# instr_fetch_unit

**instr_fetch_unit: the metal 2 layer**

Drawn at 3 px/um. Cells faint in the background.
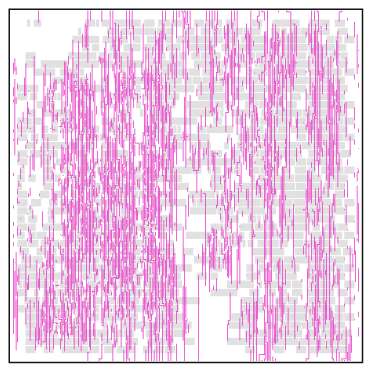

File: src/rtl/instr_fetch_unit.sv
// Instruction fetch unit: a three-state fetch/issue sequencer with a fetch timeout.
// It hands decoded instruction fields to the control unit and counts accepted instructions.
module instr_fetch_unit #(
  parameter logic [31:0] RESET_PC = 32'h0000_0000,
  parameter int          TIMEOUT  = 16
) (
  input  logic        clk,
  input  logic        rst_n,
  output logic        imem_req,
  output logic [31:0] imem_addr,
  input  logic [31:0] imem_rdata,
  input  logic        imem_ack,
  output logic        instr_valid,
  output logic [31:0] instr,
  output logic [3:0]  cond,
  output logic [1:0]  op,
  output logic [5:0]  funct,
  output logic [3:0]  rn,
  output logic [3:0]  rd,
  output logic [31:0] pc_plus8,
  input  logic        cu_ready,
  input  logic        pc_src,
  input  logic [31:0] branch_target,
  output logic        fetch_err,
  output logic [31:0] issue_count
);

  // state | meaning
  // FETCH | imem_req high, waiting for imem_ack (bounded by TIMEOUT)
  // ISSUE | instruction held for the control unit until cu_ready
  // ERROR | fetch timed out; terminal until reset
  typedef enum logic [1:0] {
    FETCH = 2'd0,
    ISSUE = 2'd1,
    ERROR = 2'd2
  } state_t;

  localparam int          CW       = (TIMEOUT > 1) ? $clog2(TIMEOUT + 1) : 1;
  localparam logic [31:0] PC_INIT  = {RESET_PC[31:2], 2'b00};
  localparam logic [CW-1:0] WAIT_LAST = CW'(TIMEOUT - 1);

  state_t        r_state, w_state_nxt;
  logic          r_active;
  logic [31:0]   r_pc, w_pc_nxt;
  logic [31:0]   r_instr, w_instr_nxt;
  logic [31:0]   r_count, w_count_nxt;
  logic [CW-1:0] r_wait, w_wait_nxt;
  logic          r_err, w_err_nxt;
  logic          w_unused_bits;

  assign w_unused_bits = ^branch_target[1:0];

  // r_active holds the FSM idle for the first cycle out of reset, so imem_req
  // stays low during reset and an ack arriving right at release is not captured.
  always_ff @(posedge clk or negedge rst_n) begin
    if (!rst_n) begin
      r_state  <= FETCH;
      r_active <= 1'b0;
      r_pc     <= PC_INIT;
      r_instr  <= 32'h0;
      r_count  <= 32'h0;
      r_wait   <= '0;
      r_err    <= 1'b0;
    end else begin
      r_state  <= w_state_nxt;
      r_active <= 1'b1;
      r_pc     <= w_pc_nxt;
      r_instr  <= w_instr_nxt;
      r_count  <= w_count_nxt;
      r_wait   <= w_wait_nxt;
      r_err    <= w_err_nxt;
    end
  end

  always_comb begin
    w_state_nxt = r_state;
    w_pc_nxt    = r_pc;
    w_instr_nxt = r_instr;
    w_count_nxt = r_count;
    w_wait_nxt  = r_wait;
    w_err_nxt   = r_err;
    case (r_state)
      FETCH: begin
        if (r_active) begin
          if (imem_ack) begin
            w_instr_nxt = imem_rdata;
            w_wait_nxt  = '0;
            w_state_nxt = ISSUE;
          end else if (r_wait == WAIT_LAST) begin
            w_err_nxt   = 1'b1;
            w_state_nxt = ERROR;
          end else begin
            w_wait_nxt = r_wait + 1'b1;
          end
        end
      end
      ISSUE: begin
        if (cu_ready) begin
          w_count_nxt = r_count + 32'd1;
          w_pc_nxt    = pc_src ? {branch_target[31:2], 2'b00} : r_pc + 32'd4;
          w_state_nxt = FETCH;
        end
      end
      ERROR: begin
        w_err_nxt = 1'b1;
      end
      default: begin
        w_state_nxt = FETCH;
      end
    endcase
  end

  assign imem_req    = r_active && (r_state == FETCH);
  assign imem_addr   = r_pc;
  assign instr_valid = (r_state == ISSUE);
  assign instr       = r_instr;
  assign cond        = r_instr[31:28];
  assign op          = r_instr[27:26];
  assign funct       = r_instr[25:20];
  assign rn          = r_instr[19:16];
  assign rd          = r_instr[15:12];
  assign pc_plus8    = r_pc + 32'd8;
  assign fetch_err   = r_err;
  assign issue_count = r_count;

endmodule

File: config.mk
export PLATFORM = sky130hd
export DESIGN_NAME = instr_fetch_unit
export DESIGN_NICKNAME = d
export VERILOG_FILES = /design/src/rtl/instr_fetch_unit.sv
export SDC_FILE = /design/constraint.sdc
export NUM_CORES = 1
export LEC_CHECK = 0
export CAP_MARGIN = 20
export CORE_MARGIN = 2
export CORE_UTILIZATION = 47
export CTS_BUF_LIST = sky130_fd_sc_hd__clkbuf_4 sky130_fd_sc_hd__clkbuf_8
export DETAILED_ROUTE_END_ITERATION = 8
export GPL_TIMING_DRIVEN = 0
export PLACE_DENSITY = 0.84
export SLEW_MARGIN = 40
export SYNTH_ARGS = -nofsm -noshare
export SYNTH_HDL_FRONTEND = slang
export SYNTH_SLANG_ARGS = --single-unit
File: constraint.sdc
create_clock -name clk -period 2.4 [get_ports clk]
set_input_delay 0.48 -clock clk [delete_from_list [all_inputs] [get_ports clk]]
set_output_delay 0.48 -clock clk [all_outputs]
set_load 0.02 [all_outputs]
# sync_debounce_edge

**config.mk**
```make
export PLATFORM = sky130hd
export DESIGN_NAME = sync_debounce_edge
export DESIGN_NICKNAME = d
export VERILOG_FILES = /design/src/rtl/sync_debounce_edge.sv
export SDC_FILE = /design/constraint.sdc
export NUM_CORES = 1
export LEC_CHECK = 0
export CAP_MARGIN = 25
export CORE_MARGIN = 10
export CORE_UTILIZATION = 37
export CTS_CLUSTER_DIAMETER = 30
export DETAILED_ROUTE_END_ITERATION = 16
export GPL_ROUTABILITY_DRIVEN = 0
export PLACE_DENSITY_LB_ADDON = 0.25
export SETUP_SLACK_MARGIN = 0.4
export SLEW_MARGIN = 20
export SYNTH_ARGS = -nofsm -noshare
export SYNTH_HDL_FRONTEND = slang
export SYNTH_SLANG_ARGS = --single-unit
```
**constraint.sdc**
```tcl
create_clock -name clk -period 1.88 [get_ports clk]
set_input_delay 0.188 -clock clk [delete_from_list [all_inputs] [get_ports clk]]
set_output_delay 0.188 -clock clk [all_outputs]
set_load 0.005 [all_outputs]
```
**src/rtl/sync_debounce_edge.sv**
```systemverilog
// Multi-channel input conditioner: reset synchroniser, per-channel N-flop synchroniser,
// debounce counter and registered rise/fall/any-edge event pulses.
module sync_debounce_edge #(
    parameter int unsigned WIDTH       = 8,
    parameter int unsigned SYNC_STAGES = 2,
    parameter int unsigned DEBOUNCE    = 4,
    parameter int unsigned RST_STAGES  = 2
) (
    input  logic             clk,
    input  logic             rst,
    input  logic [WIDTH-1:0] data_i,
    input  logic [WIDTH-1:0] edge_en_i,
    output logic [WIDTH-1:0] level_o,
    output logic [WIDTH-1:0] rise_o,
    output logic [WIDTH-1:0] fall_o,
    output logic             any_edge_o,
    output logic             rst_sync_o
);

    localparam int unsigned CNT_W = (DEBOUNCE > 1) ? $clog2(DEBOUNCE) : 1;
    localparam logic [CNT_W-1:0] CNT_MAX = CNT_W'(DEBOUNCE - 1);

    if (SYNC_STAGES < 2 || SYNC_STAGES > 4 || RST_STAGES < 2 || RST_STAGES > 4 ||
        DEBOUNCE < 1 || DEBOUNCE > 255) begin : gen_bad_params
        $error("sync_debounce_edge: parameter out of legal range");
    end

    // Reset: asserted asynchronously, released after RST_STAGES clock edges.
    logic [RST_STAGES-1:0] rst_chain_q;
    logic                  rst_sync;

    always_ff @(posedge clk or negedge rst) begin
        if (!rst) begin
            rst_chain_q <= '0;
        end else begin
            rst_chain_q <= {rst_chain_q[RST_STAGES-2:0], 1'b1};
        end
    end

    assign rst_sync = rst_chain_q[RST_STAGES-1];

    logic [SYNC_STAGES-1:0][WIDTH-1:0] sync_q;
    logic [WIDTH-1:0]                  synced;
    logic [WIDTH-1:0][CNT_W-1:0]       cnt_q, cnt_d;
    logic [WIDTH-1:0]                  level_q, level_d;
    logic [WIDTH-1:0]                  flip;
    logic [WIDTH-1:0]                  rise_q, rise_d;
    logic [WIDTH-1:0]                  fall_q, fall_d;
    logic                              any_q;

    assign synced = sync_q[SYNC_STAGES-1];

    // The counter only runs while the synchronised input disagrees with the level.
    always_comb begin
        cnt_d   = '0;
        level_d = level_q;
        flip    = '0;
        for (int i = 0; i < WIDTH; i++) begin
            if (synced[i] != level_q[i]) begin
                if (cnt_q[i] == CNT_MAX) begin
                    flip[i]    = 1'b1;
                    level_d[i] = synced[i];
                end else begin
                    cnt_d[i] = cnt_q[i] + CNT_W'(1);
                end
            end
        end
        rise_d = flip & synced & edge_en_i;
        fall_d = flip & ~synced & edge_en_i;
    end

    always_ff @(posedge clk or negedge rst_sync) begin
        if (!rst_sync) begin
            sync_q  <= '0;
            cnt_q   <= '0;
            level_q <= '0;
            rise_q  <= '0;
            fall_q  <= '0;
            any_q   <= 1'b0;
        end else begin
            sync_q  <= {sync_q[SYNC_STAGES-2:0], data_i};
            cnt_q   <= cnt_d;
            level_q <= level_d;
            rise_q  <= rise_d;
            fall_q  <= fall_d;
            any_q   <= |(rise_q | fall_q);
        end
    end

    assign level_o    = level_q;
    assign rise_o     = rise_q;
    assign fall_o     = fall_q;
    assign any_edge_o = any_q;
    assign rst_sync_o = rst_sync;

endmodule

```
# wgt_load_sequencer_flat

<file path="src/rtl/wgt_load_sequencer_if.sv">
// Weight-buffer read handshake between the preload sequencer (master)
// and the weight SRAM / array loader (slave).
interface wgt_load_sequencer_if #(
  parameter int ADDR_WIDTH = 9,
  parameter int CNT_WIDTH  = 5
) ();

  logic [ADDR_WIDTH-1:0] wgt_addr;
  logic                  addr_valid;
  logic                  ready;
  logic [CNT_WIDTH-1:0]  tap_idx;
  logic [CNT_WIDTH-1:0]  filter_idx;
  logic                  last_tap;

  modport master (
    output wgt_addr,
    output addr_valid,
    output tap_idx,
    output filter_idx,
    output last_tap,
    input  ready
  );

  modport slave (
    input  wgt_addr,
    input  addr_valid,
    input  tap_idx,
    input  filter_idx,
    input  last_tap,
    output ready
  );

endinterface

</file>
<file path="src/rtl/wgt_load_sequencer.sv">
// Weight preload sequencer for one systolic-array layer.
// Walks every filter and every kernel tap and issues weight-buffer read
// addresses over a valid/ready handshake. Weights are interleaved:
// filter f, tap t sits at base_addr + t*ADDR_STRIDE + f.
// A one-cycle bubble (GAP) separates consecutive filters so the array can
// swap filters.
// Optional build macro: WGT_SEQ_STALL_CNT_EN enables the 16-bit saturating
// ready-stall counter; without it o_stall_cnt is tied to zero.
module wgt_load_sequencer #(
  parameter int KERNEL_SIZE = 3,
  parameter int NO_CHANNEL  = 3,
  parameter int NO_FILTER   = 16,
  parameter int ADDR_WIDTH  = 9,
  parameter int ADDR_STRIDE = 16,
  parameter int CNT_WIDTH   = 5
) (
  input  logic                  clk,
  input  logic                  rst_n,
  input  logic                  i_start,
  input  logic                  i_abort,
  input  logic [ADDR_WIDTH-1:0] i_base_addr,
  wgt_load_sequencer_if.master  bus,
  output logic                  o_busy,
  output logic                  o_done,
  output logic [15:0]           o_stall_cnt
);

  localparam int TAPS = KERNEL_SIZE * KERNEL_SIZE * NO_CHANNEL;
  localparam logic [CNT_WIDTH-1:0]  TAP_LAST  = CNT_WIDTH'(TAPS - 1);
  localparam logic [CNT_WIDTH-1:0]  FILT_LAST = CNT_WIDTH'(NO_FILTER - 1);
  localparam logic [CNT_WIDTH-1:0]  CNT_ZERO  = {CNT_WIDTH{1'b0}};
  localparam logic [CNT_WIDTH-1:0]  CNT_ONE   = CNT_WIDTH'(1);
  localparam logic [ADDR_WIDTH-1:0] ADDR_ZERO = {ADDR_WIDTH{1'b0}};
  localparam logic [ADDR_WIDTH-1:0] STRIDE    = ADDR_WIDTH'(ADDR_STRIDE);
  // With a single-tap kernel the first tap of a filter is also its last.
  localparam logic FIRST_IS_LAST = (TAPS == 1) ? 1'b1 : 1'b0;

  typedef enum logic [1:0] {
    S_IDLE  = 2'd0,
    S_ISSUE = 2'd1,
    S_GAP   = 2'd2,
    S_DONE  = 2'd3
  } state_t;

  state_t                r_state;
  logic [ADDR_WIDTH-1:0] r_wgt_addr;    // row pointer: address currently offered
  logic [ADDR_WIDTH-1:0] r_filt_base;   // layer base, filter offsets are added to it
  logic                  r_addr_valid;
  logic [CNT_WIDTH-1:0]  r_tap_idx;
  logic [CNT_WIDTH-1:0]  r_filter_idx;
  logic                  r_last_tap;
  logic                  r_busy;
  logic                  r_done;

  logic                  w_start_acc;
  logic                  w_abort;
  logic                  w_accept;
  logic                  w_tap_last;
  logic                  w_filt_last;
  logic [CNT_WIDTH-1:0]  w_tap_nxt;
  logic [CNT_WIDTH-1:0]  w_filter_nxt;
  logic [ADDR_WIDTH-1:0] w_step_addr;
  logic [ADDR_WIDTH-1:0] w_gap_addr;

  // A start is honoured only from IDLE and loses against a simultaneous abort.
  assign w_start_acc  = (r_state == S_IDLE) & i_start & ~i_abort;
  // Abort only matters while a preload is in flight.
  assign w_abort      = (r_state != S_IDLE) & i_abort;
  assign w_accept     = r_addr_valid & bus.ready;
  assign w_tap_last   = (r_tap_idx == TAP_LAST);
  assign w_filt_last  = (r_filter_idx == FILT_LAST);
  assign w_tap_nxt    = r_tap_idx + CNT_ONE;
  assign w_filter_nxt = r_filter_idx + CNT_ONE;
  // Both address updates wrap modulo 2^ADDR_WIDTH by construction.
  assign w_step_addr  = r_wgt_addr + STRIDE;
  assign w_gap_addr   = r_filt_base + ADDR_WIDTH'(w_filter_nxt);

  // Sequencer FSM: state and every handshake/status output registered together.
  always_ff @(posedge clk or negedge rst_n) begin
    if (!rst_n) begin
      r_state      <= S_IDLE;
      r_wgt_addr   <= ADDR_ZERO;
      r_filt_base  <= ADDR_ZERO;
      r_addr_valid <= 1'b0;
      r_tap_idx    <= CNT_ZERO;
      r_filter_idx <= CNT_ZERO;
      r_last_tap   <= 1'b0;
      r_busy       <= 1'b0;
      r_done       <= 1'b0;
    end else if (w_abort) begin
      // Abort beats any accept in the same cycle and never produces done.
      r_state      <= S_IDLE;
      r_wgt_addr   <= ADDR_ZERO;
      r_filt_base  <= ADDR_ZERO;
      r_addr_valid <= 1'b0;
      r_tap_idx    <= CNT_ZERO;
      r_filter_idx <= CNT_ZERO;
      r_last_tap   <= 1'b0;
      r_busy       <= 1'b0;
      r_done       <= 1'b0;
    end else begin
      case (r_state)
        S_IDLE: begin
          if (w_start_acc) begin
            r_state      <= S_ISSUE;
            r_wgt_addr   <= i_base_addr;
            r_filt_base  <= i_base_addr;
            r_addr_valid <= 1'b1;
            r_tap_idx    <= CNT_ZERO;
            r_filter_idx <= CNT_ZERO;
            r_last_tap   <= FIRST_IS_LAST;
            r_busy       <= 1'b1;
            r_done       <= 1'b0;
          end else begin
            r_state      <= S_IDLE;
            r_addr_valid <= 1'b0;
            r_busy       <= 1'b0;
            r_done       <= 1'b0;
          end
        end

        S_ISSUE: begin
          if (!w_accept) begin
            // Downstream stalled: everything holds.
            r_state <= S_ISSUE;
          end else if (!w_tap_last) begin
            r_tap_idx  <= w_tap_nxt;
            r_wgt_addr <= w_step_addr;
            r_last_tap <= (w_tap_nxt == TAP_LAST);
          end else if (!w_filt_last) begin
            // Filter finished: bubble, then restart taps for the next filter.
            r_state      <= S_GAP;
            r_addr_valid <= 1'b0;
            r_filter_idx <= w_filter_nxt;
            r_tap_idx    <= CNT_ZERO;
            r_wgt_addr   <= w_gap_addr;
            r_last_tap   <= FIRST_IS_LAST;
          end else begin
            r_state      <= S_DONE;
            r_addr_valid <= 1'b0;
            r_last_tap   <= 1'b0;
            r_done       <= 1'b1;
          end
        end

        S_GAP: begin
          r_state      <= S_ISSUE;
          r_addr_valid <= 1'b1;
        end

        S_DONE: begin
          // Single-cycle done pulse; return to the reset-like idle picture.
          r_state      <= S_IDLE;
          r_done       <= 1'b0;
          r_busy       <= 1'b0;
          r_addr_valid <= 1'b0;
          r_wgt_addr   <= ADDR_ZERO;
          r_tap_idx    <= CNT_ZERO;
          r_filter_idx <= CNT_ZERO;
          r_last_tap   <= 1'b0;
        end

        default: begin
          r_state      <= S_IDLE;
          r_wgt_addr   <= ADDR_ZERO;
          r_filt_base  <= ADDR_ZERO;
          r_addr_valid <= 1'b0;
          r_tap_idx    <= CNT_ZERO;
          r_filter_idx <= CNT_ZERO;
          r_last_tap   <= 1'b0;
          r_busy       <= 1'b0;
          r_done       <= 1'b0;
        end
      endcase
    end
  end

  assign bus.wgt_addr   = r_wgt_addr;
  assign bus.addr_valid = r_addr_valid;
  assign bus.tap_idx    = r_tap_idx;
  assign bus.filter_idx = r_filter_idx;
  assign bus.last_tap   = r_last_tap;
  assign o_busy         = r_busy;
  assign o_done         = r_done;

`ifdef WGT_SEQ_STALL_CNT_EN
  logic [15:0] r_stall_cnt;

  // Stall counter: counts offered-but-not-accepted cycles, saturating, reset per layer.
  always_ff @(posedge clk or negedge rst_n) begin
    if (!rst_n) begin
      r_stall_cnt <= 16'h0000;
    end else if (w_start_acc) begin
      r_stall_cnt <= 16'h0000;
    end else if (r_addr_valid && !bus.ready && (r_stall_cnt != 16'hFFFF)) begin
      r_stall_cnt <= r_stall_cnt + 16'h0001;
    end else begin
      r_stall_cnt <= r_stall_cnt;
    end
  end

  assign o_stall_cnt = r_stall_cnt;
`else
  assign o_stall_cnt = 16'h0000;
`endif

endmodule

</file>
<file path="src/flat_wrapper.sv">
// flat-port wrapper written by rule: the top's interface ports become plain ports
module wgt_load_sequencer_flat 
#(
  parameter int KERNEL_SIZE = 3,
  parameter int NO_CHANNEL  = 3,
  parameter int NO_FILTER   = 16,
  parameter int ADDR_WIDTH  = 9,
  parameter int ADDR_STRIDE = 16,
  parameter int CNT_WIDTH   = 5
)
  (clk, rst_n, i_start, i_abort, i_base_addr, o_busy, o_done, o_stall_cnt, bus_wgt_addr, bus_addr_valid, bus_tap_idx, bus_filter_idx, bus_last_tap, bus_ready);
  wgt_load_sequencer_if #(.ADDR_WIDTH(ADDR_WIDTH), .CNT_WIDTH(CNT_WIDTH)) bus_i ();
  input  logic clk;
  input  logic rst_n;
  input  logic i_start;
  input  logic i_abort;
  input  logic [ADDR_WIDTH-1:0] i_base_addr;
  output logic o_busy;
  output logic o_done;
  output logic [15:0] o_stall_cnt;
  output wire logic [$bits(bus_i.wgt_addr)-1:0] bus_wgt_addr;
  output wire logic [$bits(bus_i.addr_valid)-1:0] bus_addr_valid;
  output wire logic [$bits(bus_i.tap_idx)-1:0] bus_tap_idx;
  output wire logic [$bits(bus_i.filter_idx)-1:0] bus_filter_idx;
  output wire logic [$bits(bus_i.last_tap)-1:0] bus_last_tap;
  input wire logic [$bits(bus_i.ready)-1:0] bus_ready;
  assign bus_wgt_addr = bus_i.wgt_addr;
  assign bus_addr_valid = bus_i.addr_valid;
  assign bus_tap_idx = bus_i.tap_idx;
  assign bus_filter_idx = bus_i.filter_idx;
  assign bus_last_tap = bus_i.last_tap;
  assign bus_i.ready = bus_ready;
  wgt_load_sequencer #(.KERNEL_SIZE(KERNEL_SIZE), .NO_CHANNEL(NO_CHANNEL), .NO_FILTER(NO_FILTER), .ADDR_WIDTH(ADDR_WIDTH), .ADDR_STRIDE(ADDR_STRIDE), .CNT_WIDTH(CNT_WIDTH)) u_core (.clk(clk), .rst_n(rst_n), .i_start(i_start), .i_abort(i_abort), .i_base_addr(i_base_addr), .bus(bus_i), .o_busy(o_busy), .o_done(o_done), .o_stall_cnt(o_stall_cnt));
endmodule
</file>
<file path="config.mk">
export PLATFORM = sky130hd
export DESIGN_NAME = wgt_load_sequencer_flat
export DESIGN_NICKNAME = d
export VERILOG_FILES = /design/src/rtl/wgt_load_sequencer_if.sv /design/src/rtl/wgt_load_sequencer.sv /design/src/flat_wrapper.sv
export SDC_FILE = /design/constraint.sdc
export NUM_CORES = 1
export LEC_CHECK = 0
export ABC_AREA = 1
export CORE_MARGIN = 10
export CORE_UTILIZATION = 49
export CTS_CLUSTER_DIAMETER = 80
export DETAILED_ROUTE_END_ITERATION = 10
export GPL_ROUTABILITY_DRIVEN = 0
export PLACE_DENSITY = 0.77
export SYNTH_ARGS = -nofsm -noshare
export SYNTH_HDL_FRONTEND = slang
export SYNTH_SLANG_ARGS = --single-unit
</file>
<file path="constraint.sdc">
create_clock -name clk -period 2.9 [get_ports clk]
set_clock_uncertainty 0.05 [all_clocks]
set_input_delay 0.58 -clock clk [delete_from_list [all_inputs] [get_ports clk]]
set_output_delay 0.58 -clock clk [all_outputs]
set_load 0.01 [all_outputs]
</file>
# seven_segment

==> src/rtl/seven_segment.sv <==
// seven_segment
//   Time-multiplexed driver for a NUM_SEGMENTS-digit common-anode 7-segment
//   display. One hex nibble and one active-low decimal point per digit are
//   scanned round-robin, each digit held for INTERVAL clocks.
//
//   Ports
//     clk          single clock, all state on posedge
//     reset        asynchronous, active-low
//     encoded      [NUM_SEGMENTS-1:0][3:0] hex nibble per digit
//     digit_point  [NUM_SEGMENTS-1:0] DP per digit, active-low
//     anode        [NUM_SEGMENTS-1:0] digit enables, active-low one-hot
//     cathode      [7:0] {DP,G,F,E,D,C,B,A}, active-low

// Per-digit hex-to-segment decoder, active-low outputs, bit0 = A.
module seven_segment_hex (
   input  logic [3:0] nibble,
   output logic [6:0] seg
);
   always_comb begin
      seg = 7'h7F;
      unique case (nibble)
         4'h0: seg = 7'h40;
         4'h1: seg = 7'h79;
         4'h2: seg = 7'h24;
         4'h3: seg = 7'h30;
         4'h4: seg = 7'h19;
         4'h5: seg = 7'h12;
         4'h6: seg = 7'h02;
         4'h7: seg = 7'h78;
         4'h8: seg = 7'h00;
         4'h9: seg = 7'h10;
         4'hA: seg = 7'h08;
         4'hB: seg = 7'h03;
         4'hC: seg = 7'h46;
         4'hD: seg = 7'h21;
         4'hE: seg = 7'h06;
         4'hF: seg = 7'h0E;
      endcase
   end
endmodule

module seven_segment #(
   parameter int NUM_SEGMENTS = 8,
   parameter int CLK_PER      = 10,
   parameter int REFR_RATE    = 1000
) (
   input  logic                         clk,
   input  logic                         reset,
   input  logic [NUM_SEGMENTS-1:0][3:0] encoded,
   input  logic [NUM_SEGMENTS-1:0]      digit_point,
   output logic [NUM_SEGMENTS-1:0]      anode,
   output logic [7:0]                   cathode
);
   localparam int INTERVAL_RAW = 1_000_000_000 / (CLK_PER * REFR_RATE);
   localparam int INTERVAL     = (INTERVAL_RAW < 1) ? 1 : INTERVAL_RAW;
   localparam int CNT_W        = (INTERVAL > 1) ? $clog2(INTERVAL) : 1;
   localparam int IDX_W        = (NUM_SEGMENTS > 1) ? $clog2(NUM_SEGMENTS) : 1;

   logic [CNT_W-1:0]                cnt;
   logic [IDX_W-1:0]                idx;
   logic [NUM_SEGMENTS-1:0][6:0]    seg_all;

   // One decoder per digit; the scan just selects the current one.
   genvar g;
   generate
      for (g = 0; g < NUM_SEGMENTS; g++) begin : g_dec
         seven_segment_hex u_hex (
            .nibble (encoded[g]),
            .seg    (seg_all[g])
         );
      end
   endgenerate

   wire cnt_wrap = (cnt == CNT_W'(INTERVAL - 1));
   wire idx_wrap = (idx == IDX_W'(NUM_SEGMENTS - 1));

   always_ff @(posedge clk or negedge reset) begin
      if (!reset) begin
         cnt     <= '0;
         idx     <= '0;
         anode   <= '1;
         cathode <= 8'hFF;
      end else begin
         cnt <= cnt_wrap ? '0 : cnt + 1'b1;
         if (cnt_wrap)
            idx <= idx_wrap ? '0 : idx + 1'b1;
         // Anode and cathode come from the same idx on the same edge, so a
         // digit change never shows the old pattern on the new digit.
         anode   <= ~(NUM_SEGMENTS'(1) << idx);
         cathode <= {digit_point[idx], seg_all[idx]};
      end
   end
endmodule

==> config.mk <==
export PLATFORM = sky130hd
export DESIGN_NAME = seven_segment
export DESIGN_NICKNAME = d
export VERILOG_FILES = /design/src/rtl/seven_segment.sv
export SDC_FILE = /design/constraint.sdc
export NUM_CORES = 1
export LEC_CHECK = 0
export CORE_ASPECT_RATIO = 0.8
export CORE_UTILIZATION = 30
export DETAILED_ROUTE_END_ITERATION = 7
export PLACE_DENSITY_LB_ADDON = 0.05
export SYNTH_ARGS = -nofsm -noshare
export SYNTH_HDL_FRONTEND = slang
export SYNTH_HIERARCHICAL = 1
export SYNTH_SLANG_ARGS = --single-unit
export TNS_END_PERCENT = 10
==> constraint.sdc <==
create_clock -name clk -period 4.08 [get_ports clk]
set_input_delay 1.224 -clock clk [delete_from_list [all_inputs] [get_ports clk]]
set_output_delay 1.224 -clock clk [all_outputs]
set_load 0.01 [all_outputs]
**seven_segment: clock routing**

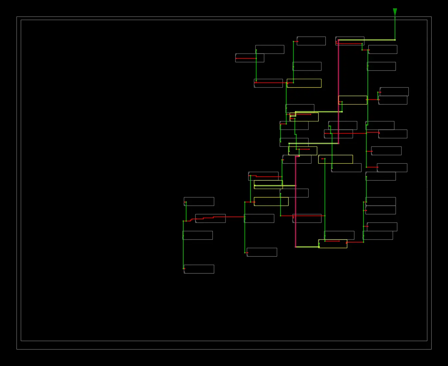
clock sinks: 36
number of clock buffers in the layout: 5
clock skew: 0.00322 ns
clk pwr: 0.555 mW

**seven_segment: wires at chosen ports, followed through buffers**

Drawn at 3 px/um.
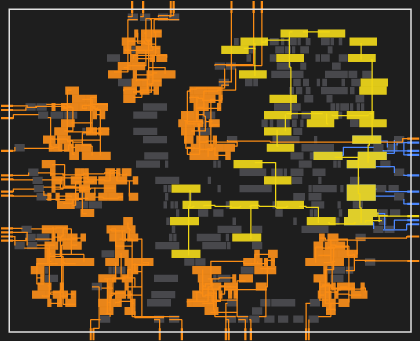
port	color	direction	edge	end cells	buffers	wire
encoded	orange	input	12 west, 10 south, 7 north, 3 east	216	33	2050 um
reset	yellow	input	east	36	2	304 um
anode	blue	output	east	8	8	102 um
Ports: 58
I/O Buffers: 57

==> flow_metrics.env, seven_segment <==
# physical design summary
export IMPL_coreArea_mm2=0.0135
export IMPL_p_switching_mw=0.287
export IMPL_largest_register="cnt"
export IMPL_avgViaCountPerCell=4.79
export IMPL_top_layer="met4"
export IMPL_intPower_mw=0.929
export IMPL_required_ns=4.29
export IMPL_rows=38
export IMPL_clkTransAtPathRegs_ns=0.06
export IMPL_slew_headroom_pct=46.9
export IMPL_first_global_vias=2918
export IMPL_cts_buffer_depth=2
export IMPL_buffers_excl_clock=60
export IMPL_clkPwrFrac_pct=45.6
export IMPL_tightest_slew_ns=0.797
export IMPL_clk_latency_ns=0.28
export IMPL_tool_warnings=78
export IMPL_wl_per_cell_um=14.7
export IMPL_finalClockPeriodUsage_pct=80.2
export IMPL_layout_area_seq_um2=921
export IMPL_outcome="complete, no violations"
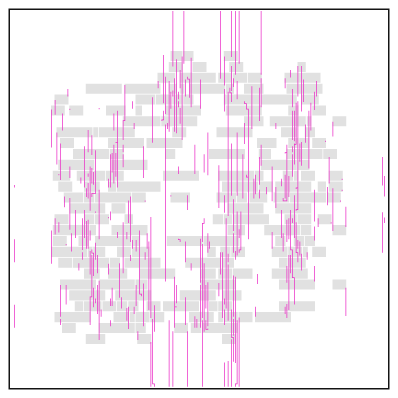
**Above:** sync_debounce_edge (the metal 2 layer).
Drawn at 4 px/um. Cells faint in the background.
nets with wire on the layer	198
main direction	vertical
longest straight run	39.1 um
share of all routed wire	48%
wire length on this layer	1850 um
final WL: 3.83 mm
met2 global-route usage: 14.6%

==> flow_metrics.env, sync_debounce_edge <==
# physical design summary
export IMPL_outcome="complete, no violations"
export IMPL_clkCellAreaFrac_pct=7.45
export IMPL_layout_top_cell="dfrtp_1"
export IMPL_cts_buffer_depth=2
export IMPL_dp_hpwl_mm=2.81
export IMPL_wl_per_cell_um=14.2
export IMPL_setup_viol=0
export IMPL_final_cell_area_mm2=0.00286
export IMPL_r2r_start="cnt_q[0]$_DFF_PN0_"
export IMPL_synth_simple_area_share_pct=15.2
export IMPL_dr_first_iter_drc_count=39
export IMPL_cts_tree="built"
export IMPL_skew_ns=0.00693
export IMPL_cts_resized=0
export IMPL_powerSeq_mw=1.70
export IMPL_synth_top_cell_by_area="dfrtp_1"
export IMPL_required_ns=1.69
export IMPL_comb_area_um2=576
export IMPL_intPower_mw=2.89
export IMPL_cts_hold_buffers=0
export IMPL_seq_cells=59
export IMPL_first_global_vias=1331
export IMPL_final_nets=218
export IMPL_drc=0
export IMPL_seq_power_share_pct=43.5
export IMPL_antenna_left=0
export IMPL_drt_pass1_iterations=2
export IMPL_cp_num_buf_inv=1
export IMPL_clockBufferCount=12
export IMPL_swShare_pct=26.0
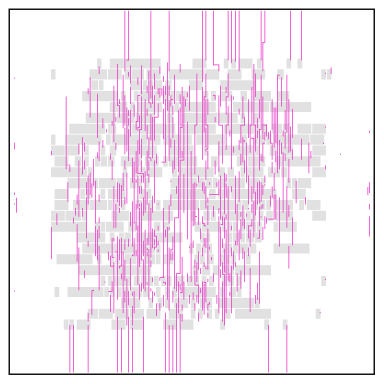
**Above:** wgt_load_sequencer_flat (the metal 2 layer).
Drawn at 4 px/um. Cells faint in the background.
main direction	vertical
nets with wire on the layer	310
met2 global-route usage: 22.5%
final WL: 5.76 mm
routed via count: 2094

**wgt_load_sequencer_flat: wires at chosen ports, followed through buffers**

Drawn at 4 px/um.
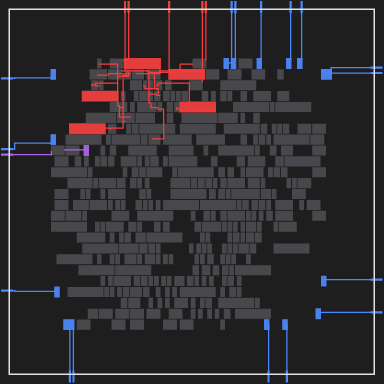
port	color	direction	edge	end cells	buffers	wire
bus_tap_idx	red	output	north	5	5	236 um
o_stall_cnt	blue	output	5 north, 4 east, 4 south, 3 west	16	0	195 um
bus_ready	purple	input	west	1	1	17.1 um
I/O Buffers: 36
Ports: 53

==> flow_metrics.env, wgt_load_sequencer_flat <==
# physical design summary
export IMPL_num_fill_cells=429
export IMPL_worstPathArrival_ns=2.47
export IMPL_antenna_found_initial=0
export IMPL_slowest_stage="dfrtp_1"
export IMPL_grt_busiest_layer="met2"
export IMPL_antenna_left=0
export IMPL_grt_usage_pct=14.1
export IMPL_clkSinkCount=34
export IMPL_cts_made_buffers=5
export IMPL_seq_cells=34
export IMPL_ys_sh_adder_pct=9.45
export IMPL_top_cells_by_area="dfrtp_1, nand2_1, ha_1"
export IMPL_final_cell_mix="nand2_1, clkdlybuf4s50_1, dfrtp_1"
export IMPL_outcome="complete, no violations"
export IMPL_ff_type="dfrtp_1"
export IMPL_die_w_um=90.9
export IMPL_crit_path_cell_trace="ha_1 -> nand2_1 -> nor2_1 -> ha_1 -> inv_1 -> ha_1 -> inv_1 -> o21bai_1 -> nand2_1 -> nand3_1 -> nand3_1 -> nand2_1 -> nand2_1 -> nand2_1 -> nand2_1"
export IMPL_yosysMostFrequentCell="nand2_1"
export IMPL_gr_total_overflow=0
**instr_fetch_unit: wires at chosen ports, followed through buffers**

Drawn at 3 px/um.
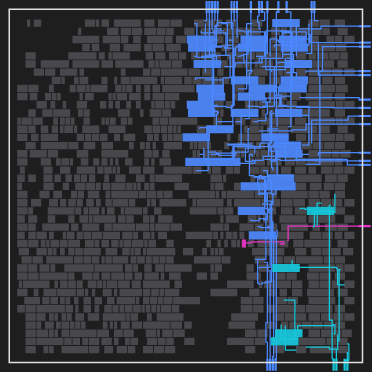
port	color	direction	edge	end cells	buffers	wire
rn	cyan	output	south	4	8	227 um
imem_req	magenta	output	east	1	1	44.9 um
issue_count	blue	output	16 north, 12 east, 4 south	32	32	1820 um
Ports: 220
I/O Buffers: 212

About 'the metal 2 layer' of instr_fetch_unit:
share of all routed wire	49%
longest straight run	45.6 um
wire length on this layer	10100 um
nets with wire on the layer	868
main direction	vertical
met2 global-route usage: 50.2%
routed via count: 6192
final WL: 20.9 mm

==> flow_metrics.env, instr_fetch_unit <==
# physical design summary
export IMPL_outcome="finished with violations"
export IMPL_violations="setup timing"
export IMPL_setup_viol=17
export IMPL_final_core_util_pct=74.9
export IMPL_gr_total_overflow=0
export IMPL_synth_xor_area_share_pct=8.42
export IMPL_skew_ns=0.0152
export IMPL_reg2reg_depth=8
export IMPL_critPathCaptureType="output pin"
export IMPL_cts_made_buffers=9
export IMPL_synth_cells=609
export IMPL_crit_path_cell_trace="clkbuf_8 -> nand4_1 -> buf_6 -> nor4_4 -> buf_4 -> nand2_2 -> xnor2_2 -> buf_4"
export IMPL_top_layer="met4"
export IMPL_use_met3_pct=6.23
export IMPL_die_w_um=117
export IMPL_cts_buffer_depth=2
export IMPL_clkSinkCount=103
export IMPL_fin_ws_ns=-0.160
export IMPL_slowest_stage="dfrtp_1"
export IMPL_dp_hpwl_mm=14.8

## Gallery

A small window of the routed layout.
panel A
Region (78, 78) to (98, 98) um. Cells in gray, sequential cells in the stronger gray; small squares are vias.
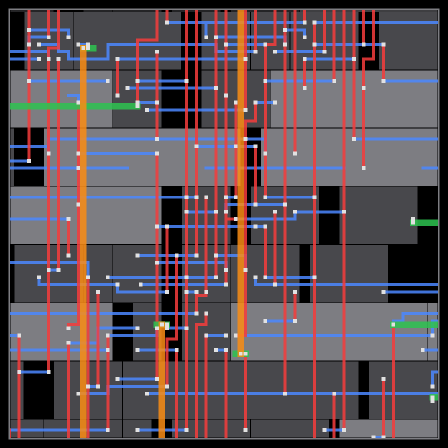
panel B
Region (58, 58) to (78, 78) um. Cells in gray, sequential cells in the stronger gray; small squares are vias.
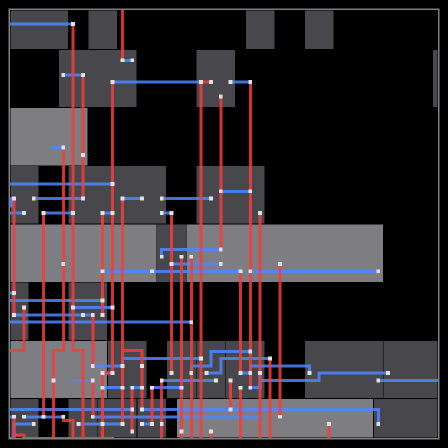
panel C
Region (90, 70) to (110, 90) um. Cells in gray, sequential cells in the stronger gray; small squares are vias.
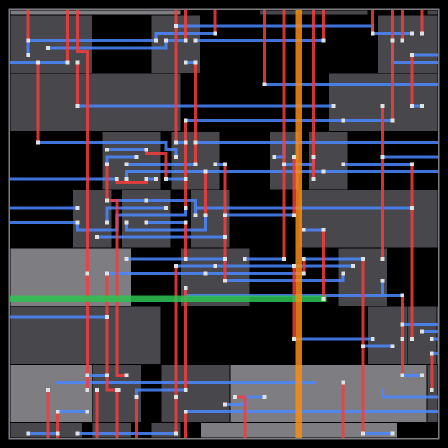
panel D
Region (61, 61) to (81, 81) um. Cells in gray, sequential cells in the stronger gray; small squares are vias.
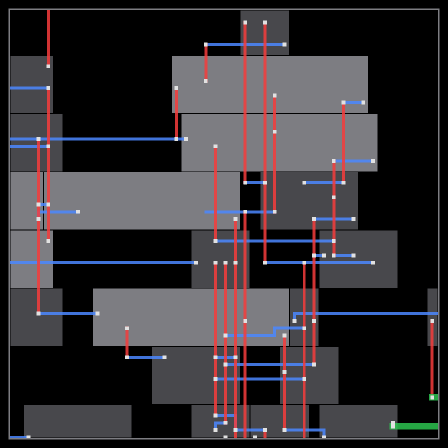
panel D -> sync_debounce_edge
panel B -> wgt_load_sequencer_flat
panel C -> seven_segment
panel A -> instr_fetch_unit


# rr_mux_pipe

### src/rtl/rr_mux_pipe.sv
// ---------------------------------------------------------------------------
// rr_mux_pipe
//   N-input, WIDTH-bit registered multiplexer / arbiter. Each input and the
//   output use a valid/ready handshake. The block adds one register stage.
//   There are two selection modes:
//     mode=0 : fixed select. The channel is named by `select`. An
//              out-of-range select never grants.
//     mode=1 : round-robin. The search starts at rr_ptr+1 and wraps.
//
//   Optional build macro: ARB_LOCK_EN
//     When it is defined, a round-robin grant taken with lock=1 pins the
//     arbiter to that channel. The pin lasts until that channel transfers
//     with lock=0. When it is undefined, the lock port is ignored.
//
// Ports
//   clk        system clock, rising edge
//   rst        asynchronous active-high reset
//   mode       0 = fixed select, 1 = round-robin
//   select     channel index used in fixed mode
//   in_data    flattened inputs, channel i at [i*WIDTH +: WIDTH]
//   in_valid   per-channel valid
//   in_ready   per-channel ready (combinational, one-hot or zero)
//   out_data   registered output data
//   out_valid  registered output valid
//   out_ready  consumer ready
//   out_sel    registered index of the channel behind out_data
//   lock       burst lock request (only meaningful with ARB_LOCK_EN)
// ---------------------------------------------------------------------------

// Per-channel eligibility: decides whether channel IDX may win this cycle.
module rr_mux_lane #(
    parameter int SEL_W = 2,
    parameter int IDX   = 0
) (
    input  logic             mode,
    input  logic [SEL_W-1:0] select,
    input  logic             valid,
    input  logic             lock_ok,
    output logic             elig
);
    always_comb begin
        if (mode)
            elig = valid && lock_ok;
        else
            elig = valid && (select == SEL_W'(IDX));
    end
endmodule

module rr_mux_pipe #(
    parameter int WIDTH  = 5,
    parameter int NUM_IN = 3,
    parameter int SEL_W  = 2
) (
    input  logic                    clk,
    input  logic                    rst,
    input  logic                    mode,
    input  logic [SEL_W-1:0]        select,
    input  logic [NUM_IN*WIDTH-1:0] in_data,
    input  logic [NUM_IN-1:0]       in_valid,
    output logic [NUM_IN-1:0]       in_ready,
    output logic [WIDTH-1:0]        out_data,
    output logic                    out_valid,
    input  logic                    out_ready,
    output logic [SEL_W-1:0]        out_sel,
    input  logic                    lock
);
    localparam int STAGES = 1;

    // vld_pipe[0] is the combinational "a word is accepted this cycle" bit.
    // vld_pipe[STAGES] is the registered output valid.
    logic [STAGES:0]                  vld_pipe;
    logic [NUM_IN-1:0][WIDTH-1:0]     din;
    logic [NUM_IN-1:0]                elig;
    logic [NUM_IN-1:0]                lock_ok;
    logic [NUM_IN-1:0]                grant;
    logic [SEL_W-1:0]                 rr_ptr;
    logic [SEL_W-1:0]                 gidx;
    logic [WIDTH-1:0]                 gdata;
    logic                             load;
    logic                             found;
    logic                             gany;

    // The packed array uses the same layout as the flattened input bus.
    assign din       = in_data;
    assign out_valid = vld_pipe[STAGES];

    // The output register is a single full-throughput stage.
    assign load = !out_valid || out_ready;

`ifdef ARB_LOCK_EN
    logic             lock_active;
    logic [SEL_W-1:0] lock_ch;

    always_comb begin
        for (int j = 0; j < NUM_IN; j++)
            lock_ok[j] = !lock_active || (lock_ch == SEL_W'(j));
    end

    // Lock only changes on an accepted round-robin word. While the lock is
    // held, only lock_ch can be granted. So "the first transfer from lock_ch
    // with lock=0" is just the next accepted word with lock=0.
    always_ff @(posedge clk or posedge rst) begin
        if (rst) begin
            lock_active <= 1'b0;
            lock_ch     <= '0;
        end else if (gany && mode) begin
            lock_active <= lock;
            if (lock)
                lock_ch <= gidx;
        end
    end
`else
    wire unused_lock = lock;
    assign lock_ok = '1;
`endif

    for (genvar i = 0; i < NUM_IN; i++) begin : g_lane
        rr_mux_lane #(
            .SEL_W (SEL_W),
            .IDX   (i)
        ) u_lane (
            .mode    (mode),
            .select  (select),
            .valid   (in_valid[i]),
            .lock_ok (lock_ok[i]),
            .elig    (elig[i])
        );
    end

    // Rotating priority without a modulo. First take the lowest eligible
    // channel above rr_ptr. Failing that, take the lowest one at or below it.
    // In fixed mode at most one channel is eligible, so the same search
    // serves both modes.
    always_comb begin
        logic             hi_f, lo_f;
        logic [SEL_W-1:0] hi_i, lo_i;
        hi_f = 1'b0;
        lo_f = 1'b0;
        hi_i = '0;
        lo_i = '0;
        for (int j = 0; j < NUM_IN; j++) begin
            if (!hi_f && elig[j] && (SEL_W'(j) > rr_ptr)) begin
                hi_f = 1'b1;
                hi_i = SEL_W'(j);
            end
            if (!lo_f && elig[j] && (SEL_W'(j) <= rr_ptr)) begin
                lo_f = 1'b1;
                lo_i = SEL_W'(j);
            end
        end
        found = hi_f || lo_f;
        gidx  = hi_f ? hi_i : lo_i;
    end

    // No grant while stalled or held in reset.
    assign gany        = found && load && !rst;
    assign vld_pipe[0] = gany;

    always_comb begin
        grant = '0;
        for (int j = 0; j < NUM_IN; j++)
            grant[j] = gany && (gidx == SEL_W'(j));
    end

    assign in_ready = grant;

    always_comb begin
        gdata = '0;
        for (int j = 0; j < NUM_IN; j++)
            if (grant[j])
                gdata = din[j];
    end

    always_ff @(posedge clk or posedge rst) begin
        if (rst) begin
            vld_pipe[STAGES:1] <= '0;
            out_data           <= '0;
            out_sel            <= '0;
            rr_ptr             <= SEL_W'(NUM_IN - 1);
        end else if (load) begin
            vld_pipe[STAGES:1] <= vld_pipe[STAGES-1:0];
            if (gany) begin
                out_data <= gdata;
                out_sel  <= gidx;
                if (mode)
                    rr_ptr <= gidx;
            end
        end
    end
endmodule

### config.mk
export PLATFORM = sky130hd
export DESIGN_NAME = rr_mux_pipe
export DESIGN_NICKNAME = d
export VERILOG_FILES = /design/src/rtl/rr_mux_pipe.sv
export SDC_FILE = /design/constraint.sdc
export NUM_CORES = 1
export LEC_CHECK = 0
export ABC_CLOCK_PERIOD_IN_PS = 2600
export CAP_MARGIN = 20
export CORE_UTILIZATION = 40
export CTS_CLUSTER_DIAMETER = 100
export DETAILED_ROUTE_END_ITERATION = 10
export GPL_TIMING_DRIVEN = 0
export PLACE_DENSITY = 0.84
export SETUP_SLACK_MARGIN = 0.3
export SLEW_MARGIN = 20
export SYNTH_ARGS = -nofsm -noshare
export SYNTH_HDL_FRONTEND = slang
export SYNTH_SLANG_ARGS = --single-unit
### constraint.sdc
create_clock -name clk -period 2.6 [get_ports clk]
set_input_delay 0.78 -clock clk [delete_from_list [all_inputs] [get_ports clk]]
set_output_delay 0.78 -clock clk [all_outputs]
set_load 0.005 [all_outputs]
# instr_mem_loader_flat

$ cat config.mk
export PLATFORM = sky130hd
export DESIGN_NAME = instr_mem_loader_flat
export DESIGN_NICKNAME = d
export VERILOG_FILES = /design/src/rtl/loader_pkg.sv /design/src/rtl/instr_mem_loader_if.sv /design/src/rtl/instr_mem_loader_byte_packer.sv /design/src/rtl/instr_mem_loader.sv /design/src/flat_wrapper.sv
export SDC_FILE = /design/constraint.sdc
export NUM_CORES = 1
export LEC_CHECK = 0
export CELL_PAD_IN_SITES_DETAIL_PLACEMENT = 1
export CELL_PAD_IN_SITES_GLOBAL_PLACEMENT = 2
export CORE_MARGIN = 3
export CORE_UTILIZATION = 32
export DETAILED_ROUTE_END_ITERATION = 12
export GPL_ROUTABILITY_DRIVEN = 1
export HOLD_SLACK_MARGIN = 0.08
export PLACE_DENSITY = 0.91
export SLEW_MARGIN = 20
export SYNTH_ARGS = -nofsm -noshare
export SYNTH_HDL_FRONTEND = slang
export SYNTH_SLANG_ARGS = --single-unit
$ cat constraint.sdc
create_clock -name clk -period 2.2 [get_ports clk]
set_clock_uncertainty 0.05 [all_clocks]
set_input_delay 0.22 -clock clk [delete_from_list [all_inputs] [get_ports clk]]
set_output_delay 0.22 -clock clk [all_outputs]
set_load 0.01 [all_outputs]
$ cat src/rtl/loader_pkg.sv
// Shared types and constants for the instruction-memory loader: FSM state encoding,
// word geometry and the word-address step.
package loader_pkg;

    localparam int WORD_BYTES  = 4;
    localparam int INSTR_WIDTH = 32;
    localparam int ADDR_STEP   = 4;

    typedef enum logic [2:0] {
        ST_IDLE,
        ST_COLLECT,
        ST_WRITE,
        ST_RELEASE,
        ST_ERROR
    } state_t;

    function automatic logic [31:0] next_word_addr(input logic [31:0] addr);
        return addr + 32'(ADDR_STEP);
    endfunction

endpackage

$ cat src/rtl/instr_mem_loader_if.sv
// Valid/ready program byte stream feeding the loader; the source drives master,
// the loader consumes through slave.
interface instr_mem_loader_if;

    logic       byte_valid;
    logic [7:0] byte_data;
    logic       byte_last;
    logic       byte_ready;

    modport master (
        output byte_valid,
        output byte_data,
        output byte_last,
        input  byte_ready
    );

    modport slave (
        input  byte_valid,
        input  byte_data,
        input  byte_last,
        output byte_ready
    );

endinterface

$ cat src/rtl/instr_mem_loader_byte_packer.sv
// Packs accepted bytes into big-endian 32-bit words: first byte of a word lands in [31:24].
// Flags the byte that completes a word and a byte_last that arrives too early.
module byte_packer
    import loader_pkg::*;
(
    input  logic                   clk,
    input  logic                   rst,
    input  logic                   clear,
    input  logic                   accept,
    input  logic [7:0]             byte_data,
    input  logic                   byte_last,
    output logic [INSTR_WIDTH-1:0] word,
    output logic                   word_full,
    output logic                   last_early,
    output logic                   last_seen
);

    logic [INSTR_WIDTH-1:0] shift_q;
    logic [1:0]             cnt_q;

    // word already includes the byte being accepted, so the top can latch it on the same edge
    assign word       = {shift_q[INSTR_WIDTH-9:0], byte_data};
    assign word_full  = accept && (cnt_q == 2'(WORD_BYTES - 1));
    assign last_early = accept && byte_last && !word_full;

    // NOTE: sequential state uses non-blocking assignments only, so every register
    // samples the pre-edge values regardless of statement order.
    always_ff @(posedge clk) begin
        if (rst || clear) begin
            shift_q   <= '0;
            cnt_q     <= '0;
            last_seen <= 1'b0;
        end else if (accept) begin
            shift_q <= word;
            cnt_q   <= cnt_q + 2'd1;
            if (byte_last) begin
                last_seen <= 1'b1;
            end
        end
    end

endmodule

$ cat src/rtl/instr_mem_loader.sv
// Loads a byte-streamed program into CPU instruction memory one word at a time,
// holding the CPU in reset until the final word has been written.
module instr_mem_loader
    import loader_pkg::*;
#(
    parameter logic [31:0] BASE_ADDR   = 32'd0,
    parameter int          MAX_WORDS   = 64,
    parameter int          HOLD_CYCLES = 2
) (
    input  logic                   clk,
    input  logic                   rst,
    input  logic                   start,
    instr_mem_loader_if.slave      bus,
    output logic                   initialize,
    output logic [INSTR_WIDTH-1:0] instruction_initialize_data,
    output logic [31:0]            instruction_initialize_address,
    output logic                   cpu_rst,
    output logic                   busy,
    output logic                   done,
    output logic                   error
);

    localparam int HW = (HOLD_CYCLES > 1) ? $clog2(HOLD_CYCLES) : 1;
    localparam int WW = $clog2(MAX_WORDS + 1);

    state_t                 state_q, state_d;
    logic [HW-1:0]          hold_q;
    logic [WW-1:0]          words_q;
    logic [31:0]            wr_addr_q;
    logic [31:0]            addr_q;
    logic [INSTR_WIDTH-1:0] data_q;
    logic                   loaded_q;

    logic                   accept;
    logic                   start_ok;
    logic                   hold_end;
    logic [INSTR_WIDTH-1:0] packed_word;
    logic                   word_full;
    logic                   last_early;
    logic                   last_seen;

    assign bus.byte_ready = (state_q == ST_COLLECT);
    assign accept         = bus.byte_valid && bus.byte_ready;
    assign start_ok       = start && ((state_q == ST_IDLE) || (state_q == ST_ERROR));
    assign hold_end       = (state_q == ST_WRITE) && (hold_q == HW'(HOLD_CYCLES - 1));

    assign instruction_initialize_data    = data_q;
    assign instruction_initialize_address = addr_q;

    byte_packer u_packer (
        .clk        (clk),
        .rst        (rst),
        .clear      (start_ok),
        .accept     (accept),
        .byte_data  (bus.byte_data),
        .byte_last  (bus.byte_last),
        .word       (packed_word),
        .word_full  (word_full),
        .last_early (last_early),
        .last_seen  (last_seen)
    );

    // NOTE: every output of this block gets a default before the case, so no path
    // leaves a signal unassigned and no latch is inferred.
    always_comb begin
        state_d    = state_q;
        initialize = 1'b0;
        busy       = 1'b0;
        done       = 1'b0;
        error      = 1'b0;
        cpu_rst    = 1'b1;
        unique case (state_q)
            ST_IDLE: begin
                cpu_rst = ~loaded_q;
                if (start) state_d = ST_COLLECT;
            end
            ST_COLLECT: begin
                busy = 1'b1;
                if (last_early)     state_d = ST_ERROR;
                else if (word_full) state_d = ST_WRITE;
            end
            ST_WRITE: begin
                busy       = 1'b1;
                initialize = 1'b1;
                // a final word that also fills memory completes normally
                if (hold_end) begin
                    if (last_seen)                            state_d = ST_RELEASE;
                    else if (words_q == WW'(MAX_WORDS - 1))   state_d = ST_ERROR;
                    else                                      state_d = ST_COLLECT;
                end
            end
            ST_RELEASE: begin
                cpu_rst = 1'b0;
                done    = 1'b1;
                state_d = ST_IDLE;
            end
            ST_ERROR: begin
                error = 1'b1;
                if (start) state_d = ST_COLLECT;
            end
            default: state_d = ST_IDLE;
        endcase
    end

    always_ff @(posedge clk) begin
        if (rst) begin
            state_q   <= ST_IDLE;
            hold_q    <= '0;
            words_q   <= '0;
            wr_addr_q <= BASE_ADDR;
            addr_q    <= BASE_ADDR;
            data_q    <= '0;
            loaded_q  <= 1'b0;
        end else begin
            state_q <= state_d;

            if (start_ok) begin
                hold_q    <= '0;
                words_q   <= '0;
                wr_addr_q <= BASE_ADDR;
                addr_q    <= BASE_ADDR;
            end

            // the presented address/data only change when a new word enters WRITE
            if ((state_q == ST_COLLECT) && word_full) begin
                data_q <= packed_word;
                addr_q <= wr_addr_q;
                hold_q <= '0;
            end

            if (state_q == ST_WRITE) begin
                if (hold_end) begin
                    hold_q    <= '0;
                    wr_addr_q <= next_word_addr(wr_addr_q);
                    words_q   <= words_q + WW'(1);
                end else begin
                    hold_q <= hold_q + HW'(1);
                end
            end

            if (state_d == ST_RELEASE)    loaded_q <= 1'b1;
            else if (state_d == ST_ERROR) loaded_q <= 1'b0;
        end
    end

endmodule

$ cat src/flat_wrapper.sv
// flat-port wrapper written by rule: the top's interface ports become plain ports
module instr_mem_loader_flat import loader_pkg::*;
#(
    parameter logic [31:0] BASE_ADDR   = 32'd0,
    parameter int          MAX_WORDS   = 64,
    parameter int          HOLD_CYCLES = 2
)
  (clk, rst, start, initialize, instruction_initialize_data, instruction_initialize_address, cpu_rst, busy, done, error, bus_byte_valid, bus_byte_data, bus_byte_last, bus_byte_ready);
  instr_mem_loader_if bus_i ();
  input  logic clk;
  input  logic rst;
  input  logic start;
  output logic initialize;
  output logic [INSTR_WIDTH-1:0] instruction_initialize_data;
  output logic [31:0] instruction_initialize_address;
  output logic cpu_rst;
  output logic busy;
  output logic done;
  output logic error;
  input wire logic [$bits(bus_i.byte_valid)-1:0] bus_byte_valid;
  input wire logic [$bits(bus_i.byte_data)-1:0] bus_byte_data;
  input wire logic [$bits(bus_i.byte_last)-1:0] bus_byte_last;
  output wire logic [$bits(bus_i.byte_ready)-1:0] bus_byte_ready;
  assign bus_i.byte_valid = bus_byte_valid;
  assign bus_i.byte_data = bus_byte_data;
  assign bus_i.byte_last = bus_byte_last;
  assign bus_byte_ready = bus_i.byte_ready;
  instr_mem_loader #(.BASE_ADDR(BASE_ADDR), .MAX_WORDS(MAX_WORDS), .HOLD_CYCLES(HOLD_CYCLES)) u_core (.clk(clk), .rst(rst), .start(start), .bus(bus_i), .initialize(initialize), .instruction_initialize_data(instruction_initialize_data), .instruction_initialize_address(instruction_initialize_address), .cpu_rst(cpu_rst), .busy(busy), .done(done), .error(error));
endmodule
# quad_encoder_array

`src/rtl/quad_encoder_array.sv`:
```
// Multi-channel quadrature encoder front-end.
// Each channel synchronises its raw A/B pins, glitch-filters them, decodes
// x1/x2/x4 steps into a wrapping signed position, and accumulates steps over a
// shared window to produce a per-channel velocity sample. A both-phases-changed
// update is flagged in a sticky error bit and contributes no step.
module quad_encoder_array #(
    parameter int NCH         = 2,
    parameter int SYNC_STAGES = 3,
    parameter int FILT_LEN    = 4,
    parameter int CNT_W       = 32,
    parameter int CLK_FREQ    = 200_000_000,
    parameter int WIN_HZ      = 100
) (
    input  logic                 clk,
    input  logic                 rstn,
    input  logic [NCH-1:0]       sa,
    input  logic [NCH-1:0]       sb,
    input  logic [1:0]           mode,
    input  logic [NCH-1:0]       invert,
    input  logic [NCH-1:0]       clr,
    input  logic [NCH-1:0]       err_clr,
    output logic [NCH*CNT_W-1:0] pos,
    output logic [NCH*CNT_W-1:0] vel,
    output logic                 vel_valid,
    output logic [NCH-1:0]       err
);

    localparam int WIN_CYC = CLK_FREQ / WIN_HZ;
    localparam int WIN_W   = (WIN_CYC > 1) ? $clog2(WIN_CYC) : 1;
    localparam int FC_W    = $clog2(FILT_LEN + 1);

    logic [WIN_W-1:0] r_win;
    logic             r_vel_valid;
    logic             w_win_last;

    assign w_win_last = (r_win == WIN_W'(WIN_CYC - 1));
    assign vel_valid  = r_vel_valid;

    // Free-running velocity window shared by all channels.
    always_ff @(posedge clk or negedge rstn) begin
        if (!rstn) begin
            r_win       <= '0;
            r_vel_valid <= 1'b0;
        end else begin
            r_vel_valid <= w_win_last;
            r_win       <= w_win_last ? '0 : r_win + 1'b1;
        end
    end

    for (genvar i = 0; i < NCH; i++) begin : g_ch
        logic [SYNC_STAGES-1:0] r_sync_a;
        logic [SYNC_STAGES-1:0] r_sync_b;
        logic [1:0]             w_syn;
        logic [1:0]             r_acc;
        logic [1:0]             r_prev;
        logic [FC_W-1:0]        r_fcnt [2];
        logic [1:0]             w_idx_old;
        logic [1:0]             w_idx_new;
        logic [1:0]             w_diff;
        logic                   w_fwd;
        logic                   w_rev;
        logic                   w_illegal;
        logic                   w_a_chg;
        logic [1:0]             w_step_raw;
        logic [1:0]             w_step;
        logic [CNT_W-1:0]       w_step_ext;
        logic [CNT_W-1:0]       r_pos;
        logic [CNT_W-1:0]       r_vacc;
        logic [CNT_W-1:0]       r_vel;
        logic                   r_err;

        // Raw pins pass through a plain flop chain; nothing reads the early stages.
        always_ff @(posedge clk or negedge rstn) begin
            if (!rstn) begin
                r_sync_a <= '0;
                r_sync_b <= '0;
            end else begin
                r_sync_a <= {r_sync_a[SYNC_STAGES-2:0], sa[i]};
                r_sync_b <= {r_sync_b[SYNC_STAGES-2:0], sb[i]};
            end
        end

        // Bit 1 is phase A, bit 0 is phase B throughout the decoder.
        assign w_syn = {r_sync_a[SYNC_STAGES-1], r_sync_b[SYNC_STAGES-1]};

        // Per-bit persistence filter: a new level must be seen FILT_LEN cycles in a row.
        always_ff @(posedge clk or negedge rstn) begin
            if (!rstn) begin
                r_acc <= 2'b00;
                for (int b = 0; b < 2; b++) r_fcnt[b] <= '0;
            end else begin
                for (int b = 0; b < 2; b++) begin
                    if (w_syn[b] == r_acc[b]) begin
                        r_fcnt[b] <= '0;
                    end else if (r_fcnt[b] == FC_W'(FILT_LEN - 1)) begin
                        r_acc[b]  <= w_syn[b];
                        r_fcnt[b] <= '0;
                    end else begin
                        r_fcnt[b] <= r_fcnt[b] + 1'b1;
                    end
                end
            end
        end

        // Gray-to-binary phase index: 00->0, 10->1, 11->2, 01->3 so forward is +1.
        assign w_idx_old = {r_prev[0], r_prev[1] ^ r_prev[0]};
        assign w_idx_new = {r_acc[0], r_acc[1] ^ r_acc[0]};
        assign w_diff    = w_idx_new - w_idx_old;
        assign w_fwd     = (w_diff == 2'd1);
        assign w_rev     = (w_diff == 2'd3);
        assign w_illegal = (w_diff == 2'd2);
        assign w_a_chg   = r_prev[1] ^ r_acc[1];

        // Step decode for the selected resolution; 2'b01 = +1, 2'b11 = -1.
        always_comb begin
            w_step_raw = 2'b00;
            case (mode)
                2'd0: begin
                    if (w_a_chg && r_acc[1] && !w_illegal)
                        w_step_raw = r_acc[0] ? 2'b11 : 2'b01;
                end
                2'd1: begin
                    if (w_a_chg && !w_illegal)
                        w_step_raw = w_fwd ? 2'b01 : 2'b11;
                end
                default: begin
                    if (w_fwd)
                        w_step_raw = 2'b01;
                    else if (w_rev)
                        w_step_raw = 2'b11;
                end
            endcase
            w_step = invert[i] ? (~w_step_raw + 2'b01) : w_step_raw;
        end

        assign w_step_ext = {{(CNT_W-2){w_step[1]}}, w_step};

        // Position, velocity accumulator and sticky error update.
        always_ff @(posedge clk or negedge rstn) begin
            if (!rstn) begin
                r_prev <= 2'b00;
                r_pos  <= '0;
                r_vacc <= '0;
                r_vel  <= '0;
                r_err  <= 1'b0;
            end else begin
                r_prev <= r_acc;
                if (clr[i])
                    r_pos <= '0;
                else
                    r_pos <= r_pos + w_step_ext;
                if (w_win_last) begin
                    r_vel  <= r_vacc + w_step_ext;
                    r_vacc <= '0;
                end else begin
                    r_vacc <= r_vacc + w_step_ext;
                end
                if (err_clr[i])
                    r_err <= 1'b0;
                else if (w_illegal)
                    r_err <= 1'b1;
            end
        end

        assign pos[i*CNT_W +: CNT_W] = r_pos;
        assign vel[i*CNT_W +: CNT_W] = r_vel;
        assign err[i]                = r_err;
    end

endmodule

```
`config.mk`:
```
export PLATFORM = sky130hd
export DESIGN_NAME = quad_encoder_array
export DESIGN_NICKNAME = d
export VERILOG_FILES = /design/src/rtl/quad_encoder_array.sv
export SDC_FILE = /design/constraint.sdc
export NUM_CORES = 1
export LEC_CHECK = 0
export CAP_MARGIN = 10
export CORE_MARGIN = 4
export CORE_UTILIZATION = 60
export CTS_BUF_LIST = sky130_fd_sc_hd__clkbuf_4 sky130_fd_sc_hd__clkbuf_8 sky130_fd_sc_hd__clkbuf_16
export CTS_CLUSTER_SIZE = 28
export DETAILED_ROUTE_END_ITERATION = 16
export GPL_TIMING_DRIVEN = 0
export PLACE_DENSITY = 0.92
export SYNTH_ARGS = -nofsm -noshare
export SYNTH_HDL_FRONTEND = slang
export SYNTH_SLANG_ARGS = --single-unit
```
`constraint.sdc`:
```
create_clock -name clk -period 12.2 [get_ports clk]
set_input_delay 1.83 -clock clk [delete_from_list [all_inputs] [get_ports clk]]
set_output_delay 1.83 -clock clk [all_outputs]
set_load 0.005 [all_outputs]
```
# conv_encoder_flat

===== src/rtl/conv_pkg.sv =====
// Shared convolutional-code constants and parity helper for the encoder and the
// Viterbi decoder blocks (bmc/acs/traceback).
package conv_pkg;

    localparam int unsigned CONV_K = 3;
    localparam logic [CONV_K-1:0] CONV_G0 = 3'b111;
    localparam logic [CONV_K-1:0] CONV_G1 = 3'b101;

    typedef enum logic {ST_RUN, ST_FLUSH} conv_enc_state_t;

    // r = {b, s}: bit K-1 taps the current input, s[K-2] is the most recent prior bit
    function automatic logic [1:0] conv_pair(
        input logic              b,
        input logic [CONV_K-2:0] s,
        input logic [CONV_K-1:0] g0 = CONV_G0,
        input logic [CONV_K-1:0] g1 = CONV_G1
    );
        logic [CONV_K-1:0] r;
        r = {b, s};
        return {^(g1 & r), ^(g0 & r)};
    endfunction

endpackage


===== src/rtl/conv_encoder_if.sv =====
// Bit-in / code-pair-out handshake bundle for conv_encoder.
interface conv_encoder_if;

    logic       in_valid;
    logic       in_ready;
    logic       in_bit;
    logic       in_last;
    logic       out_valid;
    logic       out_ready;
    logic [1:0] out_pair;
    logic       out_last;

    modport master (
        output in_valid, in_bit, in_last, out_ready,
        input  in_ready, out_valid, out_pair, out_last
    );

    modport slave (
        input  in_valid, in_bit, in_last, out_ready,
        output in_ready, out_valid, out_pair, out_last
    );

endinterface


===== src/rtl/conv_encoder.sv =====
// Rate-1/2 convolutional encoder with optional zero-tail termination so the
// decoder trellis ends in state 0.
module conv_encoder
    import conv_pkg::*;
#(
    parameter int unsigned    K       = CONV_K,
    parameter logic [K-1:0]   G0      = CONV_G0,
    parameter logic [K-1:0]   G1      = CONV_G1,
    parameter bit             TAIL_EN = 1'b1
) (
    input logic           clk,
    input logic           rst,
    conv_encoder_if.slave bus
);

    localparam int unsigned TW = $clog2(K);

    conv_enc_state_t state;
    logic [K-2:0]    s;
    logic [TW-1:0]   tail_cnt;
    logic            load_ok;
    logic [1:0]      data_pair;
    logic [1:0]      tail_pair;
    logic [K-2:0]    data_next;
    logic [K-2:0]    tail_next;

    assign load_ok      = !bus.out_valid || bus.out_ready;
    assign bus.in_ready = !rst && (state == ST_RUN) && load_ok;

    assign data_pair = conv_pair(bus.in_bit, s, G0, G1);
    assign tail_pair = conv_pair(1'b0, s, G0, G1);
    assign data_next = {bus.in_bit, s[K-2:1]};
    assign tail_next = {1'b0, s[K-2:1]};

    always_ff @(posedge clk) begin
        if (rst) begin
            state         <= ST_RUN;
            s             <= '0;
            tail_cnt      <= '0;
            bus.out_valid <= 1'b0;
            bus.out_pair  <= '0;
            bus.out_last  <= 1'b0;
        end else begin
            unique case (state)
                ST_RUN: begin
                    if (bus.in_valid && bus.in_ready) begin
                        bus.out_valid <= 1'b1;
                        bus.out_pair  <= data_pair;
                        if (bus.in_last && TAIL_EN) begin
                            s            <= data_next;
                            tail_cnt     <= TW'(K - 1);
                            bus.out_last <= 1'b0;
                            state        <= ST_FLUSH;
                        end else if (bus.in_last) begin
                            s            <= '0;
                            bus.out_last <= 1'b1;
                        end else begin
                            s            <= data_next;
                            bus.out_last <= 1'b0;
                        end
                    end else if (bus.out_ready) begin
                        bus.out_valid <= 1'b0;
                    end
                end
                ST_FLUSH: begin
                    // load_ok covers both the idle and the zero-bubble handshake case
                    if (load_ok) begin
                        bus.out_valid <= 1'b1;
                        bus.out_pair  <= tail_pair;
                        tail_cnt      <= tail_cnt - TW'(1);
                        if (tail_cnt == TW'(1)) begin
                            s            <= '0;
                            bus.out_last <= 1'b1;
                            state        <= ST_RUN;
                        end else begin
                            s            <= tail_next;
                            bus.out_last <= 1'b0;
                        end
                    end
                end
            endcase
        end
    end

endmodule


===== src/flat_wrapper.sv =====
// flat-port wrapper written by rule: the top's interface ports become plain ports
module conv_encoder_flat import conv_pkg::*;
#(
    parameter int unsigned    K       = CONV_K,
    parameter logic [K-1:0]   G0      = CONV_G0,
    parameter logic [K-1:0]   G1      = CONV_G1,
    parameter bit             TAIL_EN = 1'b1
)
  (clk, rst, bus_in_valid, bus_in_bit, bus_in_last, bus_out_ready, bus_in_ready, bus_out_valid, bus_out_pair, bus_out_last);
  conv_encoder_if bus_i ();
  input logic clk;
  input logic rst;
  input wire logic [$bits(bus_i.in_valid)-1:0] bus_in_valid;
  input wire logic [$bits(bus_i.in_bit)-1:0] bus_in_bit;
  input wire logic [$bits(bus_i.in_last)-1:0] bus_in_last;
  input wire logic [$bits(bus_i.out_ready)-1:0] bus_out_ready;
  output wire logic [$bits(bus_i.in_ready)-1:0] bus_in_ready;
  output wire logic [$bits(bus_i.out_valid)-1:0] bus_out_valid;
  output wire logic [$bits(bus_i.out_pair)-1:0] bus_out_pair;
  output wire logic [$bits(bus_i.out_last)-1:0] bus_out_last;
  assign bus_i.in_valid = bus_in_valid;
  assign bus_i.in_bit = bus_in_bit;
  assign bus_i.in_last = bus_in_last;
  assign bus_i.out_ready = bus_out_ready;
  assign bus_in_ready = bus_i.in_ready;
  assign bus_out_valid = bus_i.out_valid;
  assign bus_out_pair = bus_i.out_pair;
  assign bus_out_last = bus_i.out_last;
  conv_encoder #(.K(K), .G0(G0), .G1(G1), .TAIL_EN(TAIL_EN)) u_core (.clk(clk), .rst(rst), .bus(bus_i));
endmodule

===== config.mk =====
export PLATFORM = sky130hd
export DESIGN_NAME = conv_encoder_flat
export DESIGN_NICKNAME = d
export VERILOG_FILES = /design/src/rtl/conv_pkg.sv /design/src/rtl/conv_encoder_if.sv /design/src/rtl/conv_encoder.sv /design/src/flat_wrapper.sv
export SDC_FILE = /design/constraint.sdc
export NUM_CORES = 1
export LEC_CHECK = 0
export ABC_AREA = 1
export CORE_MARGIN = 10
export CORE_UTILIZATION = 31
export CTS_BUF_LIST = sky130_fd_sc_hd__clkbuf_16
export CTS_CLUSTER_DIAMETER = 50
export CTS_CLUSTER_SIZE = 28
export DETAILED_ROUTE_END_ITERATION = 6
export PLACE_DENSITY_LB_ADDON = 0.3
export SLEW_MARGIN = 20
export SYNTH_ARGS = -nofsm -noshare
export SYNTH_HDL_FRONTEND = slang
export SYNTH_SLANG_ARGS = --single-unit

===== constraint.sdc =====
create_clock -name clk -period 1.1 [get_ports clk]
set_input_delay 0.165 -clock clk [delete_from_list [all_inputs] [get_ports clk]]
set_output_delay 0.165 -clock clk [all_outputs]
set_load 0.1 [all_outputs]


## Gallery

Clock routing.
picture 1
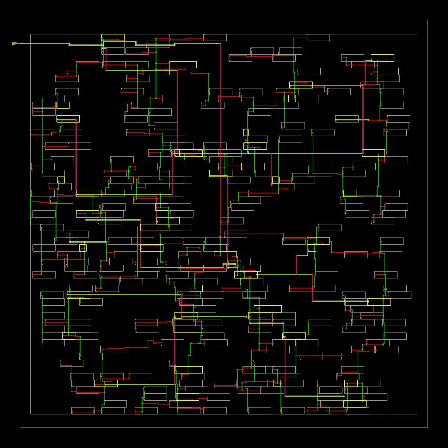
picture 2
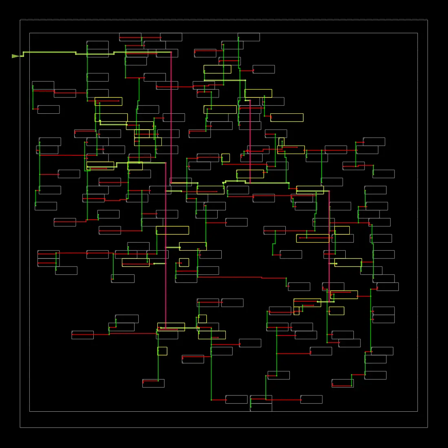
picture 3
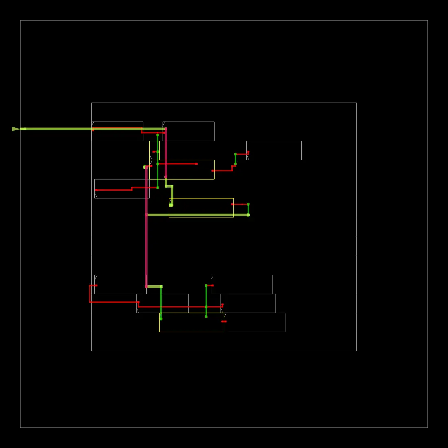
picture 4
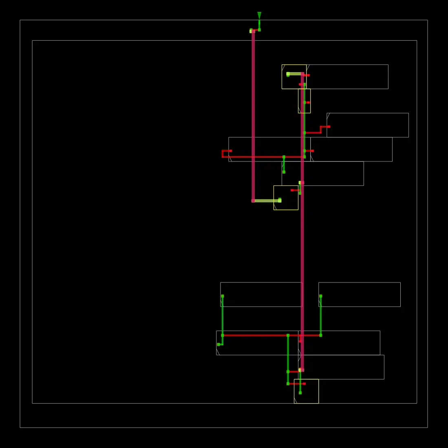
instr_mem_loader_flat: picture 2
conv_encoder_flat: picture 3
quad_encoder_array: picture 1
rr_mux_pipe: picture 4

**conv_encoder_flat: wires at chosen ports, followed through buffers**

Drawn at 6 px/um.
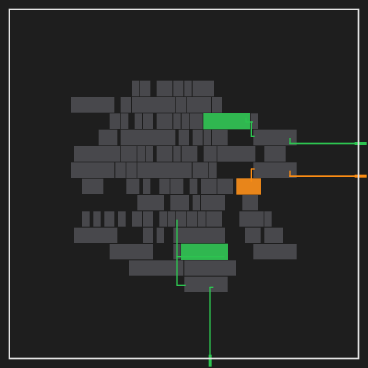
port	color	direction	edge	end cells	buffers	wire
bus_in_ready	orange	output	east	1	1	14.2 um
bus_out_pair	green	output	1 east, 1 south	2	2	48.2 um
I/O Buffers: 10
Ports: 11

==> flow_metrics.env, conv_encoder_flat <==
# physical design summary
export IMPL_violations="setup timing"
export IMPL_max_cap_violations=0
export IMPL_cts_tree="built"
export IMPL_synth_avg_cell_area_um2=7.20
export IMPL_fin_ws_ns=-0.0440
export IMPL_buf_share_pct=28.4
export IMPL_clkSinkCount=9
export IMPL_ys_cells=62
export IMPL_ys_sh_mux_pct=0
export IMPL_cts_made_buffers=3
export IMPL_top_cells_by_area="dfxtp_1, nand3_1, nand2_1"
export IMPL_setup_viol=1
export IMPL_htreeDepth=1
export IMPL_dpl_cell_area_um2=671
export IMPL_async_flop_share_pct=0
export IMPL_cts_buffer_depth=2
export IMPL_ys_seq_share_pct=40.3
export IMPL_outcome="finished with violations"
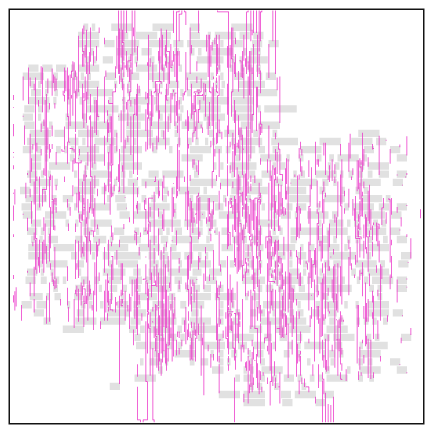
**Above:** instr_mem_loader_flat (the metal 2 layer).
Drawn at 3 px/um. Cells faint in the background.
longest straight run	53.5 um
main direction	vertical
share of all routed wire	48%
nets with wire on the layer	687
wire length on this layer	7680 um
met2 global-route usage: 28.2%
routed via count: 5110
final WL: 16.1 mm

==> flow_metrics.env, instr_mem_loader_flat <==
# physical design summary
export IMPL_outcome="complete, no violations"
export IMPL_layout_area_seq_mm2=0.00271
export IMPL_hold_violations=0
export IMPL_synth_top_cell_by_area="dfxtp_1"
export IMPL_dp_hpwl_mm=10.8
export IMPL_critPathCaptureType="output pin"
export IMPL_dominant_cells="sequential cells"
export IMPL_yosysMostFrequentCell="nand2_1"
export IMPL_htreeDepth=4
export IMPL_slowest_stage="clkdlybuf4s50_1"
export IMPL_synth_avg_cell_area_um2=8.07
export IMPL_finalNonFillerCells=993
export IMPL_worstReg2RegEnd="u_core.wr_addr_q[29]$_SDFF_PP0_"
export IMPL_drive_gt1_share_pct=11.5
export IMPL_required_ns=1.93
export IMPL_first_global_vias=5195
**rr_mux_pipe: wiring by layer**

Drawn at 12 px/um. Only two layers are drawn.
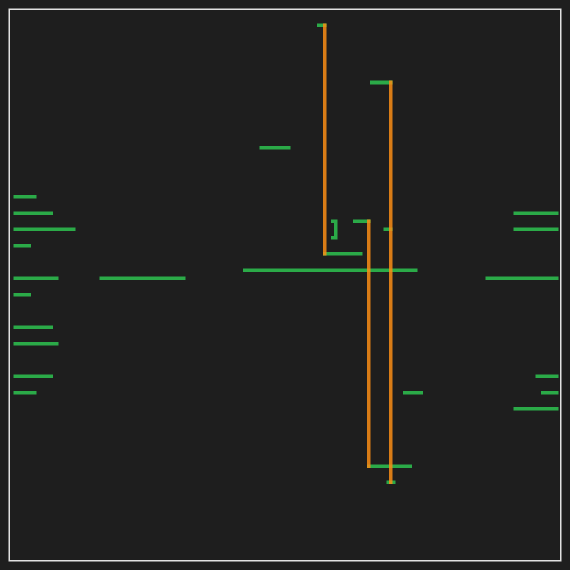
layer	color	wire length
M3	green	81.6 um
M4	orange	72.8 um
final WL: 2.25 mm
overall routing resource usage: 24.5%
routed via count: 874
DR WL/cell: 14.4 um

==> flow_metrics.env, rr_mux_pipe <==
# physical design summary
export IMPL_outcome="finished with violations"
export IMPL_violations="setup timing"
export IMPL_fin_ws_ns=-0.0124
export IMPL_post_cts_buffers=6
export IMPL_dieArea_mm2=0.00210
export IMPL_final_max_slew_viol_count=0
export IMPL_logic_gates=66
export IMPL_met3WireLength_um=81
export IMPL_fin_setup_tns_ns=-0.0163
export IMPL_synth_logic_top_family="AND-OR/OR-AND gates"
export IMPL_netlist_area_leader_share_pct=29.3
export IMPL_post_place_ws_ns=-1.08
export IMPL_yosysWarningCount=0
export IMPL_dp_cells=143
export IMPL_hold_violations=0
export IMPL_gp_congestion=0.755
export IMPL_setup_viol=3
export IMPL_synth_avg_cell_area_um2=9.15
export IMPL_clkSinkCount=10
export IMPL_ff_type="dfrtp_1"
export IMPL_clkTransAtPathRegs_ns=0.06
export IMPL_layout_top_cell="clkdlybuf4s50_1"
export IMPL_ys_cells=84
export IMPL_use_met1_pct=32.0
export IMPL_io_buffers=34
**quad_encoder_array: the metal 2 layer**

Drawn at 2 px/um. Cells faint in the background.
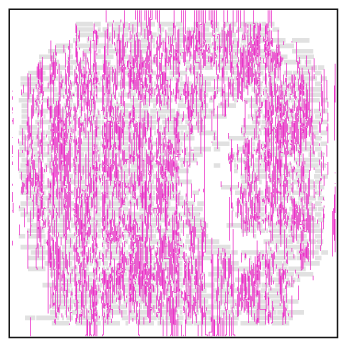
share of all routed wire	49%
main direction	vertical
longest straight run	56.4 um
nets with wire on the layer	1633
wire length on this layer	17400 um
final WL: 35.4 mm
met2 global-route usage: 45.9%
routed via count: 12.0k

==> flow_metrics.env, quad_encoder_array <==
# physical design summary
export IMPL_cts_root_buffer="clkbuf_16"
export IMPL_dominant_cells="multi-input combinational cells"
export IMPL_synth_cells=1501
export IMPL_num_fill_cells=1570
export IMPL_io_buffers=143
export IMPL_critPathCaptureType="flip-flop"
export IMPL_outcome="complete, no violations"
export IMPL_ff_type="dfrtp_1"
export IMPL_fin_setup_tns_ns=0
export IMPL_post_cts_buffers=0
export IMPL_met3WireLength_mm=1.94
export IMPL_synth_simple_area_share_pct=15.1
export IMPL_biggestRegsByFlops="g_ch.r_pos x64, g_ch.r_vacc x64, g_ch.r_vel x64"
export IMPL_grt_usage_pct=26.7
export IMPL_floorplan_core_util_pct=61.4
export IMPL_use_met3_pct=3.76
export IMPL_hold_violations=0
export IMPL_clkCellAreaFrac_pct=5.84
export IMPL_layout_area_seq_mm2=0.00621
export IMPL_ys_sh_adder_pct=13.3
export IMPL_netlist_area_leader_share_pct=42.8


==> layout pictures side by side <==
Wires at chosen ports, followed through buffers.
image #1
Drawn at 3 px/um.
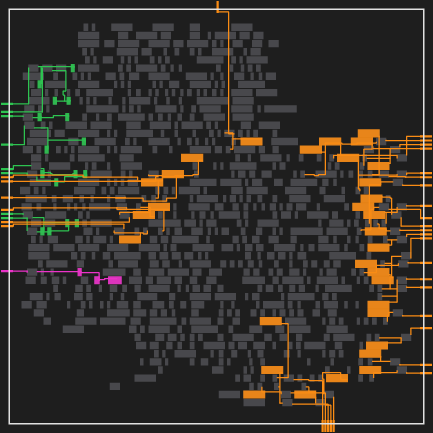
image #2
Drawn at 8 px/um.
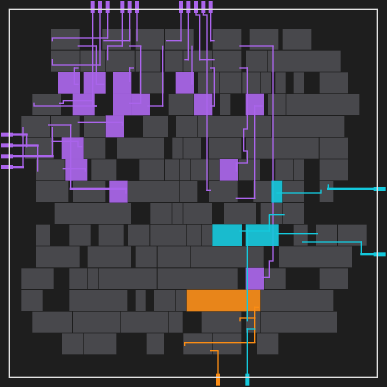
image #3
Drawn at 2 px/um.
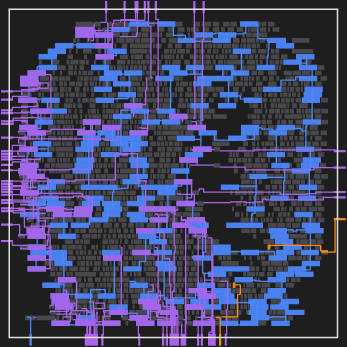
image #4
Drawn at 4 px/um.
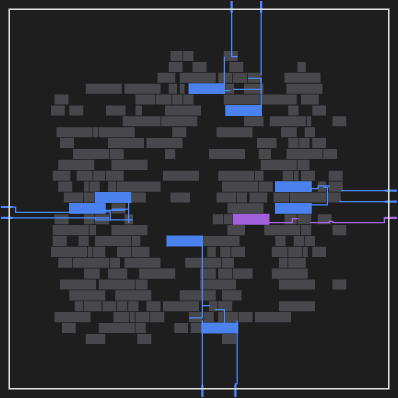
quad_encoder_array: image #3
rr_mux_pipe: image #2
instr_mem_loader_flat: image #1
sync_debounce_edge: image #4
The one with the most cells is image #3.
The one with the fewest cells is image #2.


==> notes/layouts.md <==
Pictures saved along the way, in no particular order.

A small window of the routed layout.
shot_01.png
Region (24, 24) to (44, 44) um. Cells in gray, sequential cells in the stronger gray; small squares are vias.
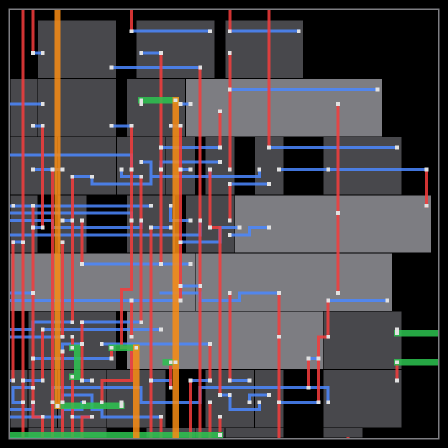
shot_02.png
Region (113, 113) to (133, 133) um. Cells in gray, sequential cells in the stronger gray; small squares are vias.
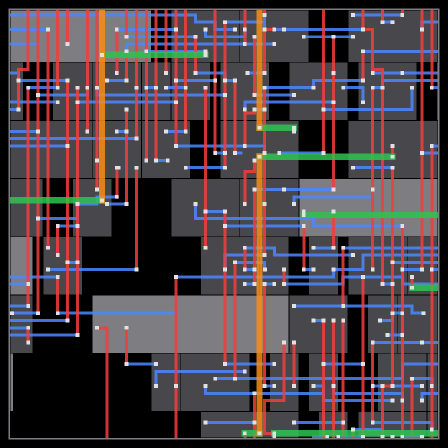
shot_03.png
Region (33, 33) to (53, 53) um. Cells in gray, sequential cells in the stronger gray; small squares are vias.
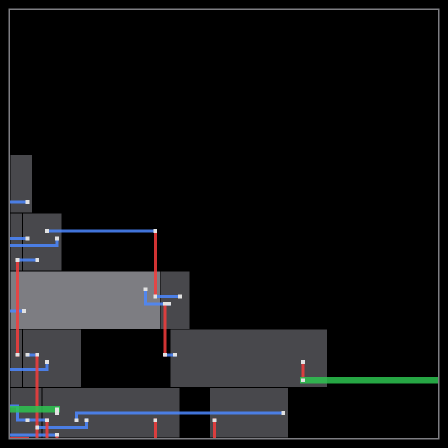
For quad_encoder_array, see shot_02.png.
For conv_encoder_flat, see shot_03.png.
For rr_mux_pipe, see shot_01.png.

Key to shot_02.png:
layer	color
M1	blue
M4	orange
M2	red
M3	green
most frequent	a21o_1 (6), and3_1 (4), nor2_1 (4)
cells with their middle in the window	35
sequential cells in the window	3
netlist names of flops here include	g_ch.r_pos (3)

Power is estimated from default activity; no workload was simulated.
